=== block 1 ===
Fig. 1: block 1, M3 wires
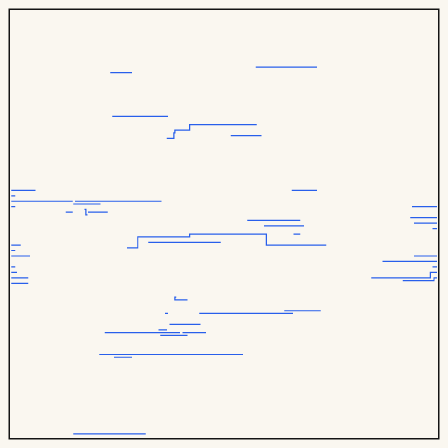

## src/rtl/pattern_pkg.sv

```systemverilog
// Shared types and default sizes for the serial pattern scanner.
// Provides the controller state encoding used by pattern_scan_ctrl.
package pattern_pkg;

    localparam int MAXLEN_D = 8;
    localparam int CNTW_D   = 8;
    localparam int WINW_D   = 16;

    typedef enum logic [1:0] {
        IDLE = 2'd0,
        SCAN = 2'd1,
        DONE = 2'd2
    } state_t;

endpackage

```

## src/rtl/pattern_match_window.sv

```systemverilog
// History shift register, fill counter and length-masked pattern compare.
// Ports: clk, reset, clear, shift, a (incoming bit), overlap, pat, pat_len -> match (comb).
module pattern_match_window #(
    parameter int MAXLEN = 8,
    parameter int LENW   = $clog2(MAXLEN + 1)
) (
    input  logic              clk,
    input  logic              reset,
    input  logic              clear,
    input  logic              shift,
    input  logic              a,
    input  logic              overlap,
    input  logic [MAXLEN-1:0] pat,
    input  logic [LENW-1:0]   pat_len,
    output logic              match
);

    localparam logic [LENW:0] ONE = (LENW + 1)'(1);

    logic [MAXLEN-2:0] hist;
    logic [LENW-1:0]   fill;
    logic [MAXLEN-1:0] word;
    logic [MAXLEN-1:0] mask;
    logic              filled;

    // The incoming bit completes the candidate word, so one fewer
    // stored bit than pat_len is enough to evaluate a match.
    always_comb begin
        word   = {hist, a};
        mask   = ~({MAXLEN{1'b1}} << pat_len);
        filled = ({1'b0, fill} + ONE) >= {1'b0, pat_len};
        match  = filled && ((word & mask) == (pat & mask));
    end

    always_ff @(posedge clk or posedge reset) begin
        if (reset) begin
            hist <= '0;
            fill <= '0;
        end else if (clear) begin
            hist <= '0;
            fill <= '0;
        end else if (shift) begin
            hist <= word[MAXLEN-2:0];
            if (match && !overlap)
                fill <= '0;
            else if (fill < pat_len)
                fill <= fill + LENW'(1);
        end
    end

endmodule

```

## src/rtl/pattern_scan_ctrl.sv

```systemverilog
// Programmable serial pattern scanner with start/busy/done handshake.
// Ports: start/abort control, pat/pat_len/overlap/win_len config, a/a_valid stream -> y, busy, done, err, match_cnt.
module pattern_scan_ctrl
    import pattern_pkg::*;
#(
    parameter int MAXLEN = MAXLEN_D,
    parameter int CNTW   = CNTW_D,
    parameter int WINW   = WINW_D,
    parameter int LENW   = $clog2(MAXLEN + 1)
) (
    input  logic              clk,
    input  logic              reset,
    input  logic              start,
    input  logic              abort,
    input  logic [MAXLEN-1:0] pat,
    input  logic [LENW-1:0]   pat_len,
    input  logic              overlap,
    input  logic [WINW-1:0]   win_len,
    input  logic              a,
    input  logic              a_valid,
    output logic              y,
    output logic              busy,
    output logic              done,
    output logic              err,
    output logic [CNTW-1:0]   match_cnt
);

    state_t            state;
    logic [MAXLEN-1:0] pat_q;
    logic [LENW-1:0]   len_q;
    logic              ov_q;
    logic [WINW-1:0]   win_q;
    logic [WINW-1:0]   bitcnt;

    logic accept;
    logic illegal;
    logic take;
    logic last;
    logic match;

    always_comb begin
        accept  = (state == IDLE) && start;
        illegal = (pat_len == '0) || (pat_len > LENW'(MAXLEN))
                  || (win_len == '0);
        take    = (state == SCAN) && a_valid && !abort;
        last    = bitcnt == (win_q - WINW'(1));
        y       = take && match;
        busy    = state == SCAN;
        done    = state == DONE;
    end

    pattern_match_window #(
        .MAXLEN (MAXLEN),
        .LENW   (LENW)
    ) u_win (
        .clk     (clk),
        .reset   (reset),
        .clear   (accept),
        .shift   (take),
        .a       (a),
        .overlap (ov_q),
        .pat     (pat_q),
        .pat_len (len_q),
        .match   (match)
    );

    always_ff @(posedge clk or posedge reset) begin
        if (reset) begin
            state     <= IDLE;
            pat_q     <= '0;
            len_q     <= '0;
            ov_q      <= 1'b0;
            win_q     <= '0;
            bitcnt    <= '0;
            match_cnt <= '0;
            err       <= 1'b0;
        end else begin
            case (state)
                IDLE: begin
                    if (start) begin
                        pat_q     <= pat;
                        len_q     <= pat_len;
                        ov_q      <= overlap;
                        win_q     <= win_len;
                        bitcnt    <= '0;
                        match_cnt <= '0;
                        err       <= illegal;
                        state     <= illegal ? DONE : SCAN;
                    end
                end
                SCAN: begin
                    if (abort) begin
                        state <= IDLE;
                    end else if (a_valid) begin
                        bitcnt <= bitcnt + WINW'(1);
                        if (y && (match_cnt != '1))
                            match_cnt <= match_cnt + CNTW'(1);
                        if (last)
                            state <= DONE;
                    end
                end
                DONE:    state <= IDLE;
                default: state <= IDLE;
            endcase
        end
    end

endmodule

```

## config.mk

```make
export PLATFORM = sky130hd
export DESIGN_NAME = pattern_scan_ctrl
export DESIGN_NICKNAME = d
export VERILOG_FILES = /design/src/rtl/pattern_pkg.sv /design/src/rtl/pattern_match_window.sv /design/src/rtl/pattern_scan_ctrl.sv
export SDC_FILE = /design/constraint.sdc
export NUM_CORES = 1
export LEC_CHECK = 0
export ABC_AREA = 1
export CORE_MARGIN = 2
export CORE_UTILIZATION = 40
export DETAILED_ROUTE_END_ITERATION = 10
export PLACE_DENSITY = 0.67
export REMOVE_ABC_BUFFERS = 1
export SLEW_MARGIN = 10
export SYNTH_ARGS = -nofsm -noshare
export SYNTH_HDL_FRONTEND = slang
export SYNTH_HIERARCHICAL = 1
export SYNTH_SLANG_ARGS = --single-unit
```

## constraint.sdc

```tcl
create_clock -name clk -period 5.2 [get_ports clk]
set_input_delay 1.04 -clock clk [delete_from_list [all_inputs] [get_ports clk]]
set_output_delay 1.04 -clock clk [all_outputs]
set_load 0.01 [all_outputs]
```

=== block 2 ===
$ cat config.mk
export PLATFORM = sky130hd
export DESIGN_NAME = mem_stage_dport_flat
export DESIGN_NICKNAME = d
export VERILOG_FILES = /design/src/rtl/mem_stage_dport_if.sv /design/src/rtl/mem_stage_dport.sv /design/src/flat_wrapper.sv
export SDC_FILE = /design/constraint.sdc
export NUM_CORES = 1
export LEC_CHECK = 0
export ABC_CLOCK_PERIOD_IN_PS = 4400
export CAP_MARGIN = 5
export CORE_ASPECT_RATIO = 0.6
export CORE_UTILIZATION = 37
export CTS_BUF_LIST = sky130_fd_sc_hd__clkbuf_8
export CTS_CLUSTER_SIZE = 30
export DETAILED_ROUTE_END_ITERATION = 16
export GPL_ROUTABILITY_DRIVEN = 0
export PLACE_DENSITY = 0.84
export SKIP_LAST_GASP = 1
export SLEW_MARGIN = 20
export SYNTH_ARGS = -nofsm -noshare
export SYNTH_HDL_FRONTEND = slang
export SYNTH_SLANG_ARGS = --single-unit
$ cat constraint.sdc
create_clock -name clk -period 4.4 [get_ports clk]
set_input_delay 0.66 -clock clk [delete_from_list [all_inputs] [get_ports clk]]
set_output_delay 0.66 -clock clk [all_outputs]
set_load 0.03 [all_outputs]
$ cat src/rtl/mem_stage_dport_if.sv
// rtl/mem_stage_dport_if.sv - EX/MEM request, data-cache and MEM/WB result bundle for the memory stage
interface mem_stage_dport_if;
    // EX/MEM pipeline register outputs
    logic        req_valid;
    logic        req_read;
    logic        req_write;
    logic [2:0]  req_funct3;
    logic [31:0] req_addr;
    logic [31:0] req_wdata;
    logic [3:0]  req_wmask;
    logic        pipe_advance;

    // data-cache port
    logic        dmem_read;
    logic        dmem_write;
    logic [31:0] dmem_address;
    logic [31:0] dmem_wdata;
    logic [3:0]  dmem_byte_enable;
    logic [31:0] dmem_rdata;
    logic        dmem_resp;

    // results toward hazard logic and MEM/WB
    logic        stall;
    logic [31:0] load_data;
    logic        misaligned;

    // pipeline and cache side: drives requests and responses
    modport master (
        output req_valid, req_read, req_write, req_funct3, req_addr,
               req_wdata, req_wmask, pipe_advance, dmem_rdata, dmem_resp,
        input  dmem_read, dmem_write, dmem_address, dmem_wdata,
               dmem_byte_enable, stall, load_data, misaligned
    );

    // memory-stage controller side
    modport slave (
        input  req_valid, req_read, req_write, req_funct3, req_addr,
               req_wdata, req_wmask, pipe_advance, dmem_rdata, dmem_resp,
        output dmem_read, dmem_write, dmem_address, dmem_wdata,
               dmem_byte_enable, stall, load_data, misaligned
    );
endinterface

$ cat src/rtl/mem_stage_dport.sv
// rtl/mem_stage_dport.sv - memory-stage data-port controller: cache handshake, stall and load alignment
module mem_stage_dport (
    input  logic               clk,
    input  logic               rst,
    mem_stage_dport_if.slave   bus
);

    typedef enum logic [1:0] {
        S_IDLE = 2'd0,
        S_WAIT = 2'd1,
        S_DONE = 2'd2
    } state_t;

    state_t      state_q;
    state_t      state_d;
    logic        capture;
    logic [31:0] data_q;

    logic        load_mis;
    logic        store_mis;
    logic        mis;
    logic        access;
    logic        issue;
    logic        in_done;
    logic        load_valid;
    logic [31:0] word;
    logic [31:0] shifted;
    logic [31:0] aligned;

    // natural-alignment check; loads by width, stores by byte-mask shape
    always_comb begin
        load_mis  = 1'b0;
        store_mis = 1'b1;
        case (bus.req_funct3)
            3'b010:         load_mis = (bus.req_addr[1:0] != 2'b00);
            3'b001, 3'b101: load_mis = bus.req_addr[0];
            default:        load_mis = 1'b0;
        endcase
        case (bus.req_wmask)
            4'b0001, 4'b0010, 4'b0100, 4'b1000,
            4'b0011, 4'b1100, 4'b1111: store_mis = 1'b0;
            default:                   store_mis = 1'b1;
        endcase
        mis = bus.req_valid & ((bus.req_read & load_mis) | (bus.req_write & store_mis));
    end

    assign access = bus.req_valid & (bus.req_read | bus.req_write) & ~mis;

    // state register and captured response word; reset drops any in-flight access
    always_ff @(posedge clk or posedge rst) begin
        if (rst) begin
            state_q <= S_IDLE;
            data_q  <= 32'd0;
        end else begin
            state_q <= state_d;
            if (capture) begin
                data_q <= bus.dmem_rdata;
            end
        end
    end

    // next state; the response word is captured only when the pipeline cannot take it now
    always_comb begin
        state_d = state_q;
        capture = 1'b0;
        case (state_q)
            S_IDLE: begin
                if (access) begin
                    if (bus.dmem_resp) begin
                        if (!bus.pipe_advance) begin
                            state_d = S_DONE;
                            capture = 1'b1;
                        end
                    end else begin
                        state_d = S_WAIT;
                    end
                end
            end
            S_WAIT: begin
                if (bus.dmem_resp) begin
                    if (bus.pipe_advance) begin
                        state_d = S_IDLE;
                    end else begin
                        state_d = S_DONE;
                        capture = 1'b1;
                    end
                end
            end
            S_DONE: begin
                if (bus.pipe_advance) begin
                    state_d = S_IDLE;
                end
            end
            default: state_d = S_IDLE;
        endcase
    end

    // request is on the bus in IDLE/WAIT only; reset gates it off within the same cycle
    always_comb begin
        issue      = access & (state_q != S_DONE) & ~rst;
        in_done    = access & (state_q == S_DONE) & ~rst;
        load_valid = bus.req_read & ((issue & bus.dmem_resp) | in_done);
        word       = in_done ? data_q : bus.dmem_rdata;
    end

    // lane select by low address bits, then sign or zero extension by load type
    always_comb begin
        shifted = word >> {bus.req_addr[1:0], 3'b000};
        aligned = 32'd0;
        case (bus.req_funct3)
            3'b000:  aligned = {{24{shifted[7]}}, shifted[7:0]};
            3'b001:  aligned = {{16{shifted[15]}}, shifted[15:0]};
            3'b010:  aligned = word;
            3'b100:  aligned = {24'd0, shifted[7:0]};
            3'b101:  aligned = {16'd0, shifted[15:0]};
            default: aligned = 32'd0;
        endcase
    end

    assign bus.dmem_read        = issue & bus.req_read;
    assign bus.dmem_write       = issue & bus.req_write;
    assign bus.dmem_address     = {bus.req_addr[31:2], 2'b00};
    assign bus.dmem_wdata       = bus.req_wdata;
    assign bus.dmem_byte_enable = bus.req_write ? bus.req_wmask : 4'b1111;
    assign bus.stall            = issue & ~bus.dmem_resp;
    assign bus.load_data        = load_valid ? aligned : 32'd0;
    assign bus.misaligned       = mis;

endmodule

$ cat src/flat_wrapper.sv
// flat-port wrapper written by rule: the top's interface ports become plain ports
module mem_stage_dport_flat 
  (clk, rst, bus_req_valid, bus_req_read, bus_req_write, bus_req_funct3, bus_req_addr, bus_req_wdata, bus_req_wmask, bus_pipe_advance, bus_dmem_rdata, bus_dmem_resp, bus_dmem_read, bus_dmem_write, bus_dmem_address, bus_dmem_wdata, bus_dmem_byte_enable, bus_stall, bus_load_data, bus_misaligned);
  mem_stage_dport_if bus_i ();
  input  logic clk;
  input  logic rst;
  input wire logic [$bits(bus_i.req_valid)-1:0] bus_req_valid;
  input wire logic [$bits(bus_i.req_read)-1:0] bus_req_read;
  input wire logic [$bits(bus_i.req_write)-1:0] bus_req_write;
  input wire logic [$bits(bus_i.req_funct3)-1:0] bus_req_funct3;
  input wire logic [$bits(bus_i.req_addr)-1:0] bus_req_addr;
  input wire logic [$bits(bus_i.req_wdata)-1:0] bus_req_wdata;
  input wire logic [$bits(bus_i.req_wmask)-1:0] bus_req_wmask;
  input wire logic [$bits(bus_i.pipe_advance)-1:0] bus_pipe_advance;
  input wire logic [$bits(bus_i.dmem_rdata)-1:0] bus_dmem_rdata;
  input wire logic [$bits(bus_i.dmem_resp)-1:0] bus_dmem_resp;
  output wire logic [$bits(bus_i.dmem_read)-1:0] bus_dmem_read;
  output wire logic [$bits(bus_i.dmem_write)-1:0] bus_dmem_write;
  output wire logic [$bits(bus_i.dmem_address)-1:0] bus_dmem_address;
  output wire logic [$bits(bus_i.dmem_wdata)-1:0] bus_dmem_wdata;
  output wire logic [$bits(bus_i.dmem_byte_enable)-1:0] bus_dmem_byte_enable;
  output wire logic [$bits(bus_i.stall)-1:0] bus_stall;
  output wire logic [$bits(bus_i.load_data)-1:0] bus_load_data;
  output wire logic [$bits(bus_i.misaligned)-1:0] bus_misaligned;
  assign bus_i.req_valid = bus_req_valid;
  assign bus_i.req_read = bus_req_read;
  assign bus_i.req_write = bus_req_write;
  assign bus_i.req_funct3 = bus_req_funct3;
  assign bus_i.req_addr = bus_req_addr;
  assign bus_i.req_wdata = bus_req_wdata;
  assign bus_i.req_wmask = bus_req_wmask;
  assign bus_i.pipe_advance = bus_pipe_advance;
  assign bus_i.dmem_rdata = bus_dmem_rdata;
  assign bus_i.dmem_resp = bus_dmem_resp;
  assign bus_dmem_read = bus_i.dmem_read;
  assign bus_dmem_write = bus_i.dmem_write;
  assign bus_dmem_address = bus_i.dmem_address;
  assign bus_dmem_wdata = bus_i.dmem_wdata;
  assign bus_dmem_byte_enable = bus_i.dmem_byte_enable;
  assign bus_stall = bus_i.stall;
  assign bus_load_data = bus_i.load_data;
  assign bus_misaligned = bus_i.misaligned;
  mem_stage_dport u_core (.clk(clk), .rst(rst), .bus(bus_i));
endmodule
=== block 3 ===
**config.mk**
```make
export PLATFORM = sky130hd
export DESIGN_NAME = mult_div_ctrl_flat
export DESIGN_NICKNAME = d
export VERILOG_FILES = /design/src/rtl/mult_div_ctrl_if.sv /design/src/rtl/mult_div_ctrl.sv /design/src/flat_wrapper.sv
export SDC_FILE = /design/constraint.sdc
export NUM_CORES = 1
export LEC_CHECK = 0
export ABC_AREA = 1
export CAP_MARGIN = 25
export CORE_MARGIN = 2
export CORE_UTILIZATION = 29
export CTS_BUF_LIST = sky130_fd_sc_hd__clkbuf_8 sky130_fd_sc_hd__clkbuf_16
export DETAILED_ROUTE_END_ITERATION = 8
export MAX_ROUTING_LAYER = met4
export PLACE_DENSITY_LB_ADDON = 0.12
export SYNTH_ARGS = -nofsm -noshare
export SYNTH_HDL_FRONTEND = slang
export SYNTH_SLANG_ARGS = --single-unit
export TNS_END_PERCENT = 50
```
**constraint.sdc**
```tcl
create_clock -name clock -period 1.87 [get_ports clock]
set_input_delay 0.2805 -clock clock [delete_from_list [all_inputs] [get_ports clock]]
set_output_delay 0.2805 -clock clock [all_outputs]
set_load 0.005 [all_outputs]
```
**src/rtl/mult_div_ctrl_if.sv**
```systemverilog
// Request/response bus between the CPU control unit and the mult/div sequencer.
// master = control unit, slave = sequencer.
interface mult_div_ctrl_if;
    logic        op_valid;
    logic        op_ready;
    logic [1:0]  op_sel;
    logic [31:0] src_a;
    logic [31:0] src_b;
    logic [31:0] hi;
    logic [31:0] lo;
    logic        busy;
    logic        done;
    logic        div_zero;

    modport master (
        output op_valid, op_sel, src_a, src_b,
        input  op_ready, hi, lo, busy, done, div_zero
    );

    modport slave (
        input  op_valid, op_sel, src_a, src_b,
        output op_ready, hi, lo, busy, done, div_zero
    );
endinterface

```
**src/rtl/mult_div_ctrl.sv**
```systemverilog
// Sequencer launching the fixed-latency multiplier/divider and owning HI/LO.
// Optional abort input enabled by defining MULT_DIV_ABORT_EN.
module mult_div_ctrl #(
    parameter int MULT_CYCLES = 32,
    parameter int DIV_CYCLES  = 32,
    parameter int CNT_W       = 6
) (
    input  logic           clock,
    input  logic           reset_n,
`ifdef MULT_DIV_ABORT_EN
    input  logic           abort,
`endif
    mult_div_ctrl_if.slave bus,
    output logic           mu_start,
    output logic           du_start,
    output logic [31:0]    unit_a,
    output logic [31:0]    unit_b,
    input  logic [31:0]    mu_hi,
    input  logic [31:0]    mu_lo,
    input  logic [31:0]    du_quot,
    input  logic [31:0]    du_rem
);

    typedef enum logic [2:0] {
        S_IDLE,
        S_LAUNCH_M,
        S_LAUNCH_D,
        S_WAIT,
        S_CAPTURE,
        S_RETIRE
    } state_t;

    typedef enum logic [1:0] {
        OP_MULT = 2'b00,
        OP_DIV  = 2'b01,
        OP_MTHI = 2'b10,
        OP_MTLO = 2'b11
    } op_t;

    state_t           state;
    state_t           state_next;
    logic [CNT_W-1:0] cnt;
    logic [CNT_W-1:0] cnt_next;
    logic             mu_start_next;
    logic             du_start_next;
    logic             done_next;
    logic             accept;
    logic             capture;
    logic             kill;
    logic             is_div;
    logic             b_zero;
    logic [31:0]      hi_r;
    logic [31:0]      lo_r;
    logic             done_r;
    logic             div_zero_r;
    op_t              op;

    assign op     = op_t'(bus.op_sel);
    assign b_zero = (bus.src_b == '0);

`ifdef MULT_DIV_ABORT_EN
    assign kill = abort && (state != S_IDLE);
`else
    assign kill = 1'b0;
`endif

    always_ff @(posedge clock or negedge reset_n) begin
        if (!reset_n) begin
            state <= S_IDLE;
            cnt   <= '0;
        end else begin
            state <= state_next;
            cnt   <= cnt_next;
        end
    end

    always_comb begin
        state_next    = state;
        cnt_next      = cnt;
        mu_start_next = 1'b0;
        du_start_next = 1'b0;
        done_next     = 1'b0;
        accept        = 1'b0;
        capture       = 1'b0;
        case (state)
            S_IDLE: begin
                if (bus.op_valid) begin
                    accept = 1'b1;
                    case (op)
                        OP_MULT: begin
                            state_next    = S_LAUNCH_M;
                            mu_start_next = 1'b1;
                        end
                        OP_DIV: begin
                            if (b_zero) begin
                                state_next = S_RETIRE;
                            end else begin
                                state_next    = S_LAUNCH_D;
                                du_start_next = 1'b1;
                            end
                        end
                        default: state_next = S_RETIRE;
                    endcase
                end
            end
            S_LAUNCH_M: begin
                cnt_next   = CNT_W'(MULT_CYCLES - 1);
                state_next = S_WAIT;
            end
            S_LAUNCH_D: begin
                cnt_next   = CNT_W'(DIV_CYCLES - 1);
                state_next = S_WAIT;
            end
            S_WAIT: begin
                if (cnt == '0) begin
                    state_next = S_CAPTURE;
                end else begin
                    cnt_next = cnt - 1'b1;
                end
            end
            S_CAPTURE: begin
                capture    = 1'b1;
                done_next  = 1'b1;
                state_next = S_IDLE;
            end
            S_RETIRE: begin
                done_next  = 1'b1;
                state_next = S_IDLE;
            end
            default: state_next = S_IDLE;
        endcase
        // Abort overrides whatever the in-flight state would have committed.
        if (kill) begin
            state_next = S_IDLE;
            done_next  = 1'b0;
            capture    = 1'b0;
        end
    end

    always_ff @(posedge clock or negedge reset_n) begin
        if (!reset_n) begin
            hi_r       <= '0;
            lo_r       <= '0;
            unit_a     <= '0;
            unit_b     <= '0;
            mu_start   <= 1'b0;
            du_start   <= 1'b0;
            done_r     <= 1'b0;
            div_zero_r <= 1'b0;
            is_div     <= 1'b0;
        end else begin
            mu_start <= mu_start_next;
            du_start <= du_start_next;
            done_r   <= done_next;
            if (accept) begin
                unit_a     <= bus.src_a;
                unit_b     <= bus.src_b;
                is_div     <= (op == OP_DIV);
                div_zero_r <= (op == OP_DIV) && b_zero;
                if (op == OP_MTHI) hi_r <= bus.src_a;
                if (op == OP_MTLO) lo_r <= bus.src_a;
            end else if (capture) begin
                if (is_div) begin
                    hi_r <= du_rem;
                    lo_r <= du_quot;
                end else begin
                    hi_r <= mu_hi;
                    lo_r <= mu_lo;
                end
            end
        end
    end

    assign bus.op_ready = (state == S_IDLE);
    assign bus.busy     = (state != S_IDLE);
    assign bus.hi       = hi_r;
    assign bus.lo       = lo_r;
    assign bus.done     = done_r;
    assign bus.div_zero = div_zero_r;

endmodule

```
**src/flat_wrapper.sv**
```systemverilog
// flat-port wrapper written by rule: the top's interface ports become plain ports
module mult_div_ctrl_flat 
#(
    parameter int MULT_CYCLES = 32,
    parameter int DIV_CYCLES  = 32,
    parameter int CNT_W       = 6
)
  (clock, reset_n, mu_start, du_start, unit_a, unit_b, mu_hi, mu_lo, du_quot, du_rem, bus_op_valid, bus_op_sel, bus_src_a, bus_src_b, bus_op_ready, bus_hi, bus_lo, bus_busy, bus_done, bus_div_zero);
  mult_div_ctrl_if bus_i ();
  input  logic clock;
  input  logic reset_n;
  output logic mu_start;
  output logic du_start;
  output logic [31:0] unit_a;
  output logic [31:0] unit_b;
  input  logic [31:0] mu_hi;
  input  logic [31:0] mu_lo;
  input  logic [31:0] du_quot;
  input  logic [31:0] du_rem;
  input wire logic [$bits(bus_i.op_valid)-1:0] bus_op_valid;
  input wire logic [$bits(bus_i.op_sel)-1:0] bus_op_sel;
  input wire logic [$bits(bus_i.src_a)-1:0] bus_src_a;
  input wire logic [$bits(bus_i.src_b)-1:0] bus_src_b;
  output wire logic [$bits(bus_i.op_ready)-1:0] bus_op_ready;
  output wire logic [$bits(bus_i.hi)-1:0] bus_hi;
  output wire logic [$bits(bus_i.lo)-1:0] bus_lo;
  output wire logic [$bits(bus_i.busy)-1:0] bus_busy;
  output wire logic [$bits(bus_i.done)-1:0] bus_done;
  output wire logic [$bits(bus_i.div_zero)-1:0] bus_div_zero;
  assign bus_i.op_valid = bus_op_valid;
  assign bus_i.op_sel = bus_op_sel;
  assign bus_i.src_a = bus_src_a;
  assign bus_i.src_b = bus_src_b;
  assign bus_op_ready = bus_i.op_ready;
  assign bus_hi = bus_i.hi;
  assign bus_lo = bus_i.lo;
  assign bus_busy = bus_i.busy;
  assign bus_done = bus_i.done;
  assign bus_div_zero = bus_i.div_zero;
  mult_div_ctrl #(.MULT_CYCLES(MULT_CYCLES), .DIV_CYCLES(DIV_CYCLES), .CNT_W(CNT_W)) u_core (.clock(clock), .reset_n(reset_n), .bus(bus_i), .mu_start(mu_start), .du_start(du_start), .unit_a(unit_a), .unit_b(unit_b), .mu_hi(mu_hi), .mu_lo(mu_lo), .du_quot(du_quot), .du_rem(du_rem));
endmodule
```

## Gallery

Signal wires by layer.
Only two layers are drawn.
image #1
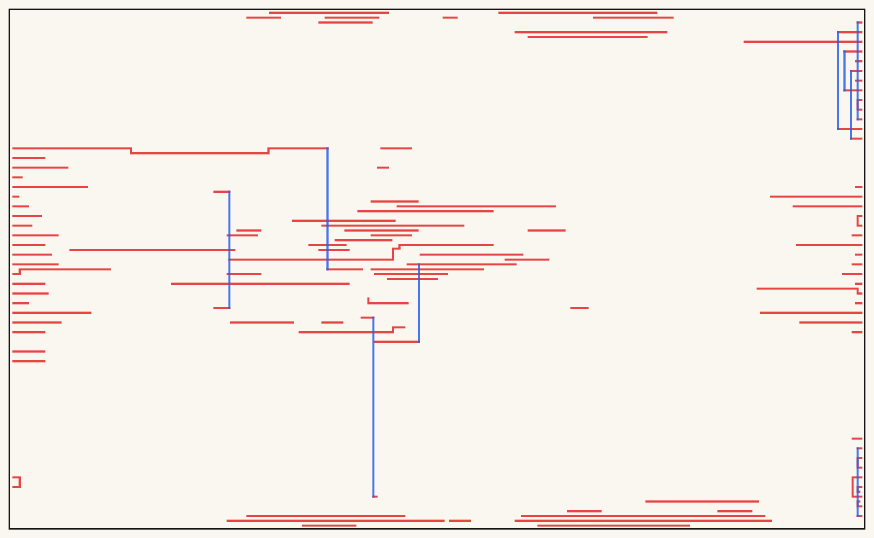
image #2
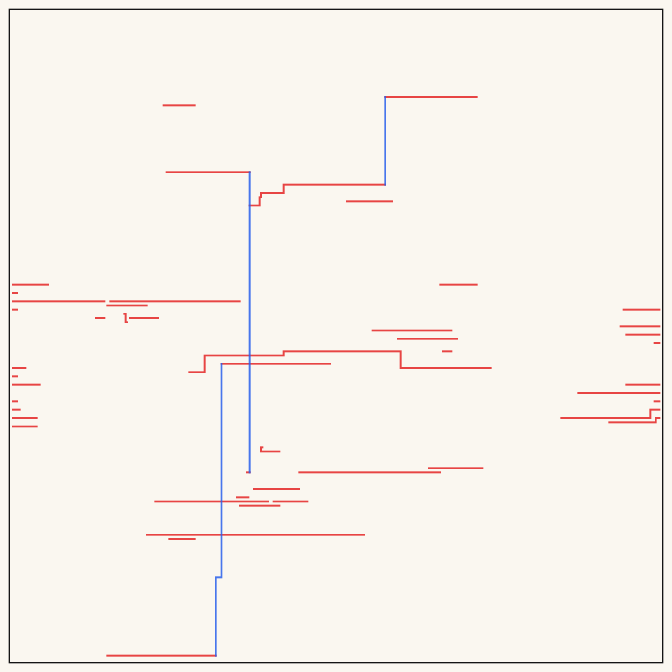
image #3
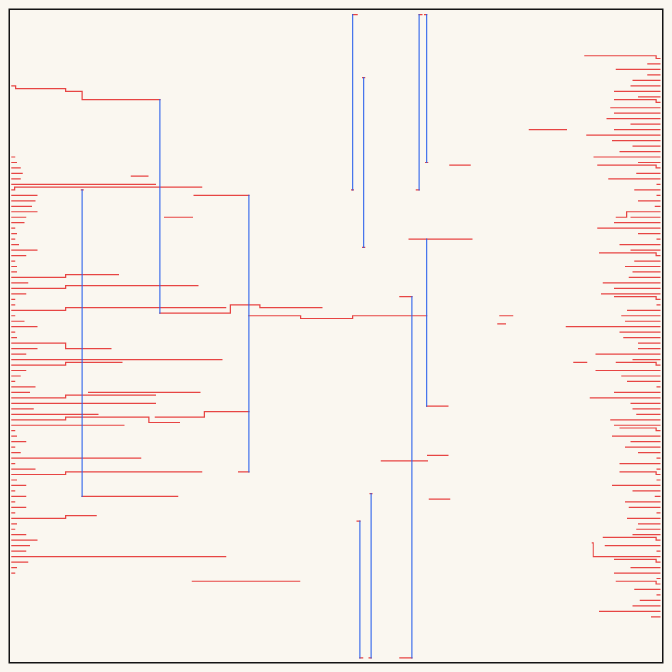
Block 2 is image #1.
Block 3 is image #3.
Block 1 is image #2.
- most wire: image #3

Fig. 2: block 1, routing congestion map
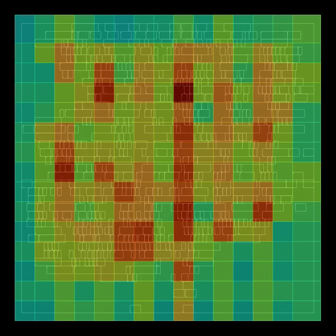
fin util: 0.493
GRT Util Overall: 0.187
met3 usage: 0.0454
grt peak-use layer: met2

About Fig. 1:
The wires run mostly horizontal. The longest straight run is 35.4 um. 40 nets have wire on it.

==> impl_metrics.ini, block 1 <==
; synthesis and place-and-route metrics
[yosys]
ys_seq_frac = 0.400
ys_sh_simple = 0.376
netlist_top_cells_count = nand2_1, dfrtp_1, nor2_1, inv_1, nand3_1
area_leaders = dfrtp_1, nand2_1, nor2_1
avgSynthCellArea_um2 = 7.29

[placed_design]
gp_congestion = 0.913
dp.final_hpwl_um = 7270

[routing]
wirelength_um = 9790
met2_wirelength_um = 4560
drt_first_iter_violations = 184

[status]
status = completed

[global_routing]
grt_pass1_wl_um = 16800
met2_usage = 0.310

[pwr]
pg_clk_uw = 534

[cts]
post_cts_buffers = 0
htree_levels = 3
cts_resized = 0

[final_timing]
skew_ps = 13.1
whs_ps = 486
hold_violations = 0
setup_ws_ps = 1340

[final_layout]
antennaDiodeCount = 0

[floorplanning]
core_area_um2 = 10200
block 1: layout make-up:
class	instances	area (um2)
Timing Repair Buffer	48	475
Inverter	70	268
Multi-Input combinational cell	430	2210
Clock buffer	9	124
Clock inverter	7	116
Tap cell	136	170
Sequential cell	67	1680
Fill cell	1005	5190
block 1: sequential cells by signal, summed over array words and instances, names as in the netlist:
register	flops
match_cnt	8
bitcnt	16
win_q	16
ov_q	1
u_win/hist	7
pat_q	8
len_q	4
state	2
u_win/fill	4
err	1
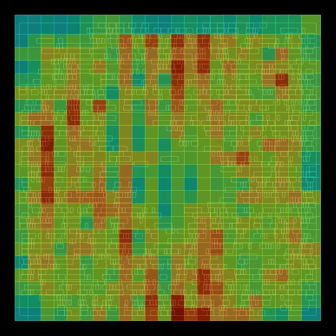
Fig. 3. Routing congestion map (block 3).
GRT Util Overall: 0.194
fin util: 0.475
GR Util met2: 0.304
grt peak-use layer: met2

==> impl_metrics.ini, block 3 <==
; synthesis and place-and-route metrics
[final_timing]
hold_violations = 0
maxSlewHeadroom = 0.678
skew_ps = 13.3
max_freq_mhz = 583

[flow_run]
maxCapViolations = 0

[floorplanning]
chipArea_um2 = 26200

[hold_path]
hold_class = in2async

[global_routing]
antenna_found_initial = 1
grt_max_degree = 72

[yosys]
fp_nets = 1188
ys_sh_aoi = 0.0873
synth_adder_area_share = 0.00346
mux_area_frac = 0
area_leaders = dfrtp_1, nand2_1, o21ai_2

[critical_path]
startpoint_type = register

[final_layout]
clock_area_frac = 0.0517
lay_top_count = nand2_1

[status]
status = completed

[pwr]
p_switching_uw = 6230
power_frac_seq = 0.308
[block 3: worst max-delay path: stages, from the launching register on]
cell and delay (ps):
dfrtp_1 410, nor2_4 150, nand2_2 100, clkinv_2 90, dlygate4sd2_1 260
[block 3: timing repair]
action | in CTS | in global routing
endpoints found under the hold margin | 40 | 0
endpoints found under the setup margin | 2 | 2
resized | 1 | 1
buffers inserted | 1 | 2
hold buffers | 1 | 0
pin swaps | 0 | 1
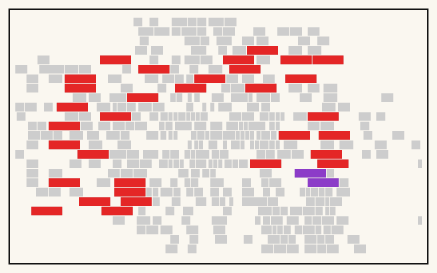
Fig. 4. Where the registers sit (block 2).
Other cells in grey.
Red is u_core.data_q, flops 32. Purple is u_core.state_q, flops 2.
P_seq: 477 uW
fin util: 0.469
Seq. cell area: 851 um2

==> impl_metrics.ini, block 2 <==
; synthesis and place-and-route metrics
[status]
status = completed

[cts]
cts-root-buf = clkbuf_8
cts_hold_buf = 0

[global_routing]
grt_pass1_wl_um = 13600
grt_pass1_vias = 2547
grt-ovfl-total = 0

[critical_path]
worst_ep_required_time_ps = 3740
cp_max_fo = 16
critPathCapture = bus_load_data[17]
crit_arrival_ps = 3630
critPathLaunch = bus_req_funct3[1]
critical_path.endpoint_type = output pin

[pwr]
p_total_uw = 993
power_frac_seq = 0.480

[floorplanning]
core_area_um2 = 7980

[routing]
wirelength_um = 8830
drc = 0

[yosys]
numSynthFlops = 34

[final_layout]
largest-register = u_core.data_q
syn_to_final_growth_pct = 20.9
layout_top_cells = clkdlybuf4s50_1, buf_4, mux2i_1, mux2_2, dfrtp_1
largest_cell_class = logic gates
largest_reg_flops = 32
==> block 2: power groups by stage <==
| stage | clock network, uW | logic [uW] | registers [uW] |
|---|---|---|---|
| 3_5_place_dp | 0 | 304 | 483 |
| 4_1_cts | 211 | 305 | 476 |
| 3_3_place_gp | 0 | 291 | 471 |
| 5_1_grt | 222 | 329 | 493 |
| 2_1_floorplan | 0 | 302 | 463 |
| 6_report | 211 | 306 | 477 |
==> block 2: cell families after synthesis <==
family / Yosys count / synth area share
flops: 34 / 0.275
other cells: 1 / 0.00121
buf+inv: 86 / 0.185
simple gates: 77 / 0.125
mux: 77 / 0.265
compound gates: 59 / 0.149

=== block 4 ===
Fig. 5: block 4, pin map
Pins as bars across the die edge, other pins in grey.
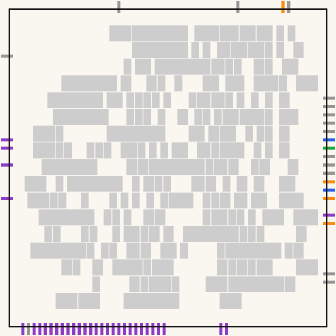

==> config.mk <==
export PLATFORM = sky130hd
export DESIGN_NAME = multicycle_control
export DESIGN_NICKNAME = d
export VERILOG_FILES = /design/src/rtl/riscx_pkg.sv /design/src/rtl/alu_decoder.sv /design/src/rtl/multicycle_control.sv
export SDC_FILE = /design/constraint.sdc
export NUM_CORES = 1
export LEC_CHECK = 0
export ABC_AREA = 1
export CORE_UTILIZATION = 41
export DETAILED_ROUTE_END_ITERATION = 16
export PLACE_DENSITY_LB_ADDON = 0.2
export SETUP_SLACK_MARGIN = 0.3
export SYNTH_ARGS = -nofsm -noshare
export SYNTH_HDL_FRONTEND = slang
export SYNTH_SLANG_ARGS = --single-unit
==> constraint.sdc <==
create_clock -name clk -period 2.2 [get_ports clk]
set_input_delay 0.44 -clock clk [delete_from_list [all_inputs] [get_ports clk]]
set_output_delay 0.44 -clock clk [all_outputs]
set_load 0.02 [all_outputs]
==> src/rtl/riscx_pkg.sv <==
// Shared constants and types for the multi-cycle RV32I controller.
// Contents: opcode and funct3 constants, ALU operation codes, PC-source and
// write-back select codes, the controller state enum and the latched IR fields.
package riscx_pkg;

  localparam int unsigned ALU_W = 4;

  localparam logic [6:0] OPC_LOAD   = 7'b0000011;
  localparam logic [6:0] OPC_STORE  = 7'b0100011;
  localparam logic [6:0] OPC_OP     = 7'b0110011;
  localparam logic [6:0] OPC_OP_IMM = 7'b0010011;
  localparam logic [6:0] OPC_BRANCH = 7'b1100011;
  localparam logic [6:0] OPC_JAL    = 7'b1101111;

  localparam logic [2:0] F3_BEQ = 3'b000;

  localparam logic [ALU_W-1:0] ALU_AND = 4'b0000;
  localparam logic [ALU_W-1:0] ALU_OR  = 4'b0001;
  localparam logic [ALU_W-1:0] ALU_ADD = 4'b0010;
  localparam logic [ALU_W-1:0] ALU_SUB = 4'b0110;
  localparam logic [ALU_W-1:0] ALU_SLT = 4'b0111;

  localparam logic [1:0] PC_PLUS4  = 2'b00;
  localparam logic [1:0] PC_BRANCH = 2'b01;
  localparam logic [1:0] PC_JAL    = 2'b10;

  localparam logic [1:0] WB_ALU_SEL = 2'b00;
  localparam logic [1:0] WB_MEM_SEL = 2'b01;
  localparam logic [1:0] WB_PC4_SEL = 2'b10;

  typedef enum logic [3:0] {
    S_RESET,
    S_FETCH,
    S_DECODE,
    S_EXEC_R,
    S_EXEC_I,
    S_ADDR,
    S_MEM_RD,
    S_MEM_WR,
    S_WB_ALU,
    S_WB_MEM,
    S_BRANCH,
    S_JUMP,
    S_TRAP
  } state_t;

  // Only the instruction fields the controller actually decodes are kept.
  typedef struct packed {
    logic       funct7b5;
    logic [2:0] funct3;
    logic [6:0] opcode;
  } ir_t;

endpackage

==> src/rtl/alu_decoder.sv <==
// Combinational ALU operation decode for OP / OP-IMM instructions.
// Ports: is_r_i (R-type, enables SUB), funct3_i, funct7b5_i ->
//        alu_control_o (ALU code), bad_funct_o (unsupported funct3).
module alu_decoder
  import riscx_pkg::*;
(
  input  logic             is_r_i,
  input  logic [2:0]       funct3_i,
  input  logic             funct7b5_i,
  output logic [ALU_W-1:0] alu_control_o,
  output logic             bad_funct_o
);

  always_comb begin
    alu_control_o = ALU_ADD;
    bad_funct_o   = 1'b0;
    case (funct3_i)
      3'b000:  alu_control_o = (is_r_i && funct7b5_i) ? ALU_SUB : ALU_ADD;
      3'b010:  alu_control_o = ALU_SLT;
      3'b110:  alu_control_o = ALU_OR;
      3'b111:  alu_control_o = ALU_AND;
      default: bad_funct_o   = 1'b1;
    endcase
  end

endmodule

==> src/rtl/multicycle_control.sv <==
// Multi-cycle RV32I control FSM (LOAD, STORE, OP, OP-IMM, BEQ, JAL).
// Sequences FETCH/DECODE/EXECUTE/MEM/WB with a req/ready memory handshake,
// latching the decoded instruction fields at fetch. Outputs are a decode of
// state + IR; ir_write/pc_write in FETCH are qualified by mem_ready so the
// datapath loads on the same edge the fetch completes.
// Inputs : clk, rst_n (async, active-low), instr_in, mem_ready, alu_zero.
// Outputs: mem_req, mem_we, instr_fetch, ir_write, pc_write, pc_write_br,
//          orig_pc, orig_ula, alu_control, reg_write, wb_sel, illegal, bus_err.
// Build option: CTRL_MEM_TIMEOUT_EN adds a per-access wait counter that traps
// with bus_err after MEM_TIMEOUT unanswered request cycles.
module multicycle_control
  import riscx_pkg::*;
#(
  parameter int unsigned ALU_CTRL_W  = 4,
  parameter int unsigned MEM_TIMEOUT = 255
) (
  input  logic                  clk,
  input  logic                  rst_n,
  input  logic [31:0]           instr_in,
  input  logic                  mem_ready,
  input  logic                  alu_zero,
  output logic                  mem_req,
  output logic                  mem_we,
  output logic                  instr_fetch,
  output logic                  ir_write,
  output logic                  pc_write,
  output logic                  pc_write_br,
  output logic [1:0]            orig_pc,
  output logic                  orig_ula,
  output logic [ALU_CTRL_W-1:0] alu_control,
  output logic                  reg_write,
  output logic [1:0]            wb_sel,
  output logic                  illegal,
  output logic                  bus_err
);

  state_t           state_q, state_d;
  ir_t              ir_q;
  logic             illegal_q, illegal_d;
  logic             in_access;
  logic             is_r;
  logic [ALU_W-1:0] dec_alu;
  logic             dec_bad;
  logic             unused_in;

  // The branch decision is made in the datapath from pc_write_br and alu_zero.
  assign unused_in = ^{alu_zero, instr_in[31], instr_in[29:15], instr_in[11:7]};

  assign in_access = (state_q == S_FETCH) || (state_q == S_MEM_RD) || (state_q == S_MEM_WR);
  assign is_r      = (ir_q.opcode == OPC_OP);

  alu_decoder u_alu_decoder (
    .is_r_i        (is_r),
    .funct3_i      (ir_q.funct3),
    .funct7b5_i    (ir_q.funct7b5),
    .alu_control_o (dec_alu),
    .bad_funct_o   (dec_bad)
  );

`ifdef CTRL_MEM_TIMEOUT_EN
  localparam int unsigned CNT_W = $clog2(MEM_TIMEOUT + 1);

  logic [CNT_W-1:0] wait_cnt_q, wait_cnt_d;
  logic             bus_err_q;
  logic             timeout;

  // Last permitted wait cycle still unanswered; a ready in that cycle wins.
  assign timeout = in_access && !mem_ready && (wait_cnt_q == CNT_W'(MEM_TIMEOUT - 1));

  // Counter restarts on every state change, so each access gets a fresh budget.
  always_comb begin
    wait_cnt_d = wait_cnt_q;
    if (state_d != state_q) begin
      wait_cnt_d = '0;
    end else if (in_access && !mem_ready) begin
      wait_cnt_d = wait_cnt_q + CNT_W'(1);
    end
  end

  always_ff @(posedge clk or negedge rst_n) begin
    if (!rst_n) begin
      wait_cnt_q <= '0;
      bus_err_q  <= 1'b0;
    end else begin
      wait_cnt_q <= wait_cnt_d;
      if (timeout) bus_err_q <= 1'b1;
    end
  end

  assign bus_err = bus_err_q;
`else
  logic unused_timeout;

  // Timeout budget has no effect without the wait counter.
  assign unused_timeout = (MEM_TIMEOUT == 0);
  assign bus_err        = 1'b0;
`endif

  // State, latched instruction fields and sticky illegal flag.
  always_ff @(posedge clk or negedge rst_n) begin
    if (!rst_n) begin
      state_q   <= S_RESET;
      ir_q      <= '0;
      illegal_q <= 1'b0;
    end else begin
      state_q   <= state_d;
      illegal_q <= illegal_d;
      if ((state_q == S_FETCH) && mem_ready) begin
        ir_q <= {instr_in[30], instr_in[14:12], instr_in[6:0]};
      end
    end
  end

  // Next-state logic.
  always_comb begin
    state_d   = state_q;
    illegal_d = illegal_q;
    case (state_q)
      S_RESET:  state_d = S_FETCH;
      S_FETCH:  if (mem_ready) state_d = S_DECODE;
      S_DECODE: begin
        case (ir_q.opcode)
          OPC_OP:              state_d = dec_bad ? S_TRAP : S_EXEC_R;
          OPC_OP_IMM:          state_d = dec_bad ? S_TRAP : S_EXEC_I;
          OPC_LOAD, OPC_STORE: state_d = S_ADDR;
          OPC_BRANCH:          state_d = (ir_q.funct3 == F3_BEQ) ? S_BRANCH : S_TRAP;
          OPC_JAL:             state_d = S_JUMP;
          default:             state_d = S_TRAP;
        endcase
        illegal_d = (state_d == S_TRAP);
      end
      S_EXEC_R, S_EXEC_I: state_d = S_WB_ALU;
      S_ADDR:   state_d = (ir_q.opcode == OPC_STORE) ? S_MEM_WR : S_MEM_RD;
      S_MEM_RD: if (mem_ready) state_d = S_WB_MEM;
      S_MEM_WR: if (mem_ready) state_d = S_FETCH;
      S_WB_ALU, S_WB_MEM, S_BRANCH, S_JUMP: state_d = S_FETCH;
      S_TRAP:   state_d = S_TRAP;
      default:  state_d = S_RESET;
    endcase
`ifdef CTRL_MEM_TIMEOUT_EN
    if (timeout) state_d = S_TRAP;
`endif
  end

  // Output decode of state + IR.
  always_comb begin
    mem_req     = 1'b0;
    mem_we      = 1'b0;
    instr_fetch = 1'b0;
    ir_write    = 1'b0;
    pc_write    = 1'b0;
    pc_write_br = 1'b0;
    orig_pc     = PC_PLUS4;
    orig_ula    = 1'b0;
    alu_control = '0;
    reg_write   = 1'b0;
    wb_sel      = WB_ALU_SEL;
    case (state_q)
      S_FETCH: begin
        mem_req     = 1'b1;
        instr_fetch = 1'b1;
        if (mem_ready) begin
          ir_write = 1'b1;
          pc_write = 1'b1;
          orig_pc  = PC_PLUS4;
        end
      end
      S_EXEC_R: alu_control = ALU_CTRL_W'(dec_alu);
      S_EXEC_I: begin
        alu_control = ALU_CTRL_W'(dec_alu);
        orig_ula    = 1'b1;
      end
      S_ADDR: begin
        alu_control = ALU_CTRL_W'(ALU_ADD);
        orig_ula    = 1'b1;
      end
      S_MEM_RD: mem_req = 1'b1;
      S_MEM_WR: begin
        mem_req = 1'b1;
        mem_we  = 1'b1;
      end
      S_WB_ALU: begin
        reg_write = 1'b1;
        wb_sel    = WB_ALU_SEL;
      end
      S_WB_MEM: begin
        reg_write = 1'b1;
        wb_sel    = WB_MEM_SEL;
      end
      S_BRANCH: begin
        alu_control = ALU_CTRL_W'(ALU_SUB);
        pc_write_br = 1'b1;
        orig_pc     = PC_BRANCH;
      end
      S_JUMP: begin
        pc_write  = 1'b1;
        orig_pc   = PC_JAL;
        reg_write = 1'b1;
        wb_sel    = WB_PC4_SEL;
      end
      default: ;
    endcase
  end

  assign illegal = illegal_q;

endmodule

=== block 5 ===
==> config.mk <==
export PLATFORM = sky130hd
export DESIGN_NAME = sw_conditioner
export DESIGN_NICKNAME = d
export VERILOG_FILES = /design/src/rtl/sw_pkg.sv /design/src/rtl/sw_debounce_bit.sv /design/src/rtl/sw_conditioner.sv
export SDC_FILE = /design/constraint.sdc
export NUM_CORES = 1
export LEC_CHECK = 0
export CAP_MARGIN = 20
export CORE_ASPECT_RATIO = 0.5
export CORE_MARGIN = 2
export CORE_UTILIZATION = 40
export DETAILED_ROUTE_END_ITERATION = 6
export PLACE_DENSITY_LB_ADDON = 0.3
export SYNTH_ARGS = -nofsm -noshare
export SYNTH_HDL_FRONTEND = slang
export SYNTH_SLANG_ARGS = --single-unit
==> constraint.sdc <==
create_clock -name clk_i -period 5.6 [get_ports clk_i]
set_input_delay 1.12 -clock clk_i [delete_from_list [all_inputs] [get_ports clk_i]]
set_output_delay 1.12 -clock clk_i [all_outputs]
set_load 0.02 [all_outputs]
==> src/rtl/sw_pkg.sv <==
// Shared constants for the switch conditioner and the LSU switch port.
`ifndef VECTOR_RANGE
`define VECTOR_RANGE 31:0
`endif

package sw_pkg;
  localparam int IO_SW_W        = 32;
  localparam int NUM_SW_DEFAULT = 18;
endpackage

==> src/rtl/sw_debounce_bit.sv <==
// One switch bit: 2-flop synchroniser, tick-driven debounce counter and
// registered rise/fall pulses that coincide with the level change.
module sw_debounce_bit #(
  parameter int STABLE_TICKS = 10
) (
  input  logic clk,
  input  logic rst_n,
  input  logic tick,
  input  logic raw,
  output logic level,
  output logic rise,
  output logic fall
);
  localparam int CW = $clog2(STABLE_TICKS + 1);
  localparam logic [CW-1:0] CNT_LAST = CW'(STABLE_TICKS - 1);

  logic          s1;
  logic          s2;
  logic [CW-1:0] cnt;
  logic          accept;

  function automatic logic [CW-1:0] sat_inc(input logic [CW-1:0] v);
    return (v == CNT_LAST) ? CNT_LAST : v + CW'(1);
  endfunction

  assign accept = (s2 != level) && tick && (cnt == CNT_LAST);

  // Synchroniser stage: s1 then s2, no logic in between.
  always_ff @(posedge clk or negedge rst_n) begin
    if (!rst_n) begin
      s1 <= 1'b0;
      s2 <= 1'b0;
    end else begin
      s1 <= raw;
      s2 <= s1;
    end
  end

  // Debounce stage: any cycle that agrees with the accepted level discards progress.
  always_ff @(posedge clk or negedge rst_n) begin
    if (!rst_n) begin
      level <= 1'b0;
      cnt   <= '0;
      rise  <= 1'b0;
      fall  <= 1'b0;
    end else begin
      rise <= accept && s2;
      fall <= accept && !s2;
      if (s2 == level) begin
        cnt <= '0;
      end else if (accept) begin
        level <= s2;
        cnt   <= '0;
      end else if (tick) begin
        cnt <= sat_inc(cnt);
      end
    end
  end
endmodule

==> src/rtl/sw_conditioner.sv <==
// Slide-switch conditioner: shared sample prescaler, per-bit debouncers and
// zero-extension onto the 32-bit LSU switch port.
module sw_conditioner
  import sw_pkg::*;
#(
  parameter int NUM_SW       = NUM_SW_DEFAULT,
  parameter int TICK_DIV     = 50000,
  parameter int STABLE_TICKS = 10
) (
  input  logic                clk_i,
  input  logic                rst_ni,
  input  logic [NUM_SW-1:0]   sw_raw_i,
  output logic [`VECTOR_RANGE] io_sw_o,
  output logic [NUM_SW-1:0]   sw_rise_o,
  output logic [NUM_SW-1:0]   sw_fall_o
);
  localparam int PW = (TICK_DIV > 1) ? $clog2(TICK_DIV) : 1;
  localparam logic [PW-1:0] PRE_LAST = PW'(TICK_DIV - 1);

  logic [PW-1:0]     pre_cnt;
  logic              tick;
  logic [NUM_SW-1:0] stable;

  // With TICK_DIV=1 the counter sits at 0 and tick is permanently high.
  assign tick = (pre_cnt == PRE_LAST);

  always_ff @(posedge clk_i or negedge rst_ni) begin
    if (!rst_ni) begin
      pre_cnt <= '0;
    end else begin
      pre_cnt <= tick ? '0 : pre_cnt + PW'(1);
    end
  end

  for (genvar i = 0; i < NUM_SW; i++) begin : g_bit
    sw_debounce_bit #(
      .STABLE_TICKS(STABLE_TICKS)
    ) u_bit (
      .clk  (clk_i),
      .rst_n(rst_ni),
      .tick (tick),
      .raw  (sw_raw_i[i]),
      .level(stable[i]),
      .rise (sw_rise_o[i]),
      .fall (sw_fall_o[i])
    );
  end

  assign io_sw_o = IO_SW_W'(stable);
endmodule

=== block 6 ===
$ cat config.mk
export PLATFORM = sky130hd
export DESIGN_NAME = sync_fifo_ctrl_flat
export DESIGN_NICKNAME = d
export VERILOG_FILES = /design/src/rtl/sync_fifo_ctrl_if.sv /design/src/rtl/sync_fifo_ctrl.sv /design/src/flat_wrapper.sv
export SDC_FILE = /design/constraint.sdc
export NUM_CORES = 1
export LEC_CHECK = 0
export CORE_MARGIN = 2
export CORE_UTILIZATION = 48
export DETAILED_ROUTE_END_ITERATION = 6
export GPL_TIMING_DRIVEN = 0
export MAX_ROUTING_LAYER = met4
export PLACE_DENSITY = 0.82
export SYNTH_ARGS = -nofsm -noshare
export SYNTH_HDL_FRONTEND = slang
export SYNTH_SLANG_ARGS = --single-unit
export TNS_END_PERCENT = 1
$ cat constraint.sdc
create_clock -name clk -period 3.4 [get_ports clk]
set_clock_uncertainty 0.2 [all_clocks]
set_input_delay 0.34 -clock clk [delete_from_list [all_inputs] [get_ports clk]]
set_output_delay 0.34 -clock clk [all_outputs]
set_load 0.01 [all_outputs]
$ cat src/rtl/sync_fifo_ctrl_if.sv
// Request/status bundle between a producer/consumer pair and the FIFO
// controller. The controller takes the slave view; whoever drives the
// requests and watches the flags takes the master view.
interface sync_fifo_ctrl_if #(
  parameter int ADDR_W = 4
);
  logic              wr_req;
  logic              rd_req;
  logic              clr_err;
  logic              ram_we;
  logic [ADDR_W-1:0] ram_waddr;
  logic              ram_re;
  logic [ADDR_W-1:0] ram_raddr;
  logic              rd_valid;
  logic [ADDR_W:0]   count;
  logic              full;
  logic              empty;
  logic              almost_full;
  logic              almost_empty;
  logic              overflow;
  logic              underflow;

  modport master (
    output wr_req, rd_req, clr_err,
    input  ram_we, ram_waddr, ram_re, ram_raddr, rd_valid, count,
           full, empty, almost_full, almost_empty, overflow, underflow
  );

  modport slave (
    input  wr_req, rd_req, clr_err,
    output ram_we, ram_waddr, ram_re, ram_raddr, rd_valid, count,
           full, empty, almost_full, almost_empty, overflow, underflow
  );
endinterface

$ cat src/rtl/sync_fifo_ctrl.sv
// Single-clock FIFO controller for an external synchronous-read RAM.
// Owns the write/read pointers, the occupancy count, the level flags and
// the sticky overflow/underflow errors. Acceptance is decided from the
// registered flags, so RAM enables are a single gate away from the requests.
module sync_fifo_ctrl #(
  parameter int ADDR_W    = 4,
  parameter int AFULL_TH  = 12,
  parameter int AEMPTY_TH = 2
) (
  input logic             clk,
  input logic             reset_n,
  sync_fifo_ctrl_if.slave bus
);
  localparam int              DEPTH    = 1 << ADDR_W;
  localparam logic [ADDR_W:0] DEPTH_V  = DEPTH[ADDR_W:0];
  localparam logic [ADDR_W:0] AFULL_V  = AFULL_TH[ADDR_W:0];
  localparam logic [ADDR_W:0] AEMPTY_V = AEMPTY_TH[ADDR_W:0];
  localparam logic [ADDR_W:0] ONE      = {{ADDR_W{1'b0}}, 1'b1};

  logic [ADDR_W:0] wptr_q, wptr_d;
  logic [ADDR_W:0] rptr_q, rptr_d;
  logic [ADDR_W:0] count_q, count_d;
  logic            full_q, full_d;
  logic            empty_q, empty_d;
  logic            afull_q, afull_d;
  logic            aempty_q, aempty_d;
  logic            ovf_q, ovf_d;
  logic            udf_q, udf_d;
  logic            rd_valid_q, rd_valid_d;
  logic            wr_acc;
  logic            rd_acc;

  // At full with both requests only the read goes; at empty only the write.
  assign wr_acc = bus.wr_req & ~full_q;
  assign rd_acc = bus.rd_req & ~empty_q;

  // Next-state: pointers, count, flags from the next count, sticky errors.
  always_comb begin
    wptr_d     = wptr_q;
    rptr_d     = rptr_q;
    count_d    = count_q;
    rd_valid_d = rd_acc;

    if (wr_acc) wptr_d = wptr_q + ONE;
    if (rd_acc) rptr_d = rptr_q + ONE;

    unique case ({wr_acc, rd_acc})
      2'b10:   count_d = count_q + ONE;
      2'b01:   count_d = count_q - ONE;
      default: count_d = count_q;
    endcase

    full_d   = (count_d == DEPTH_V);
    empty_d  = (count_d == '0);
    afull_d  = (count_d >= AFULL_V);
    aempty_d = (count_d <= AEMPTY_V);

    // A set in the same cycle as clr_err wins.
    ovf_d = (bus.wr_req & full_q)  | (ovf_q & ~bus.clr_err);
    udf_d = (bus.rd_req & empty_q) | (udf_q & ~bus.clr_err);
  end

  // State registers; synchronous reset discards all contents.
  always_ff @(posedge clk) begin
    if (!reset_n) begin
      wptr_q     <= '0;
      rptr_q     <= '0;
      count_q    <= '0;
      full_q     <= 1'b0;
      empty_q    <= 1'b1;
      afull_q    <= 1'b0;
      aempty_q   <= 1'b1;
      ovf_q      <= 1'b0;
      udf_q      <= 1'b0;
      rd_valid_q <= 1'b0;
    end else begin
      wptr_q     <= wptr_d;
      rptr_q     <= rptr_d;
      count_q    <= count_d;
      full_q     <= full_d;
      empty_q    <= empty_d;
      afull_q    <= afull_d;
      aempty_q   <= aempty_d;
      ovf_q      <= ovf_d;
      udf_q      <= udf_d;
      rd_valid_q <= rd_valid_d;
    end
  end

  assign bus.ram_we       = wr_acc;
  assign bus.ram_waddr    = wptr_q[ADDR_W-1:0];
  assign bus.ram_re       = rd_acc;
  assign bus.ram_raddr    = rptr_q[ADDR_W-1:0];
  assign bus.rd_valid     = rd_valid_q;
  assign bus.count        = count_q;
  assign bus.full         = full_q;
  assign bus.empty        = empty_q;
  assign bus.almost_full  = afull_q;
  assign bus.almost_empty = aempty_q;
  assign bus.overflow     = ovf_q;
  assign bus.underflow    = udf_q;

  // Occupancy must always equal the pointer distance.
  count_matches_ptrs : assert property (
    @(posedge clk) disable iff (!reset_n) count_q == (wptr_q - rptr_q)
  );
endmodule

$ cat src/flat_wrapper.sv
// flat-port wrapper written by rule: the top's interface ports become plain ports
module sync_fifo_ctrl_flat 
#(
  parameter int ADDR_W    = 4,
  parameter int AFULL_TH  = 12,
  parameter int AEMPTY_TH = 2
)
  (clk, reset_n, bus_wr_req, bus_rd_req, bus_clr_err, bus_ram_we, bus_ram_waddr, bus_ram_re, bus_ram_raddr, bus_rd_valid, bus_count, bus_full, bus_empty, bus_almost_full, bus_almost_empty, bus_overflow, bus_underflow);
  sync_fifo_ctrl_if #(.ADDR_W(ADDR_W)) bus_i ();
  input logic clk;
  input logic reset_n;
  input wire logic [$bits(bus_i.wr_req)-1:0] bus_wr_req;
  input wire logic [$bits(bus_i.rd_req)-1:0] bus_rd_req;
  input wire logic [$bits(bus_i.clr_err)-1:0] bus_clr_err;
  output wire logic [$bits(bus_i.ram_we)-1:0] bus_ram_we;
  output wire logic [$bits(bus_i.ram_waddr)-1:0] bus_ram_waddr;
  output wire logic [$bits(bus_i.ram_re)-1:0] bus_ram_re;
  output wire logic [$bits(bus_i.ram_raddr)-1:0] bus_ram_raddr;
  output wire logic [$bits(bus_i.rd_valid)-1:0] bus_rd_valid;
  output wire logic [$bits(bus_i.count)-1:0] bus_count;
  output wire logic [$bits(bus_i.full)-1:0] bus_full;
  output wire logic [$bits(bus_i.empty)-1:0] bus_empty;
  output wire logic [$bits(bus_i.almost_full)-1:0] bus_almost_full;
  output wire logic [$bits(bus_i.almost_empty)-1:0] bus_almost_empty;
  output wire logic [$bits(bus_i.overflow)-1:0] bus_overflow;
  output wire logic [$bits(bus_i.underflow)-1:0] bus_underflow;
  assign bus_i.wr_req = bus_wr_req;
  assign bus_i.rd_req = bus_rd_req;
  assign bus_i.clr_err = bus_clr_err;
  assign bus_ram_we = bus_i.ram_we;
  assign bus_ram_waddr = bus_i.ram_waddr;
  assign bus_ram_re = bus_i.ram_re;
  assign bus_ram_raddr = bus_i.ram_raddr;
  assign bus_rd_valid = bus_i.rd_valid;
  assign bus_count = bus_i.count;
  assign bus_full = bus_i.full;
  assign bus_empty = bus_i.empty;
  assign bus_almost_full = bus_i.almost_full;
  assign bus_almost_empty = bus_i.almost_empty;
  assign bus_overflow = bus_i.overflow;
  assign bus_underflow = bus_i.underflow;
  sync_fifo_ctrl #(.ADDR_W(ADDR_W), .AFULL_TH(AFULL_TH), .AEMPTY_TH(AEMPTY_TH)) u_core (.clk(clk), .reset_n(reset_n), .bus(bus_i));
endmodule
=== block 7 ===
**config.mk**
```make
export PLATFORM = sky130hd
export DESIGN_NAME = ap1000_interrupt_conditioner_flat
export DESIGN_NICKNAME = d
export VERILOG_FILES = /design/src/rtl/ap1000_interrupt_conditioner_if.sv /design/src/rtl/ap1000_interrupt_conditioner.sv /design/src/flat_wrapper.sv
export SDC_FILE = /design/constraint.sdc
export NUM_CORES = 1
export LEC_CHECK = 0
export CAP_MARGIN = 30
export CELL_PAD_IN_SITES_DETAIL_PLACEMENT = 0
export CELL_PAD_IN_SITES_GLOBAL_PLACEMENT = 1
export CORE_AREA = 2 2 97 99
export CTS_CLUSTER_DIAMETER = 80
export DETAILED_ROUTE_END_ITERATION = 12
export DIE_AREA = 0 0 99 101
export GPL_TIMING_DRIVEN = 0
export PLACE_DENSITY_LB_ADDON = 0.1
export SETUP_SLACK_MARGIN = 0.05
export SLEW_MARGIN = 20
export SYNTH_ARGS = -nofsm -noshare
export SYNTH_HDL_FRONTEND = slang
export SYNTH_SLANG_ARGS = --single-unit
export TNS_END_PERCENT = 50
```
**constraint.sdc**
```tcl
create_clock -name sys_clk -period 1.27 [get_ports sys_clk]
set_input_delay 0.254 -clock sys_clk [delete_from_list [all_inputs] [get_ports sys_clk]]
set_output_delay 0.254 -clock sys_clk [all_outputs]
set_load 0.005 [all_outputs]
```
**src/rtl/ap1000_interrupt_conditioner_if.sv**
```systemverilog
// ap1000_interrupt_conditioner_if: pin-side and controller-side interrupt signals of the conditioner
interface ap1000_interrupt_conditioner_if #(
  parameter int C_NUM_IRQ   = 11,
  parameter int C_OUT_WIDTH = 23
);
  logic [C_NUM_IRQ-1:0]   irq_in;
  logic [C_NUM_IRQ-1:0]   irq_enable;
  logic [C_NUM_IRQ-1:0]   irq_ack;
  logic [C_NUM_IRQ-1:0]   irq_status;
  logic [C_OUT_WIDTH-1:0] irq_out;
  modport master (output irq_in, irq_enable, irq_ack, input irq_status, irq_out);
  modport slave  (input irq_in, irq_enable, irq_ack, output irq_status, irq_out);
endinterface

```
**src/rtl/ap1000_interrupt_conditioner.sv**
```systemverilog
// ap1000_interrupt_conditioner: per-channel sync, polarity fix, glitch filter, level/edge latch and mask
module ap1000_interrupt_conditioner #(
  parameter int                   C_NUM_IRQ        = 11,
  parameter int                   C_OUT_WIDTH      = 23,
  parameter int                   C_SYNC_STAGES    = 2,
  parameter int                   C_FILTER_CYCLES  = 4,
  parameter logic [C_NUM_IRQ-1:0] C_IN_ACTIVE_LOW  = 11'h7FE,
  parameter logic [C_NUM_IRQ-1:0] C_EDGE_MASK      = 11'h000,
  parameter bit                   C_OUT_ACTIVE_LOW = 1'b1
) (
  input logic                          sys_clk,
  input logic                          sys_rst_n,
  ap1000_interrupt_conditioner_if.slave bus
);
  localparam int CW = $clog2(C_FILTER_CYCLES + 1);
  localparam logic [CW-1:0] LAST = CW'(C_FILTER_CYCLES - 1);
  if (C_OUT_WIDTH < C_NUM_IRQ || C_FILTER_CYCLES == 0) begin : g_bad
    $error("ap1000_interrupt_conditioner: C_OUT_WIDTH < C_NUM_IRQ or C_FILTER_CYCLES == 0");
  end
  logic [C_NUM_IRQ-1:0]   filt_v;
  logic [C_NUM_IRQ-1:0]   pend_v;
  logic [C_OUT_WIDTH-1:0] out_d;
  logic [C_OUT_WIDTH-1:0] out_q;
  for (genvar i = 0; i < C_NUM_IRQ; i++) begin : g_ch
    logic [C_SYNC_STAGES-1:0] sync;
    logic [CW-1:0]            cnt;
    logic                     filt;
    logic                     filt_d;
    logic                     pend;
    logic                     act;
    assign act = sync[C_SYNC_STAGES-1] ^ C_IN_ACTIVE_LOW[i];
    always_ff @(posedge sys_clk or negedge sys_rst_n) begin
      if (!sys_rst_n) begin
        sync   <= {C_SYNC_STAGES{C_IN_ACTIVE_LOW[i]}};
        cnt    <= '0;
        filt   <= 1'b0;
        filt_d <= 1'b0;
        pend   <= 1'b0;
      end else begin
        sync   <= {sync[C_SYNC_STAGES-2:0], bus.irq_in[i]};
        cnt    <= (act == filt || cnt == LAST) ? '0 : cnt + CW'(1);
        filt   <= (act != filt && cnt == LAST) ? act : filt;
        filt_d <= filt;
        // edge mode: a new rise beats a same-cycle ack so no event is lost
        pend   <= C_EDGE_MASK[i] ? ((filt & ~filt_d) | (pend & ~bus.irq_ack[i])) : filt;
      end
    end
    assign filt_v[i] = filt;
    assign pend_v[i] = pend;
  end
  always_comb begin
    out_d = {C_OUT_WIDTH{C_OUT_ACTIVE_LOW}};
    out_d[C_NUM_IRQ-1:0] = (pend_v & bus.irq_enable) ^ {C_NUM_IRQ{C_OUT_ACTIVE_LOW}};
  end
  always_ff @(posedge sys_clk or negedge sys_rst_n) begin
    if (!sys_rst_n) out_q <= {C_OUT_WIDTH{C_OUT_ACTIVE_LOW}};
    else            out_q <= out_d;
  end
  assign bus.irq_out    = out_q;
  assign bus.irq_status = filt_v;
endmodule

```
**src/flat_wrapper.sv**
```systemverilog
// flat-port wrapper written by rule: the top's interface ports become plain ports
module ap1000_interrupt_conditioner_flat 
#(
  parameter int                   C_NUM_IRQ        = 11,
  parameter int                   C_OUT_WIDTH      = 23,
  parameter int                   C_SYNC_STAGES    = 2,
  parameter int                   C_FILTER_CYCLES  = 4,
  parameter logic [C_NUM_IRQ-1:0] C_IN_ACTIVE_LOW  = 11'h7FE,
  parameter logic [C_NUM_IRQ-1:0] C_EDGE_MASK      = 11'h000,
  parameter bit                   C_OUT_ACTIVE_LOW = 1'b1
)
  (sys_clk, sys_rst_n, bus_irq_in, bus_irq_enable, bus_irq_ack, bus_irq_status, bus_irq_out);
  ap1000_interrupt_conditioner_if #(.C_NUM_IRQ(C_NUM_IRQ), .C_OUT_WIDTH(C_OUT_WIDTH)) bus_i ();
  input logic sys_clk;
  input logic sys_rst_n;
  input wire logic [$bits(bus_i.irq_in)-1:0] bus_irq_in;
  input wire logic [$bits(bus_i.irq_enable)-1:0] bus_irq_enable;
  input wire logic [$bits(bus_i.irq_ack)-1:0] bus_irq_ack;
  output wire logic [$bits(bus_i.irq_status)-1:0] bus_irq_status;
  output wire logic [$bits(bus_i.irq_out)-1:0] bus_irq_out;
  assign bus_i.irq_in = bus_irq_in;
  assign bus_i.irq_enable = bus_irq_enable;
  assign bus_i.irq_ack = bus_irq_ack;
  assign bus_irq_status = bus_i.irq_status;
  assign bus_irq_out = bus_i.irq_out;
  ap1000_interrupt_conditioner #(.C_NUM_IRQ(C_NUM_IRQ), .C_OUT_WIDTH(C_OUT_WIDTH), .C_SYNC_STAGES(C_SYNC_STAGES), .C_FILTER_CYCLES(C_FILTER_CYCLES), .C_IN_ACTIVE_LOW(C_IN_ACTIVE_LOW), .C_EDGE_MASK(C_EDGE_MASK), .C_OUT_ACTIVE_LOW(C_OUT_ACTIVE_LOW)) u_core (.sys_clk(sys_clk), .sys_rst_n(sys_rst_n), .bus(bus_i));
endmodule
```
Fig. 6: block 6, where the registers sit
Other sequential cells in the stronger grey, the rest of the logic in the fainter grey.
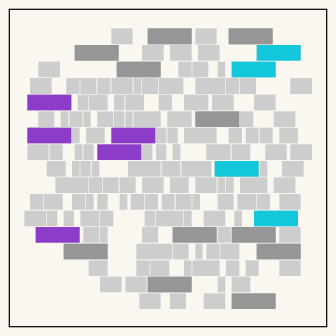
Cyan is u_core.wptr_q, flops 4. Purple is u_core.bus.count, flops 5.
Another 11 sequential cells are not coloured.

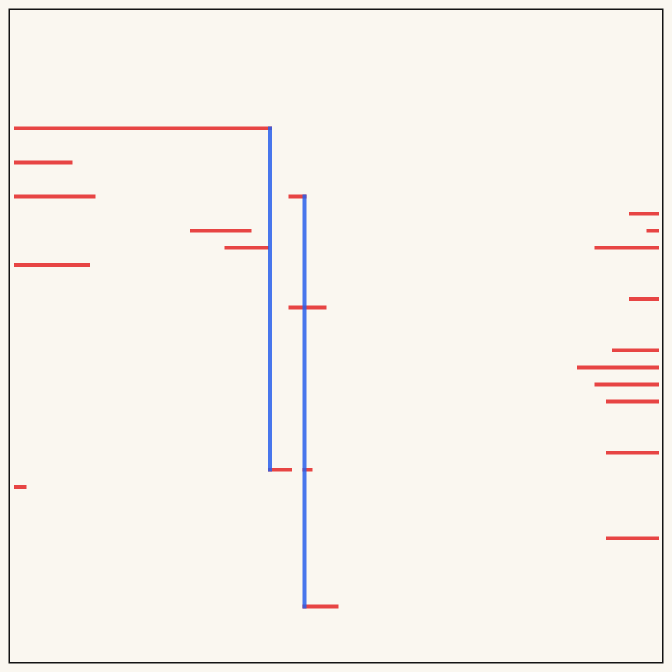
Fig. 7. Signal wires by layer (block 6).
Only two layers are drawn.
Red is M3, wire length 89.2 um. Blue is M4, wire length 59.8 um.
GRT Util Overall: 0.193
Post-Route WL: 2360 um
WL/cell: 13.2 um
Via Count: 967

==> impl_metrics.ini, block 6 <==
; synthesis and place-and-route metrics
[pwr]
p_leak_uw = 0.000550
swShare = 0.366
clockPowerShare = 0.159

[critical_path]
critPathLaunch = bus_rd_req
critPathMaxStageDelay_ps = 520
cp_num_buf_inv = 3
path_class = in2reg

[global_routing]
grt-ovfl-total = 0
grt_max_degree = 12
grt_pass1_wl_um = 3660

[final_layout]
antennaDiodeCount = 0
signal_buffers = 33

[floorplanning]
core_area_um2 = 2190

[final_timing]
whs_ps = 306
max_freq_mhz = 349

[yosys]
xor_area_frac = 0.0795
ys_seq_frac = 0.363

[status]
status = completed

[cts]
cts_tree = done
cts_hold_buf = 0
cts_buffer_depth = 2

[flow_run]
openroad.warnings = 26
block 6: cell usage after synthesis, types with 3 or more instances:
master / n
a21oi_1: 4
a22oi_1: 3
and2_1: 8
buf_6: 3
dfxtp_1: 20
ha_1: 4
inv_1: 5
nand2_1: 9
nand2b_1: 3
nand3_1: 3
nor2_1: 5
nor2b_1: 4
nor3_1: 3
xnor2_1: 10
block 6: routing by layer:
layer	GRT usage	share of wire	vias to the layer above
li1	-	-	477
met1	0.237	0.46	458
met2	0.300	0.48	27
met3	0.0259	0.038	5
met4	0.118	0.025	0
met5	-	0	-
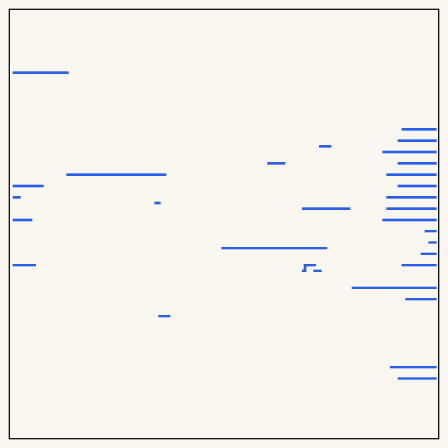
Fig. 8. M3 wires (block 4).
The layer carries 129 um of wire. 28 nets have wire on it.
met3 usage: 0.0208
Via Count: 1,066
Post-Route WL: 2460 um

About Fig. 5:
Orange is alu_control, pins 4, direction output, edge 3 east, 1 north. Blue is orig_pc, pins 2, direction output, edge east. Green is reg_write, pins 1, direction output, edge east. Purple is instr_in, pins 32, direction input, edge 27 south, 4 west, 1 east.

==> impl_metrics.ini, block 4 <==
; synthesis and place-and-route metrics
[yosys]
yosysCellCount = 152
synthesis.area_um2 = 1000

[pwr]
p_total_uw = 1730

[status]
status = completed

[flow_run]
openroad.warnings = 50

[floorplanning]
fp.dieH_um = 51.4
initCoreUtil = 0.443

[critical_path]
r2r-start = state_q[3]
slowest_stage = dfrtp_1
crit_arrival_ps = 1530
reg2reg_depth = 9
critPathLaunch = state_q[3]
startpoint_type = register
crit_cells = 6

[global_routing]
met1_usage = 0.236
top_usage_layer = met2

[cts]
clk_pin_slew_worst_paths_ps = 90
clk_latency_ps = 280

[final_layout]
instances_no_fill = 221
fillers = 232
antennaDiodeCount = 0
fin_area_um2 = 1400

[final_timing]
rsz0062_at_grt = yes
maxSlewHeadroom = 0.520
setup_viol = 0

[placed_design]
io_buffers = 29
dp.final_hpwl_um = 1880

[routing]
wl_met1_um = 1030
block 4: placed cells by master (no fill, tap or decap), drive strengths merged, types with 2 or more instances in the layout:
cell type / count
nand2: 55
inv: 23
nor2: 23
buf: 20
dfrtp: 16
clkdlybuf4s50: 14
o21ai: 13
nand3: 9
clkbuf: 8
a21oi: 2
conb: 2
dlygate4sd2: 2
clkdlybuf4s15: 2
block 4: power breakdown:
group	switching (uW)	total, uW	leakage [uW]	internal [uW]
sequential	118	551	0.000198	433
clock	91.4	192	0.0000210	101
combinational	592	986	0.000521	393
total	802	1730	0.000740	927
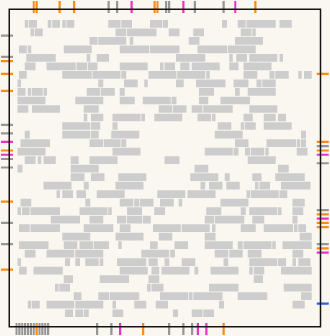
Fig. 9. Pin map (block 7).
Pins as bars across the die edge, other pins in grey.
Orange is bus_irq_out, pins 23, direction output, edge 7 north, 7 east, 6 west, 3 south. Magenta is bus_irq_enable, pins 11, direction input, edge 3 south, 3 north, 3 east, 2 west. Blue is sys_rst_n, pins 1, direction input, edge east.

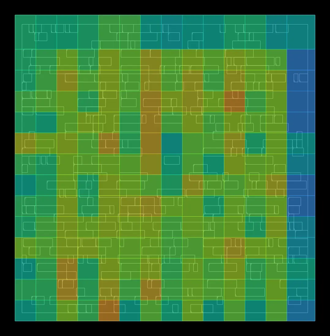
Fig. 10. Routing congestion map (block 7).
met1 Usage GRT: 0.120
grt peak-use layer: met2
GR Util met2: 0.147

==> impl_metrics.ini, block 7 <==
; synthesis and place-and-route metrics
[cts]
clk_pin_slew_worst_paths_ps = 90
cts_buffer_depth = 2
post_cts_buffers = 11

[status]
status = completed

[routing]
viasPerCell = 4.10

[placed_design]
dp.final_hpwl_um = 2790

[pwr]
power_frac_seq = 0.499
clockPowerShare = 0.208
peakVddDrop_mv = 0.875

[critical_path]
worst_ep_required_time_ps = 1020
reg2reg_depth = 3

[global_routing]
use_met3 = 0.0492
grt-ovfl-total = 0

[final_timing]
finalMaxSlewViolations = 0
skew_ps = 11.4

[yosys]
numSynthFlops = 88
synthesis.area_um2 = 3270
yosys_warnings = 0

[final_layout]
syn_to_final_growth_pct = 26.5
largest-register = u_core.g_ch.cnt
[block 7: synth_stat cells, drive strengths merged]
| cell type | number |
|---|---|
| nor3b | 11 |
| inv | 21 |
| buf | 23 |
| xor2 | 10 |
| ha | 22 |
| dfrtp | 57 |
| nand2 | 11 |
| mux2 | 1 |
| xnor2 | 1 |
| dfstp | 31 |
| conb | 1 |
| nor3 | 22 |
| mux2i | 10 |
[block 7: final cells by class]
class	count	area [um2]
fill	809	4840
sequential	88	2240
multi-input combinational	100	842
timing repair buffer	60	552
clock buffer	11	141
tap	111	139
buffer	14	109
inverter	21	78.8
clock inverter	5	32.5
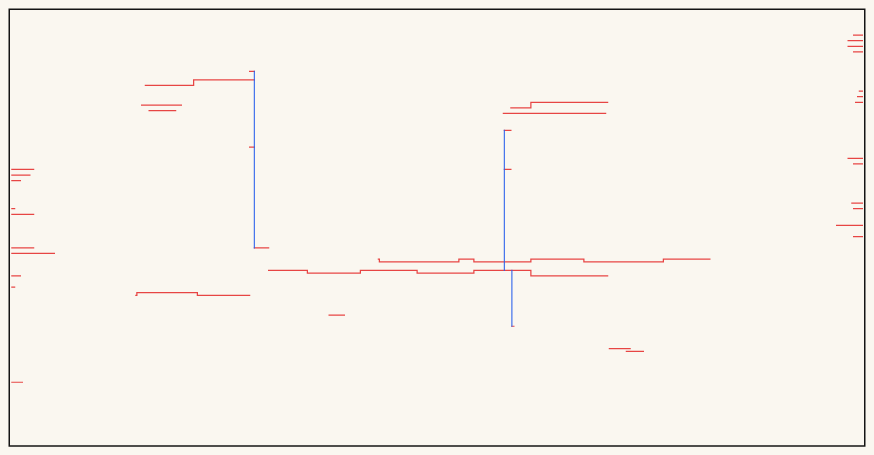
Fig. 11. Signal wires by layer (block 5).
Only two layers are drawn.
Blue is M4, wire length 90.4 um. Red is M3, wire length 388 um.

==> impl_metrics.ini, block 5 <==
; synthesis and place-and-route metrics
[final_layout]
largest_cell_class = registers
fillers = 1860

[cts]
cts_buffer_depth = 2
cts_resized = 0

[status]
status = completed

[floorplanning]
core_area_um2 = 20400
io_pins = 88

[pwr]
powerDensity_nw_per_um2 = 265

[placed_design]
dpl_cell_area_um2 = 8850

[critical_path]
path_class = reg2reg
critPathLaunch = pre_cnt[0]

[routing]
drc = 0

[final_timing]
skew_ps = 11.2

[hold_path]
min_delay_worst_endpoint = g_bit[4].u_bit.s2

[yosys]
yosysCellCount = 769
top_area_cell = dfrtp_1

[global_routing]
grt_pass1_vias = 5370
-- block 5: where the power goes --
part | internal (uW) | total, uW | switching (uW)
registers | 1300 | 1310 | 8.89
logic | 20.6 | 64.4 | 43.8
clock network | 584 | 1130 | 544
total | 1900 | 2500 | 597
-- block 5: cells by family (layout without fill, tap and decap cells) --
kind of cell	Yosys count	after routing	synth area share
compound gates	116	116	0.0815
xor+xnor	32	32	0.0339
fa+ha+maj	37	37	0.0559
buf+inv	126	151	0.0889
flops	178	178	0.538
mux	18	18	0.0245
other cells	1	14	0.000453
simple gates	261	261	0.177

=== block 8 ===
Fig. 12: block 8, pin map
Pins as bars across the die edge, other pins in grey.
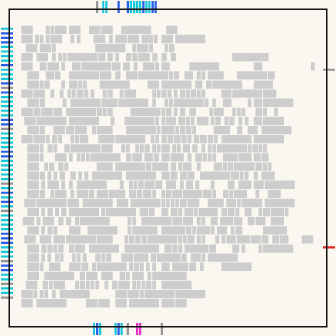

===== src/rtl/pose_display_mux_if.sv =====
// rtl/pose_display_mux_if.sv - channel inputs and display bus of the pose display mux
interface pose_display_mux_if #(
  parameter int NUM_CH     = 2,
  parameter int CH_W       = 24,
  parameter int NUM_DIGITS = 6,
  parameter int SEL_W      = $clog2(NUM_CH)
);
  logic [NUM_CH*CH_W-1:0]   ch_data;
  logic [1:0]               mode;
  logic [SEL_W-1:0]         sel;
  logic                     step;
  logic [NUM_DIGITS*4-1:0]  digits;
  logic [NUM_DIGITS-1:0]    digit_en;
  logic [SEL_W-1:0]         cur_ch;
  logic                     ch_changed;

  modport master (
    output ch_data, mode, sel, step,
    input  digits, digit_en, cur_ch, ch_changed
  );

  modport slave (
    input  ch_data, mode, sel, step,
    output digits, digit_en, cur_ch, ch_changed
  );
endinterface


===== src/rtl/pose_display_mux.sv =====
// rtl/pose_display_mux.sv - channel select (manual/auto/freeze), snapshot and blanked digit bus
module pose_display_mux #(
  parameter int NUM_CH       = 2,
  parameter int CH_W         = 24,
  parameter int NUM_DIGITS   = 6,
  parameter int DWELL_CYCLES = 50000000,
  parameter int BLANK_LZ     = 1,
  parameter int SEL_W        = $clog2(NUM_CH)
) (
  input  logic                CLOCK_50,
  input  logic                reset_n,
  pose_display_mux_if.slave   bus
);
  localparam int DW    = NUM_DIGITS * 4;
  localparam int CP    = (CH_W < DW) ? CH_W : DW;
  localparam int CNT_W = $clog2(DWELL_CYCLES);
  localparam logic [SEL_W-1:0]      LAST_CH    = SEL_W'(NUM_CH - 1);
  localparam logic [CNT_W-1:0]      DWELL_LAST = CNT_W'(DWELL_CYCLES - 1);
  localparam logic [NUM_DIGITS-1:0] RST_EN     = (BLANK_LZ != 0) ? NUM_DIGITS'(1) : {NUM_DIGITS{1'b1}};

  typedef enum logic [1:0] {
    MODE_MANUAL = 2'b00,
    MODE_AUTO   = 2'b01,
    MODE_FREEZE = 2'b10,
    MODE_ALT    = 2'b11
  } mode_t;

  logic [CH_W-1:0]       ch_arr [NUM_CH];
  logic [SEL_W-1:0]      cur_ch, cur_ch_next;
  logic [DW-1:0]         snap, snap_next;
  logic [NUM_DIGITS-1:0] en, en_next;
  logic [CNT_W-1:0]      dwell, dwell_next, dwell_eff;
  logic                  step_q, auto_q, ch_changed_q;
  logic                  step_rise, nz;
  logic [CH_W-1:0]       ch_sel;
  mode_t                 mode;

  for (genvar k = 0; k < NUM_CH; k++) begin : g_unpack
    assign ch_arr[k] = bus.ch_data[k*CH_W +: CH_W];
  end

  assign mode      = mode_t'(bus.mode);
  assign step_rise = bus.step & ~step_q;
  assign ch_sel    = ch_arr[cur_ch];

  always_comb begin
    snap_next   = snap;
    cur_ch_next = cur_ch;
    dwell_next  = dwell;
    // A counter left over from a frozen auto session is ignored on re-entry.
    dwell_eff   = auto_q ? dwell : '0;

    case (mode)
      MODE_FREEZE: begin
      end
      MODE_AUTO: begin
        snap_next         = '0;
        snap_next[CP-1:0] = ch_sel[CP-1:0];
        if (step_rise || dwell_eff == DWELL_LAST) begin
          dwell_next  = '0;
          cur_ch_next = (cur_ch >= LAST_CH) ? '0 : cur_ch + 1'b1;
        end else begin
          dwell_next = dwell_eff + 1'b1;
        end
      end
      default: begin
        snap_next         = '0;
        snap_next[CP-1:0] = ch_sel[CP-1:0];
        cur_ch_next       = (bus.sel > LAST_CH) ? LAST_CH : bus.sel;
        dwell_next        = '0;
      end
    endcase
  end

  // Digit k lights when any nibble at or above k is non-zero; digit 0 always lit.
  always_comb begin
    nz      = 1'b0;
    en_next = '0;
    for (int k = NUM_DIGITS - 1; k >= 0; k--) begin
      nz         = nz | (snap_next[4*k +: 4] != 4'h0);
      en_next[k] = nz;
    end
    en_next[0] = 1'b1;
    if (BLANK_LZ == 0) en_next = '1;
    if (mode == MODE_FREEZE) en_next = en;
  end

  always_ff @(posedge CLOCK_50 or negedge reset_n) begin
    if (!reset_n) begin
      cur_ch       <= '0;
      snap         <= '0;
      en           <= RST_EN;
      dwell        <= '0;
      step_q       <= 1'b0;
      auto_q       <= 1'b0;
      ch_changed_q <= 1'b0;
    end else begin
      cur_ch       <= cur_ch_next;
      snap         <= snap_next;
      en           <= en_next;
      dwell        <= dwell_next;
      step_q       <= bus.step;
      auto_q       <= (mode == MODE_AUTO);
      ch_changed_q <= (cur_ch_next != cur_ch);
    end
  end

  assign bus.digits     = snap;
  assign bus.digit_en   = en;
  assign bus.cur_ch     = cur_ch;
  assign bus.ch_changed = ch_changed_q;
endmodule


===== src/flat_wrapper.sv =====
// flat-port wrapper written by rule: the top's interface ports become plain ports
module pose_display_mux_flat 
#(
  parameter int NUM_CH       = 2,
  parameter int CH_W         = 24,
  parameter int NUM_DIGITS   = 6,
  parameter int DWELL_CYCLES = 50000000,
  parameter int BLANK_LZ     = 1,
  parameter int SEL_W        = $clog2(NUM_CH)
)
  (CLOCK_50, reset_n, bus_ch_data, bus_mode, bus_sel, bus_step, bus_digits, bus_digit_en, bus_cur_ch, bus_ch_changed);
  pose_display_mux_if #(.NUM_CH(NUM_CH), .CH_W(CH_W), .NUM_DIGITS(NUM_DIGITS), .SEL_W(SEL_W)) bus_i ();
  input  logic CLOCK_50;
  input  logic reset_n;
  input wire logic [$bits(bus_i.ch_data)-1:0] bus_ch_data;
  input wire logic [$bits(bus_i.mode)-1:0] bus_mode;
  input wire logic [$bits(bus_i.sel)-1:0] bus_sel;
  input wire logic [$bits(bus_i.step)-1:0] bus_step;
  output wire logic [$bits(bus_i.digits)-1:0] bus_digits;
  output wire logic [$bits(bus_i.digit_en)-1:0] bus_digit_en;
  output wire logic [$bits(bus_i.cur_ch)-1:0] bus_cur_ch;
  output wire logic [$bits(bus_i.ch_changed)-1:0] bus_ch_changed;
  assign bus_i.ch_data = bus_ch_data;
  assign bus_i.mode = bus_mode;
  assign bus_i.sel = bus_sel;
  assign bus_i.step = bus_step;
  assign bus_digits = bus_i.digits;
  assign bus_digit_en = bus_i.digit_en;
  assign bus_cur_ch = bus_i.cur_ch;
  assign bus_ch_changed = bus_i.ch_changed;
  pose_display_mux #(.NUM_CH(NUM_CH), .CH_W(CH_W), .NUM_DIGITS(NUM_DIGITS), .DWELL_CYCLES(DWELL_CYCLES), .BLANK_LZ(BLANK_LZ), .SEL_W(SEL_W)) u_core (.CLOCK_50(CLOCK_50), .reset_n(reset_n), .bus(bus_i));
endmodule

===== config.mk =====
export PLATFORM = sky130hd
export DESIGN_NAME = pose_display_mux_flat
export DESIGN_NICKNAME = d
export VERILOG_FILES = /design/src/rtl/pose_display_mux_if.sv /design/src/rtl/pose_display_mux.sv /design/src/flat_wrapper.sv
export SDC_FILE = /design/constraint.sdc
export NUM_CORES = 1
export LEC_CHECK = 0
export ABC_AREA = 1
export CAP_MARGIN = 20
export CORE_MARGIN = 3
export CORE_UTILIZATION = 45
export CTS_CLUSTER_SIZE = 28
export DETAILED_ROUTE_END_ITERATION = 10
export GPL_TIMING_DRIVEN = 0
export PLACE_DENSITY = 0.8
export REMOVE_ABC_BUFFERS = 1
export SLEW_MARGIN = 40
export SYNTH_ARGS = -nofsm -noshare
export SYNTH_HDL_FRONTEND = slang
export SYNTH_SLANG_ARGS = --single-unit
export TNS_END_PERCENT = 50

===== constraint.sdc =====
create_clock -name CLOCK_50 -period 2.1 [get_ports CLOCK_50]
set_input_delay 0.315 -clock CLOCK_50 [delete_from_list [all_inputs] [get_ports CLOCK_50]]
set_output_delay 0.315 -clock CLOCK_50 [all_outputs]
set_load 0.02 [all_outputs]

=== block 9 ===
$ cat config.mk
export PLATFORM = sky130hd
export DESIGN_NAME = serial_word_tx
export DESIGN_NICKNAME = d
export VERILOG_FILES = /design/src/rtl/serial_word_tx.sv
export SDC_FILE = /design/constraint.sdc
export NUM_CORES = 1
export LEC_CHECK = 0
export CORE_UTILIZATION = 36
export DETAILED_ROUTE_END_ITERATION = 8
export PLACE_DENSITY = 0.63
export SETUP_SLACK_MARGIN = 0.3
export SLEW_MARGIN = 20
export SYNTH_ARGS = -nofsm -noshare
export SYNTH_HDL_FRONTEND = slang
export SYNTH_SLANG_ARGS = --single-unit
export TNS_END_PERCENT = 30
$ cat constraint.sdc
create_clock -name clk -period 4.39 [get_ports clk]
set_clock_uncertainty 0.15 [all_clocks]
set_input_delay 0.6585 -clock clk [delete_from_list [all_inputs] [get_ports clk]]
set_output_delay 0.6585 -clock clk [all_outputs]
set_load 0.01 [all_outputs]
$ cat src/rtl/serial_word_tx.sv
// Parallel-to-serial framer: shifts WIDTH-bit words out LSB first with tx_start framing,
// forces GAP_CYCLES idle cycles between frames and buffers one pending word.
module serial_word_tx #(
    parameter int WIDTH      = 4,
    parameter int GAP_CYCLES = 1
) (
    input  logic             clk,
    input  logic             reset,
    input  logic [WIDTH-1:0] data_in,
    input  logic             data_valid,
    output logic             data_ready,
    output logic             tx_start,
    output logic             bit_out,
    output logic             frame_done,
    output logic             busy
);

    localparam int CW = (WIDTH > 1) ? $clog2(WIDTH) : 1;
    localparam int GW = $clog2(GAP_CYCLES + 1);
    localparam logic [CW-1:0] BIT_LAST = CW'(WIDTH - 1);
    localparam logic [CW-1:0] BIT_PENU = CW'(WIDTH - 2);
    localparam logic [GW-1:0] GAP_LAST = GW'(GAP_CYCLES - 1);

    typedef enum logic [1:0] {IDLE, SHIFT, GAP} state_t;

    state_t           state, state_d;
    logic [WIDTH-1:0] sreg, sreg_d;
    logic [WIDTH-1:0] hold, hold_d;
    logic             hold_full, hold_full_d;
    logic [CW-1:0]    bit_cnt, bit_cnt_d;
    logic [GW-1:0]    gap_cnt, gap_cnt_d;
    logic             tx_start_d, bit_out_d, frame_done_d;
    logic             xfer;

    assign data_ready = !hold_full && !reset;
    assign xfer       = data_valid && data_ready;
    assign busy       = (state != IDLE) || hold_full;

    always_comb begin
        state_d      = state;
        sreg_d       = sreg;
        hold_d       = hold;
        hold_full_d  = hold_full;
        bit_cnt_d    = bit_cnt;
        gap_cnt_d    = gap_cnt;
        tx_start_d   = 1'b0;
        bit_out_d    = 1'b0;
        frame_done_d = 1'b0;
        case (state)
            IDLE: begin
                if (xfer) begin
                    state_d    = SHIFT;
                    sreg_d     = data_in;
                    bit_cnt_d  = '0;
                    tx_start_d = 1'b1;
                    bit_out_d  = data_in[0];
                end
            end
            SHIFT: begin
                // Outputs are registered, so each edge presents the next bit.
                if (bit_cnt != BIT_LAST) begin
                    bit_cnt_d    = bit_cnt + 1'b1;
                    sreg_d       = sreg >> 1;
                    tx_start_d   = 1'b1;
                    bit_out_d    = sreg[1];
                    frame_done_d = (bit_cnt == BIT_PENU);
                end else begin
                    state_d   = GAP;
                    gap_cnt_d = '0;
                end
                if (xfer) begin
                    hold_d      = data_in;
                    hold_full_d = 1'b1;
                end
            end
            GAP: begin
                if (gap_cnt != GAP_LAST) begin
                    gap_cnt_d = gap_cnt + 1'b1;
                    if (xfer) begin
                        hold_d      = data_in;
                        hold_full_d = 1'b1;
                    end
                end else if (hold_full) begin
                    state_d     = SHIFT;
                    sreg_d      = hold;
                    hold_full_d = 1'b0;
                    bit_cnt_d   = '0;
                    tx_start_d  = 1'b1;
                    bit_out_d   = hold[0];
                end else if (xfer) begin
                    // A word arriving as the gap closes skips the holding register.
                    state_d    = SHIFT;
                    sreg_d     = data_in;
                    bit_cnt_d  = '0;
                    tx_start_d = 1'b1;
                    bit_out_d  = data_in[0];
                end else begin
                    state_d = IDLE;
                end
            end
            default: state_d = IDLE;
        endcase
    end

    always_ff @(posedge clk) begin
        if (reset) begin
            state      <= IDLE;
            sreg       <= '0;
            hold       <= '0;
            hold_full  <= 1'b0;
            bit_cnt    <= '0;
            gap_cnt    <= '0;
            tx_start   <= 1'b0;
            bit_out    <= 1'b0;
            frame_done <= 1'b0;
        end else begin
            state      <= state_d;
            sreg       <= sreg_d;
            hold       <= hold_d;
            hold_full  <= hold_full_d;
            bit_cnt    <= bit_cnt_d;
            gap_cnt    <= gap_cnt_d;
            tx_start   <= tx_start_d;
            bit_out    <= bit_out_d;
            frame_done <= frame_done_d;
        end
    end

endmodule

Fig. 13: block 9, routing congestion map
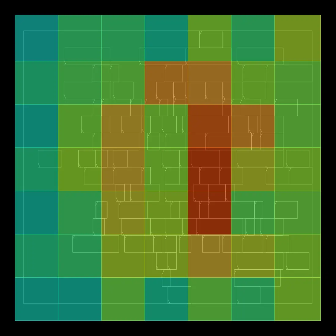
grt peak-use layer: met2
met1 Usage GRT: 0.198

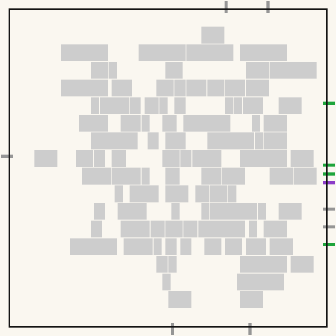
Fig. 14. Pin map (block 9).
Pins as bars across the die edge, other pins in grey.
Green is data_in, pins 4, direction input, edge east. Purple is data_valid, pins 1, direction input, edge east.
die width: 48.8 um
Chip Height: 48.8 um

==> impl_metrics.ini, block 9 <==
; synthesis and place-and-route metrics
[cts]
cts_sinks = 15
htree_levels = 1
cts_tree = done

[routing]
wire_per_inst_um = 12.0

[final_timing]
finalMaxSlewViolations = 0
setup_viol = 0
maxSlewHeadroom = 0.645

[final_layout]
seqCellArea_um2 = 300
instances_no_fill = 123
final_nets = 112
inverters_excl_clock = 4

[global_routing]
grt_pass1_wl_um = 2680
grt_max_degree = 16
grt-ovfl-total = 0
met2_usage = 0.220

[status]
status = completed

[pwr]
p_seq_uw = 145

[flow_run]
maxCapViolations = 0

[yosys]
synthFlopType = dfxtp_1
block 9: cells by family (layout without fill, tap and decap cells):
group,Yosys count,after routing,synth area share
adder cells (fa/ha/maj),8,8,0.127
AND/OR/NAND/NOR,29,29,0.196
multiplexers,4,4,0.0509
AND-OR/OR-AND,21,21,0.202
flip-flops,15,15,0.382
buffers and inverters,7,19,0.0429
block 9: critical path: stages:
cell and delay [ps]:
clkdlybuf4s50_1 670, nor2_1 190, clkdlybuf4s50_1 550
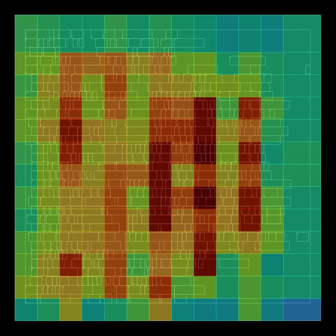
Fig. 15. Routing congestion map (block 8).
met3 usage: 0.0773
WL/cell: 15.2 um
grt peak-use layer: met2
met1 Usage GRT: 0.266

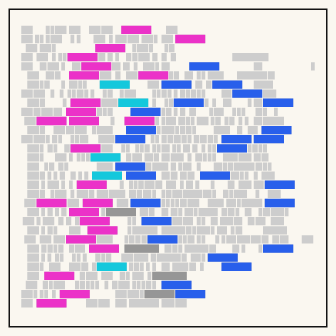
Fig. 16. Where the registers sit (block 8).
Other sequential cells in the stronger grey, the rest of the logic in the fainter grey.
Blue is u_core.dwell, flops 26. Magenta is u_core.bus.digits, flops 24. Cyan is u_core.bus.digit_en, flops 5.

## Picture notes: Fig. 12
Magenta is bus_mode, pins 2, direction input, edge south. Red is reset_n, pins 1, direction input, edge east. Blue is bus_digits, pins 24, direction output, edge 17 west, 5 north, 2 south. Cyan is bus_ch_data, pins 48, direction input, edge 36 west, 8 north, 4 south.
All pins by edge: 60 west, 14 north, 10 south, 2 east.

==> impl_metrics.ini, block 8 <==
; synthesis and place-and-route metrics
[yosys]
yosys_warnings = 0
synthesis.area_um2 = 3510
ys_sh_aoi = 0.111

[critical_path]
crit_arrival_ps = 2260
cp_max_fo = 4
critPathMaxStageDelay_ps = 480

[floorplanning]
rows = 31

[pwr]
p_leak_uw = 0.00216
p_seq_uw = 1310
p_switching_uw = 940
powerDensity_nw_per_um2 = 617
p_comb_uw = 742

[status]
status = completed

[final_layout]
clock_buffers = 12
signal_buffers = 107
buffer_area_frac = 0.218
final_core_util = 0.658

[routing]
route.antenna.remaining_nets = 0
drt_first_iter_violations = 286

[cts]
cts_tree = done
cts_buffers = 9

[global_routing]
grt_pass1_wl_um = 15900
==> block 8: path summary, 6_finish.rpt <==
| path | from | to | slack (ps) | depth (start not counted) |
|---|---|---|---|---|
| worst max-delay path | u_core.auto_q | u_core.dwell[24] | 70 | 12 |
| worst min-delay path | reset_n | u_core.dwell[7] | 430 | 2 |
| worst max register to register | u_core.auto_q | u_core.dwell[24] | 70 | 12 |
| worst min register to register | u_core.bus.digits[23] | u_core.bus.digits[23] | 500 | 2 |
| max in group asynchronous | reset_n | u_core.bus.cur_ch | 1160 | 3 |
| min in group CLOCK_50 | bus_step | u_core.step_q | 450 | 1 |

==> screenshots <==
Signal wires by layer.
Only two layers are drawn.
picture 1
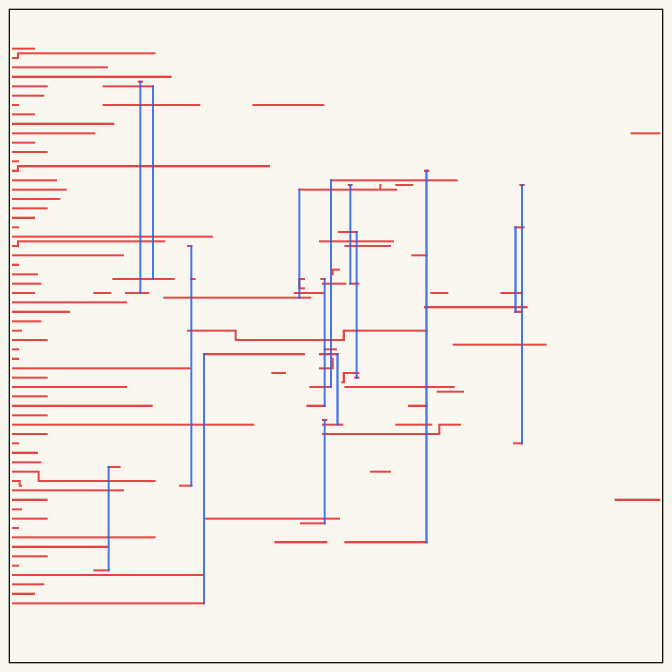
picture 2
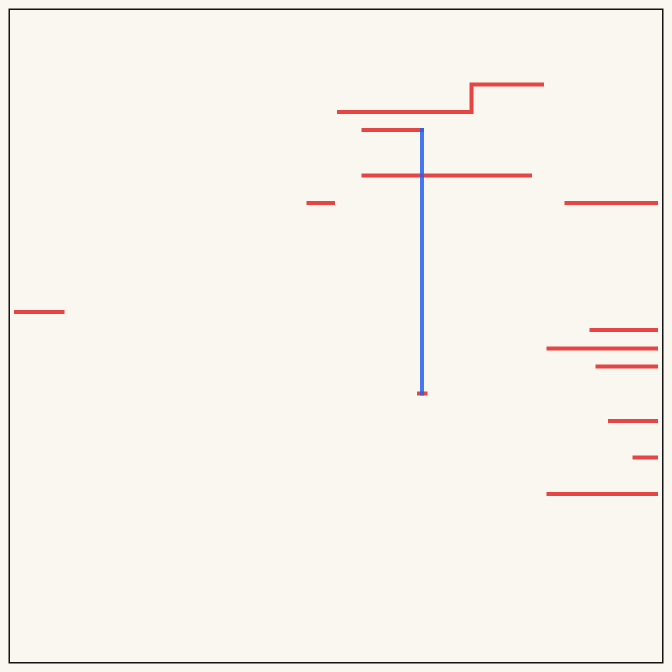
Of these, most wire: picture 1
- picture 2 = block 9
- picture 1 = block 8

Key to picture 1:
Blue is M4, wire length 372 um. Red is M3, wire length 921 um.


=== block 10 ===
**config.mk**
```make
export PLATFORM = sky130hd
export DESIGN_NAME = imem_loader
export DESIGN_NICKNAME = d
export VERILOG_FILES = /design/src/rtl/imem_loader.sv
export SDC_FILE = /design/constraint.sdc
export NUM_CORES = 1
export LEC_CHECK = 0
export CAP_MARGIN = 20
export CORE_UTILIZATION = 49
export CTS_BUF_LIST = sky130_fd_sc_hd__clkbuf_8
export CTS_CLUSTER_DIAMETER = 30
export CTS_CLUSTER_SIZE = 10
export DETAILED_ROUTE_END_ITERATION = 8
export MAX_ROUTING_LAYER = met4
export PLACE_DENSITY = 0.81
export SETUP_SLACK_MARGIN = 0.4
export SLEW_MARGIN = 20
export SYNTH_ARGS = -nofsm -noshare
export SYNTH_HDL_FRONTEND = slang
export SYNTH_SLANG_ARGS = --single-unit
export TNS_END_PERCENT = 100
```
**constraint.sdc**
```tcl
create_clock -name clk -period 2 [get_ports clk]
set_input_delay 0.2 -clock clk [delete_from_list [all_inputs] [get_ports clk]]
set_output_delay 0.2 -clock clk [all_outputs]
set_load 0.05 [all_outputs]
```
**src/rtl/imem_loader.sv**
```systemverilog
// Streams bytes into an instruction memory through a registered byte-write port, big-endian per word.
// Define IMEM_LOADER_CHECKSUM_EN to add a CHECK state that consumes one trailing XOR checksum byte.
module imem_loader #(
  parameter int unsigned ADDR_W = 8,
  parameter int unsigned CNT_W  = 6
) (
  input  logic              clk,
  input  logic              reset,
  input  logic              start,
  input  logic [ADDR_W-1:0] base_addr,
  input  logic [CNT_W-1:0]  num_words,
  input  logic              abort,
  input  logic              in_valid,
  output logic              in_ready,
  input  logic [7:0]        in_data,
  output logic              mem_we,
  output logic [ADDR_W-1:0] mem_addr,
  output logic [7:0]        mem_wdata,
  output logic              busy,
  output logic              done,
  output logic              err,
  output logic [CNT_W-1:0]  words_loaded
);

`ifdef IMEM_LOADER_CHECKSUM_EN
  typedef enum logic [1:0] {StIdle, StLoad, StCheck} state_e;
`else
  typedef enum logic [0:0] {StIdle, StLoad} state_e;
`endif

  state_e            state_q, state_d;
  logic [ADDR_W-1:0] addr_q, addr_d;
  logic [CNT_W-1:0]  count_q, count_d;
  logic [1:0]        byte_idx_q, byte_idx_d;
  logic [CNT_W-1:0]  words_loaded_q, words_loaded_d;
  logic              mem_we_q, mem_we_d;
  logic [ADDR_W-1:0] mem_addr_q, mem_addr_d;
  logic [7:0]        mem_wdata_q, mem_wdata_d;
  logic              done_q, done_d;
  logic              accept;
`ifdef IMEM_LOADER_CHECKSUM_EN
  logic              err_q, err_d;
  logic [7:0]        xor_q, xor_d;
`endif

  assign in_ready = (state_q != StIdle) && !abort;
  assign accept   = in_ready && in_valid;

  always_comb begin
    state_d        = state_q;
    addr_d         = addr_q;
    count_d        = count_q;
    byte_idx_d     = byte_idx_q;
    words_loaded_d = words_loaded_q;
    mem_we_d       = 1'b0;
    mem_addr_d     = mem_addr_q;
    mem_wdata_d    = mem_wdata_q;
    done_d         = 1'b0;
`ifdef IMEM_LOADER_CHECKSUM_EN
    err_d          = err_q;
    xor_d          = xor_q;
`endif
    case (state_q)
      StIdle: begin
        // abort has priority over start in IDLE
        if (start && !abort) begin
          if (num_words != '0) begin
            state_d        = StLoad;
            addr_d         = {base_addr[ADDR_W-1:2], 2'b00};
            count_d        = num_words;
            byte_idx_d     = 2'd0;
            words_loaded_d = '0;
`ifdef IMEM_LOADER_CHECKSUM_EN
            err_d          = 1'b0;
            xor_d          = 8'h00;
`endif
          end else begin
            done_d = 1'b1;
          end
        end
      end
      StLoad: begin
        if (abort) begin
          state_d = StIdle;
        end else if (accept) begin
          mem_we_d    = 1'b1;
          mem_addr_d  = addr_q;
          mem_wdata_d = in_data;
          addr_d      = addr_q + ADDR_W'(1);
          byte_idx_d  = byte_idx_q + 2'd1;
`ifdef IMEM_LOADER_CHECKSUM_EN
          xor_d       = xor_q ^ in_data;
`endif
          if (byte_idx_q == 2'd3) begin
            words_loaded_d = words_loaded_q + CNT_W'(1);
            if (words_loaded_q == count_q - CNT_W'(1)) begin
`ifdef IMEM_LOADER_CHECKSUM_EN
              state_d = StCheck;
`else
              state_d = StIdle;
              done_d  = 1'b1;
`endif
            end
          end
        end
      end
`ifdef IMEM_LOADER_CHECKSUM_EN
      StCheck: begin
        if (abort) begin
          state_d = StIdle;
        end else if (accept) begin
          err_d   = (in_data != xor_q);
          done_d  = 1'b1;
          state_d = StIdle;
        end
      end
`endif
      default: state_d = StIdle;
    endcase
  end

  always_ff @(posedge clk or posedge reset) begin
    if (reset) begin
      state_q        <= StIdle;
      addr_q         <= '0;
      count_q        <= '0;
      byte_idx_q     <= 2'd0;
      words_loaded_q <= '0;
      mem_we_q       <= 1'b0;
      mem_addr_q     <= '0;
      mem_wdata_q    <= 8'h00;
      done_q         <= 1'b0;
`ifdef IMEM_LOADER_CHECKSUM_EN
      err_q          <= 1'b0;
      xor_q          <= 8'h00;
`endif
    end else begin
      state_q        <= state_d;
      addr_q         <= addr_d;
      count_q        <= count_d;
      byte_idx_q     <= byte_idx_d;
      words_loaded_q <= words_loaded_d;
      mem_we_q       <= mem_we_d;
      mem_addr_q     <= mem_addr_d;
      mem_wdata_q    <= mem_wdata_d;
      done_q         <= done_d;
`ifdef IMEM_LOADER_CHECKSUM_EN
      err_q          <= err_d;
      xor_q          <= xor_d;
`endif
    end
  end

  assign mem_we       = mem_we_q;
  assign mem_addr     = mem_addr_q;
  assign mem_wdata    = mem_wdata_q;
  assign busy         = (state_q != StIdle);
  assign done         = done_q;
  assign words_loaded = words_loaded_q;
`ifdef IMEM_LOADER_CHECKSUM_EN
  assign err          = err_q;
`else
  assign err          = 1'b0;
`endif

endmodule

```
=== block 11 ===
<file path="src/rtl/pwm_duty_ramp.sv">
// pwm_duty_ramp: soft-start duty sequencer in front of the PWM generator.
// Slews `duty` toward a clamped target in step-sized increments, one step
// every rate+1 clocks. Duty encoding is R+1 bits, 2^R = 100 %.
// Optional feature macro: PWM_DUTY_RAMP_FREEZE_EN adds a `freeze` input that
// stalls stepping while a ramp is in progress.
//
// state | meaning
// IDLE  | duty stable at target, prescaler parked at 0
// UP    | duty stepping upward toward tgt_reg
// DOWN  | duty stepping downward toward tgt_reg
module pwm_duty_ramp #(
  parameter int R          = 8,
  parameter int TIMER_BITS = 15
) (
  input  logic                  clk,
  input  logic                  reset_n,
  input  logic [R:0]            target,
  input  logic                  target_valid,
  input  logic [R-1:0]          step,
  input  logic [TIMER_BITS-1:0] rate,
`ifdef PWM_DUTY_RAMP_FREEZE_EN
  input  logic                  freeze,
`endif
  output logic [R:0]            duty,
  output logic                  busy,
  output logic                  done
);

  typedef enum logic [1:0] {
    IDLE = 2'd0,
    UP   = 2'd1,
    DOWN = 2'd2
  } state_t;

  localparam logic [R:0]   FULL = {1'b1, {R{1'b0}}};
  localparam logic [R+1:0] ONE  = (R+2)'(1);

  state_t                state;
  logic [R:0]            duty_reg;
  logic [R:0]            tgt_reg;
  logic [TIMER_BITS-1:0] cnt;
  logic                  busy_reg;
  logic                  done_reg;

  logic [R:0]   tgt_clamped;
  logic [R+1:0] step_eff;
  logic [R+1:0] duty_ext;
  logic [R+1:0] tgt_ext;
  logic [R+1:0] up_sum;
  logic [R+1:0] dn_diff;
  logic         up_hit;
  logic         dn_hit;
  logic         step_now;
  logic         stall;

`ifdef PWM_DUTY_RAMP_FREEZE_EN
  assign stall = freeze;
`else
  assign stall = 1'b0;
`endif

  // Step arithmetic is carried at R+2 bits so overshoot above 2^R and
  // underflow below 0 are both visible before saturation to the target.
  assign tgt_clamped = (target > FULL) ? FULL : target;
  assign step_eff    = (step == '0) ? ONE : {2'b00, step};
  assign duty_ext    = {1'b0, duty_reg};
  assign tgt_ext     = {1'b0, tgt_reg};
  assign up_sum      = duty_ext + step_eff;
  assign dn_diff     = duty_ext - step_eff;
  assign up_hit      = (up_sum >= tgt_ext);
  assign dn_hit      = (step_eff > duty_ext) || (dn_diff <= tgt_ext);
  assign step_now    = (cnt == rate);

  // Ramp FSM: target load has priority over a step landing the same cycle.
  always_ff @(posedge clk or negedge reset_n) begin
    if (!reset_n) begin
      state    <= IDLE;
      duty_reg <= '0;
      tgt_reg  <= '0;
      cnt      <= '0;
      busy_reg <= 1'b0;
      done_reg <= 1'b0;
    end else begin
      done_reg <= 1'b0;
      if (target_valid) begin
        tgt_reg <= tgt_clamped;
        cnt     <= '0;
        if (tgt_clamped > duty_reg) begin
          state    <= UP;
          busy_reg <= 1'b1;
        end else if (tgt_clamped < duty_reg) begin
          state    <= DOWN;
          busy_reg <= 1'b1;
        end else begin
          state    <= IDLE;
          busy_reg <= 1'b0;
          done_reg <= 1'b1;
        end
      end else if ((state != IDLE) && !stall) begin
        if (step_now) begin
          cnt <= '0;
          if ((state == UP) ? up_hit : dn_hit) begin
            duty_reg <= tgt_reg;
            state    <= IDLE;
            busy_reg <= 1'b0;
            done_reg <= 1'b1;
          end else if (state == UP) begin
            duty_reg <= up_sum[R:0];
          end else begin
            duty_reg <= dn_diff[R:0];
          end
        end else begin
          cnt <= cnt + TIMER_BITS'(1);
        end
      end
    end
  end

  assign duty = duty_reg;
  assign busy = busy_reg;
  assign done = done_reg;

endmodule

</file>
<file path="config.mk">
export PLATFORM = sky130hd
export DESIGN_NAME = pwm_duty_ramp
export DESIGN_NICKNAME = d
export VERILOG_FILES = /design/src/rtl/pwm_duty_ramp.sv
export SDC_FILE = /design/constraint.sdc
export NUM_CORES = 1
export LEC_CHECK = 0
export CAP_MARGIN = 20
export CORE_UTILIZATION = 25
export CTS_BUF_LIST = sky130_fd_sc_hd__clkbuf_16
export DETAILED_ROUTE_END_ITERATION = 8
export GPL_ROUTABILITY_DRIVEN = 0
export PLACE_DENSITY_LB_ADDON = 0.05
export SLEW_MARGIN = 0
export SYNTH_ARGS = -nofsm -noshare
export SYNTH_HDL_FRONTEND = slang
export SYNTH_SLANG_ARGS = --single-unit
</file>
<file path="constraint.sdc">
create_clock -name clk -period 9.5 [get_ports clk]
set_input_delay 1.9 -clock clk [delete_from_list [all_inputs] [get_ports clk]]
set_output_delay 1.9 -clock clk [all_outputs]
set_load 0.02 [all_outputs]
</file>
=== block 12 ===
**src/rtl/rpm_period_meter_pkg.sv**
```systemverilog
// Shared build constants and types for the tachometer period meter.
// The `define block is the project-wide configuration consumed by parameter defaults.
`ifndef RPM_CONFIG_DEFINED
`define RPM_CONFIG_DEFINED
`define RPM_WIDTH     14
`define RPM_PRESCALE  1000
`define RPM_DEBOUNCE  4
`define RPM_MAX_COUNT 9999
`define RPM_MIN_COUNT 1
`endif

package rpm_period_meter_pkg;

    typedef enum logic [0:0] {
        StWaitFirst,
        StMeasure
    } meter_state_e;

    // Width needed to hold values 0..n (never less than one bit).
    function automatic int unsigned cnt_width(input int unsigned n);
        return (n < 2) ? 1 : $clog2(n + 1);
    endfunction

endpackage

```
**src/rtl/rpm_debounce.sv**
```systemverilog
// 2-FF synchroniser, run-length debounce filter and registered rising-edge pulse.
// Edge-to-pulse latency is a fixed 2 + DEBOUNCE + 1 cycles.
module rpm_debounce
    import rpm_period_meter_pkg::*;
#(
    parameter int unsigned DEBOUNCE = `RPM_DEBOUNCE
) (
    input  logic clk,
    input  logic rst,
    input  logic sensor,
    output logic rise
);

    localparam int unsigned RunW = cnt_width(DEBOUNCE);
    localparam logic [RunW-1:0] RunLast = RunW'(DEBOUNCE - 1);

    logic            sync1_q;
    logic            sync2_q;
    logic            level_q;
    logic            level_dly_q;
    logic            rise_q;
    logic [RunW-1:0] run_q;

    always_ff @(posedge clk or posedge rst) begin
        if (rst) begin
            sync1_q     <= 1'b0;
            sync2_q     <= 1'b0;
            level_q     <= 1'b0;
            level_dly_q <= 1'b0;
            rise_q      <= 1'b0;
            run_q       <= '0;
        end else begin
            sync1_q     <= sensor;
            sync2_q     <= sync1_q;
            level_dly_q <= level_q;
            rise_q      <= level_q & ~level_dly_q;
            // Level flips on the cycle the disagreeing run reaches DEBOUNCE samples.
            if (sync2_q == level_q) begin
                run_q <= '0;
            end else if (run_q == RunLast) begin
                level_q <= sync2_q;
                run_q   <= '0;
            end else begin
                run_q <= run_q + 1'b1;
            end
        end
    end

    assign rise = rise_q;

endmodule

```
**src/rtl/rpm_period_meter.sv**
```systemverilog
// Tachometer period meter: counts prescaled ticks between debounced rising edges and
// publishes each interval with a toggle strobe; a stalled shaft publishes MAX_COUNT.
module rpm_period_meter
    import rpm_period_meter_pkg::*;
#(
    parameter int unsigned WIDTH     = `RPM_WIDTH,
    parameter int unsigned PRESCALE  = `RPM_PRESCALE,
    parameter int unsigned DEBOUNCE  = `RPM_DEBOUNCE,
    parameter int unsigned MAX_COUNT = `RPM_MAX_COUNT,
    parameter int unsigned MIN_COUNT = `RPM_MIN_COUNT
) (
    input  logic             clk,
    input  logic             rst,
    input  logic             sensor,
    output logic [WIDTH-1:0] period,
    output logic             period_change,
    output logic             timeout
);

    localparam int unsigned PresW = cnt_width(PRESCALE - 1);
    localparam logic [PresW-1:0] PresLast = PresW'(PRESCALE - 1);
    localparam logic [WIDTH-1:0] MaxCnt   = WIDTH'(MAX_COUNT);
    localparam logic [WIDTH-1:0] MaxM1    = WIDTH'(MAX_COUNT - 1);
    localparam logic [WIDTH-1:0] MinCnt   = WIDTH'(MIN_COUNT);

    meter_state_e     state_q, state_d;
    logic [PresW-1:0] presc_q, presc_d;
    logic [WIDTH-1:0] cnt_q, cnt_d;
    logic [WIDTH-1:0] period_q, period_d;
    logic             change_q, change_d;
    logic             timeout_q, timeout_d;
    logic             rise;
    logic             tick;

    rpm_debounce #(
        .DEBOUNCE (DEBOUNCE)
    ) u_debounce (
        .clk    (clk),
        .rst    (rst),
        .sensor (sensor),
        .rise   (rise)
    );

    always_comb begin
        state_d   = state_q;
        presc_d   = presc_q;
        cnt_d     = cnt_q;
        period_d  = period_q;
        change_d  = change_q;
        timeout_d = timeout_q;
        tick      = 1'b0;
        unique case (state_q)
            StWaitFirst: begin
                presc_d = '0;
                cnt_d   = '0;
                if (rise) begin
                    state_d = StMeasure;
                end
            end
            StMeasure: begin
                tick    = (presc_q == PresLast);
                presc_d = tick ? '0 : presc_q + 1'b1;
                // An accepted edge takes priority over a coincident tick, which is dropped.
                if (rise && (cnt_q >= MinCnt)) begin
                    period_d  = cnt_q;
                    change_d  = ~change_q;
                    timeout_d = 1'b0;
                    presc_d   = '0;
                    cnt_d     = '0;
                end else if (tick) begin
                    if (cnt_q >= MaxM1) begin
                        period_d  = MaxCnt;
                        change_d  = ~change_q;
                        timeout_d = 1'b1;
                        presc_d   = '0;
                        cnt_d     = '0;
                        state_d   = StWaitFirst;
                    end else begin
                        cnt_d = cnt_q + 1'b1;
                    end
                end
            end
            default: state_d = StWaitFirst;
        endcase
    end

    always_ff @(posedge clk or posedge rst) begin
        if (rst) begin
            state_q   <= StWaitFirst;
            presc_q   <= '0;
            cnt_q     <= '0;
            period_q  <= '0;
            change_q  <= 1'b0;
            timeout_q <= 1'b0;
        end else begin
            state_q   <= state_d;
            presc_q   <= presc_d;
            cnt_q     <= cnt_d;
            period_q  <= period_d;
            change_q  <= change_d;
            timeout_q <= timeout_d;
        end
    end

    assign period        = period_q;
    assign period_change = change_q;
    assign timeout       = timeout_q;

endmodule

```
**config.mk**
```make
export PLATFORM = sky130hd
export DESIGN_NAME = rpm_period_meter
export DESIGN_NICKNAME = d
export VERILOG_FILES = /design/src/rtl/rpm_period_meter_pkg.sv /design/src/rtl/rpm_debounce.sv /design/src/rtl/rpm_period_meter.sv
export SDC_FILE = /design/constraint.sdc
export NUM_CORES = 1
export LEC_CHECK = 0
export ABC_AREA = 0
export CORE_ASPECT_RATIO = 2
export CORE_UTILIZATION = 57
export DETAILED_ROUTE_END_ITERATION = 8
export PLACE_DENSITY = 0.83
export REMOVE_ABC_BUFFERS = 1
export SLEW_MARGIN = 40
export SYNTH_ARGS = -nofsm -noshare
export SYNTH_HDL_FRONTEND = slang
export SYNTH_SLANG_ARGS = --single-unit
```
**constraint.sdc**
```tcl
create_clock -name clk -period 2.5 [get_ports clk]
set_input_delay 0.5 -clock clk [delete_from_list [all_inputs] [get_ports clk]]
set_output_delay 0.5 -clock clk [all_outputs]
set_load 0.1 [all_outputs]
```
Fig. 17: block 11, where the registers sit
Other sequential cells in the stronger grey, the rest of the logic in the fainter grey.
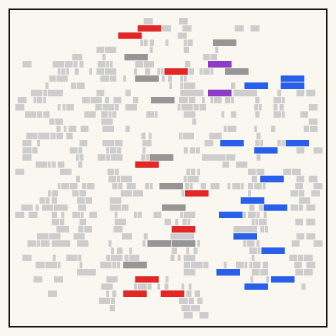
Purple is state, flops 2. Red is tgt_reg, flops 9. Blue is cnt, flops 15.

==> impl_metrics.ini, block 11 <==
; synthesis and place-and-route metrics
[global_routing]
use_met3 = 0.0190
grt-ovfl-total = 0
grt_use_total = 0.145

[pwr]
p_seq_uw = 170
power_leader = sequential cells

[final_timing]
whs_ps = 549
rsz0062_at_grt = no

[hold_path]
hold_start = cnt[14]

[flow_run]
openroad.warnings = 34

[routing]
wire_per_inst_um = 15.8
first_pass_iters = 4
vias = 2928
wl_met1_um = 4420

[status]
status = completed

[critical_path]
slowest_stage = a2111oi_0
critical_path.endpoint_type = register
critPathMaxStageDelay_ps = 490
reg2reg_slack_ps = 5090
crit_cells = 17
critPathCapture = duty[7]

[yosys]
yosys_warnings = 0
area_leaders = dfrtp_1, ha_1, xor2_1
topCombFamilyByArea = simple AND/OR/NAND/NOR gates

[cts]
cts_hold_buf = 0

[final_layout]
buffer_area_frac = 0.107
==> block 11: synthesized netlist by cell type, types with 2 or more instances <==
cell,number
a211oi_1,4
a21o_1,6
a21oi_1,20
and4_1,3
buf_2,7
buf_4,2
clkbuf_1,8
dfrtp_1,37
fa_1,2
ha_1,44
inv_1,36
mux2_2,3
mux2i_1,4
nand2_1,33
nand2b_1,6
nand2b_4,2
nand3_1,10
nand4_1,5
nor2_1,33
nor2b_1,15
nor3_1,6
nor4_1,4
o21a_1,7
o21ai_0,25
o21bai_1,2
o221ai_1,3
o31ai_1,2
or3_1,3
xnor2_1,15
xor2_1,27
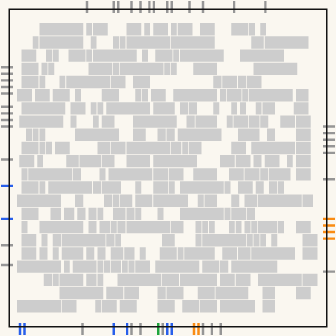
Fig. 18. Pin map (block 10).
Pins as bars across the die edge, other pins in grey.
Blue is base_addr, pins 8, direction input, edge 6 south, 2 west. Orange is num_words, pins 6, direction input, edge 4 east, 2 south. Green is abort, pins 1, direction input, edge south.
All pins by edge: 16 south, 14 west, 13 north, 11 east.

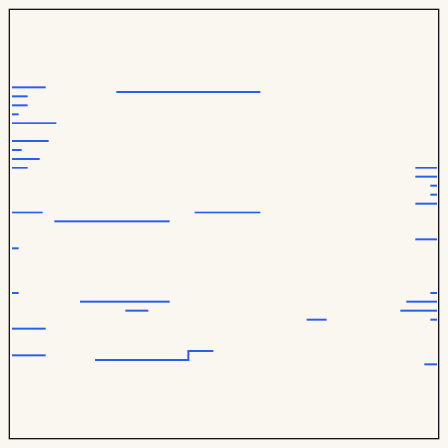
Fig. 19. M3 wires (block 10).
The wires run mostly horizontal. The layer carries 157 um of wire. 29 nets have wire on it.
Post-Route WL: 4480 um
Via Count: 1,700
met3 usage: 0.0521

==> impl_metrics.ini, block 10 <==
; synthesis and place-and-route metrics
[status]
status = completed

[final_timing]
skew_ps = 7.49
max_freq_mhz = 648
whs_ps = 248
fin_crit_ps = 1540

[pwr]
p_total_uw = 2590

[flow_run]
openroad.warnings = 28

[floorplanning]
die_width_um = 65.2
core_area_um2 = 3740

[placed_design]
dp.final_hpwl_um = 3220

[yosys]
most_common_cell = nand2_1
ys_seq_frac = 0.525
avgSynthCellArea_um2 = 9.36
edf_count = 0

[cts]
cts_buffer_depth = 2

[critical_path]
critPathMaxStageDelay_ps = 580
[block 10: cell type report]
| class | count | area, um2 |
|---|---|---|
| fill | 308 | 1050 |
| sequential | 41 | 1030 |
| multi-input combinational | 152 | 880 |
| timing repair buffer | 68 | 611 |
| clock buffer | 6 | 82.6 |
| tap | 48 | 60.1 |
| inverter | 8 | 33.8 |
| clock inverter | 1 | 3.75 |
[block 10: power by group]
part           total (uW)  internal (uW)  switching, uW  leakage, uW
Combinational         922            317            604     0.000770
Sequential           1120            991            126     0.000520
Clock                 547            269            278    0.0000485
Total                2590           1580           1010      0.00134
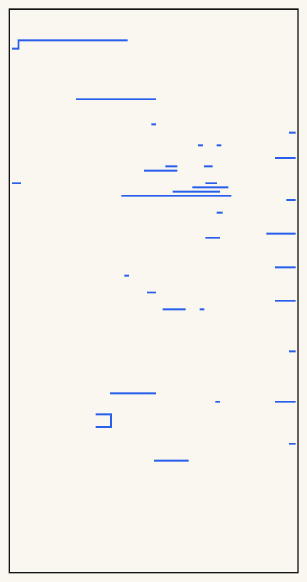
Fig. 20. M3 wires (block 12).
The layer carries 121 um of wire. 21 nets have wire on it. The wires run mostly horizontal. The layer holds 2.8% of the routed length. The longest straight run is 17.5 um.
Via Count: 1,668
met3 usage: 0.0360
Post-Route WL: 4260 um

==> impl_metrics.ini, block 12 <==
; synthesis and place-and-route metrics
[critical_path]
critPathMaxStageDelay_ps = 470
reg2reg_to = presc_q[8]
reg2reg_depth = 7
reg2reg_slack_ps = 200
crit_family = simple AND/OR/NAND/NOR gates

[yosys]
most_common_cell = dfrtp_1
yosys_area_um2 = 2250
yosysCellCount = 224
ys_seq_frac = 0.544
top_area_cell = dfrtp_1
syn_inst = 224

[hold_path]
hold_class = reg2reg

[floorplanning]
io_pins = 19

[final_timing]
fin_crit_sh = 0.918
skew_ps = 4.01
rsz0062_at_grt = no

[final_layout]
comb_share = 0.371
syn_to_final_growth_pct = 13.0
seqCellArea_um2 = 1230
final_core_util = 0.670

[cts]
post_cts_buffers = 0

[routing]
viasPerCell = 5.58

[status]
status = completed

[placed_design]
io_buffers = 18
block 12: routing by layer:
metal  track usage  wire length (um)
met1         0.238              1570
met2         0.407              2360
met3        0.0360               121
met4         0.145               202
met5             0                 0
block 12: where the power goes:
group | switching [uW] | leakage [uW] | internal, uW | total [uW]
Combinational | 96.0 | 0.000574 | 108 | 204
Clock | 260 | 0.0000374 | 197 | 457
Sequential | 91.9 | 0.000654 | 890 | 982
Total | 448 | 0.00126 | 1190 | 1640
block 12: sequential cells by signal (all words and copies together) (netlist names), 3 cells and up:
name              count
presc_q              10
u_debounce.run_q      3
period               14
cnt_q                14


==> gallery <==
Pin map.
Pins as bars across the die edge, other pins in grey.
shot_01.png
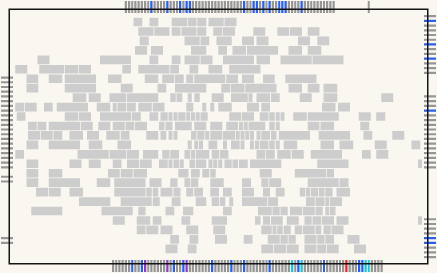
shot_02.png
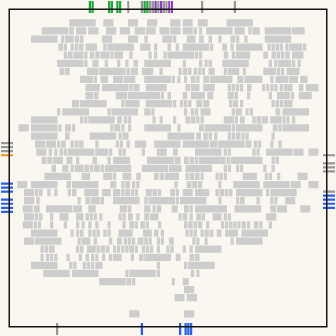
shot_03.png
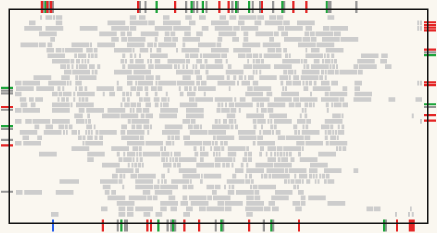
shot_04.png
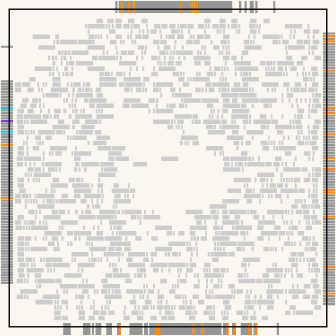
shot_05.png
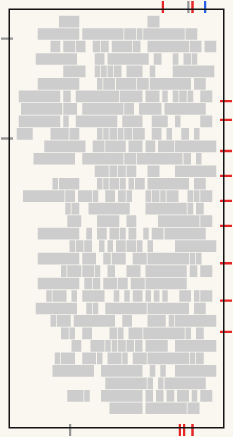
shot_06.png
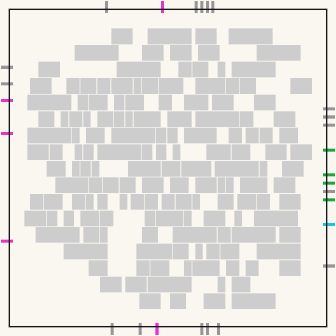
| from | picture |
|---|---|
| block 1 | shot_02.png |
| block 12 | shot_05.png |
| block 2 | shot_01.png |
| block 3 | shot_04.png |
| block 5 | shot_03.png |
| block 6 | shot_06.png |
Of these, fewest pins: shot_05.png
Of these, most pins: shot_04.png

Key to shot_06.png:
Magenta is bus_count, pins 5, direction output, edge 3 west, 1 north, 1 south. Cyan is bus_rd_valid, pins 1, direction output, edge east. Green is bus_ram_waddr, pins 4, direction output, edge east.


## Gallery

M3 wires.
panel A
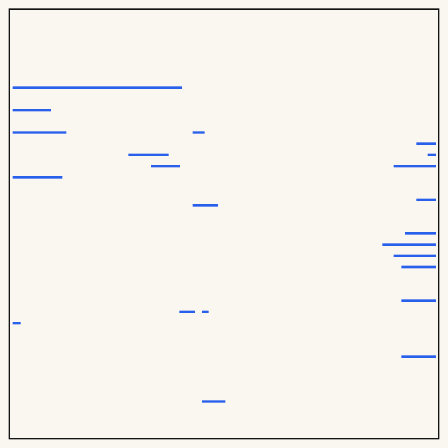
panel B
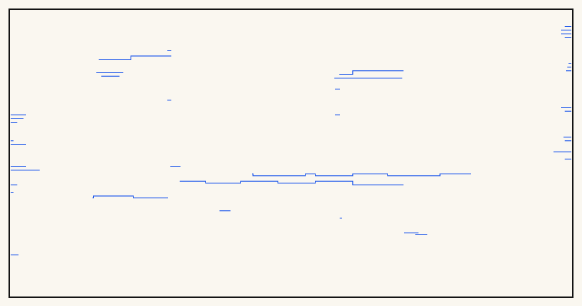
panel C
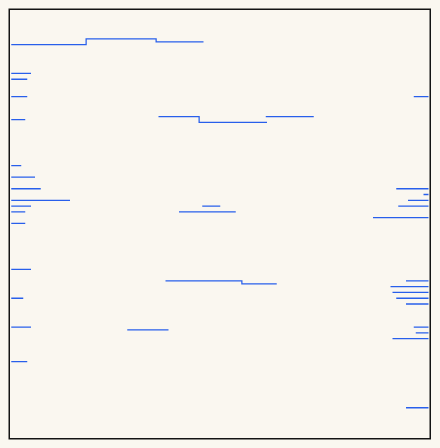
panel D
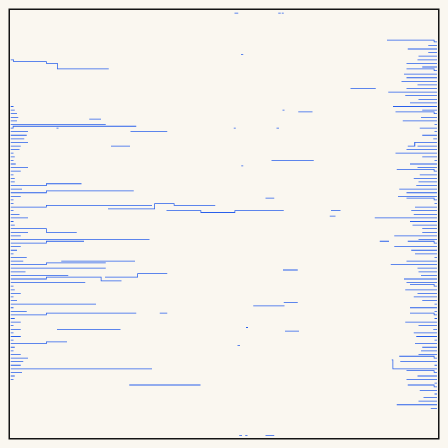
panel E
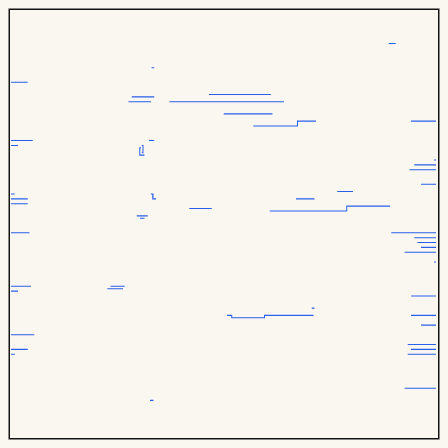
panel F
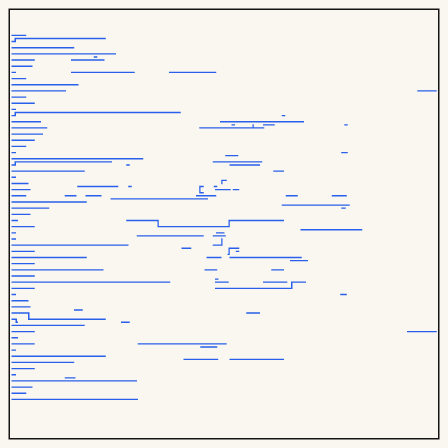
- panel A = block 6
- panel F = block 8
- panel B = block 5
- panel E = block 11
- panel C = block 7
- panel D = block 3

Key to panel D:
The layer carries 2,020 um of wire. The layer holds 8.3% of the routed length. The wires run mostly horizontal.

Power and IR drop assume default switching activity.
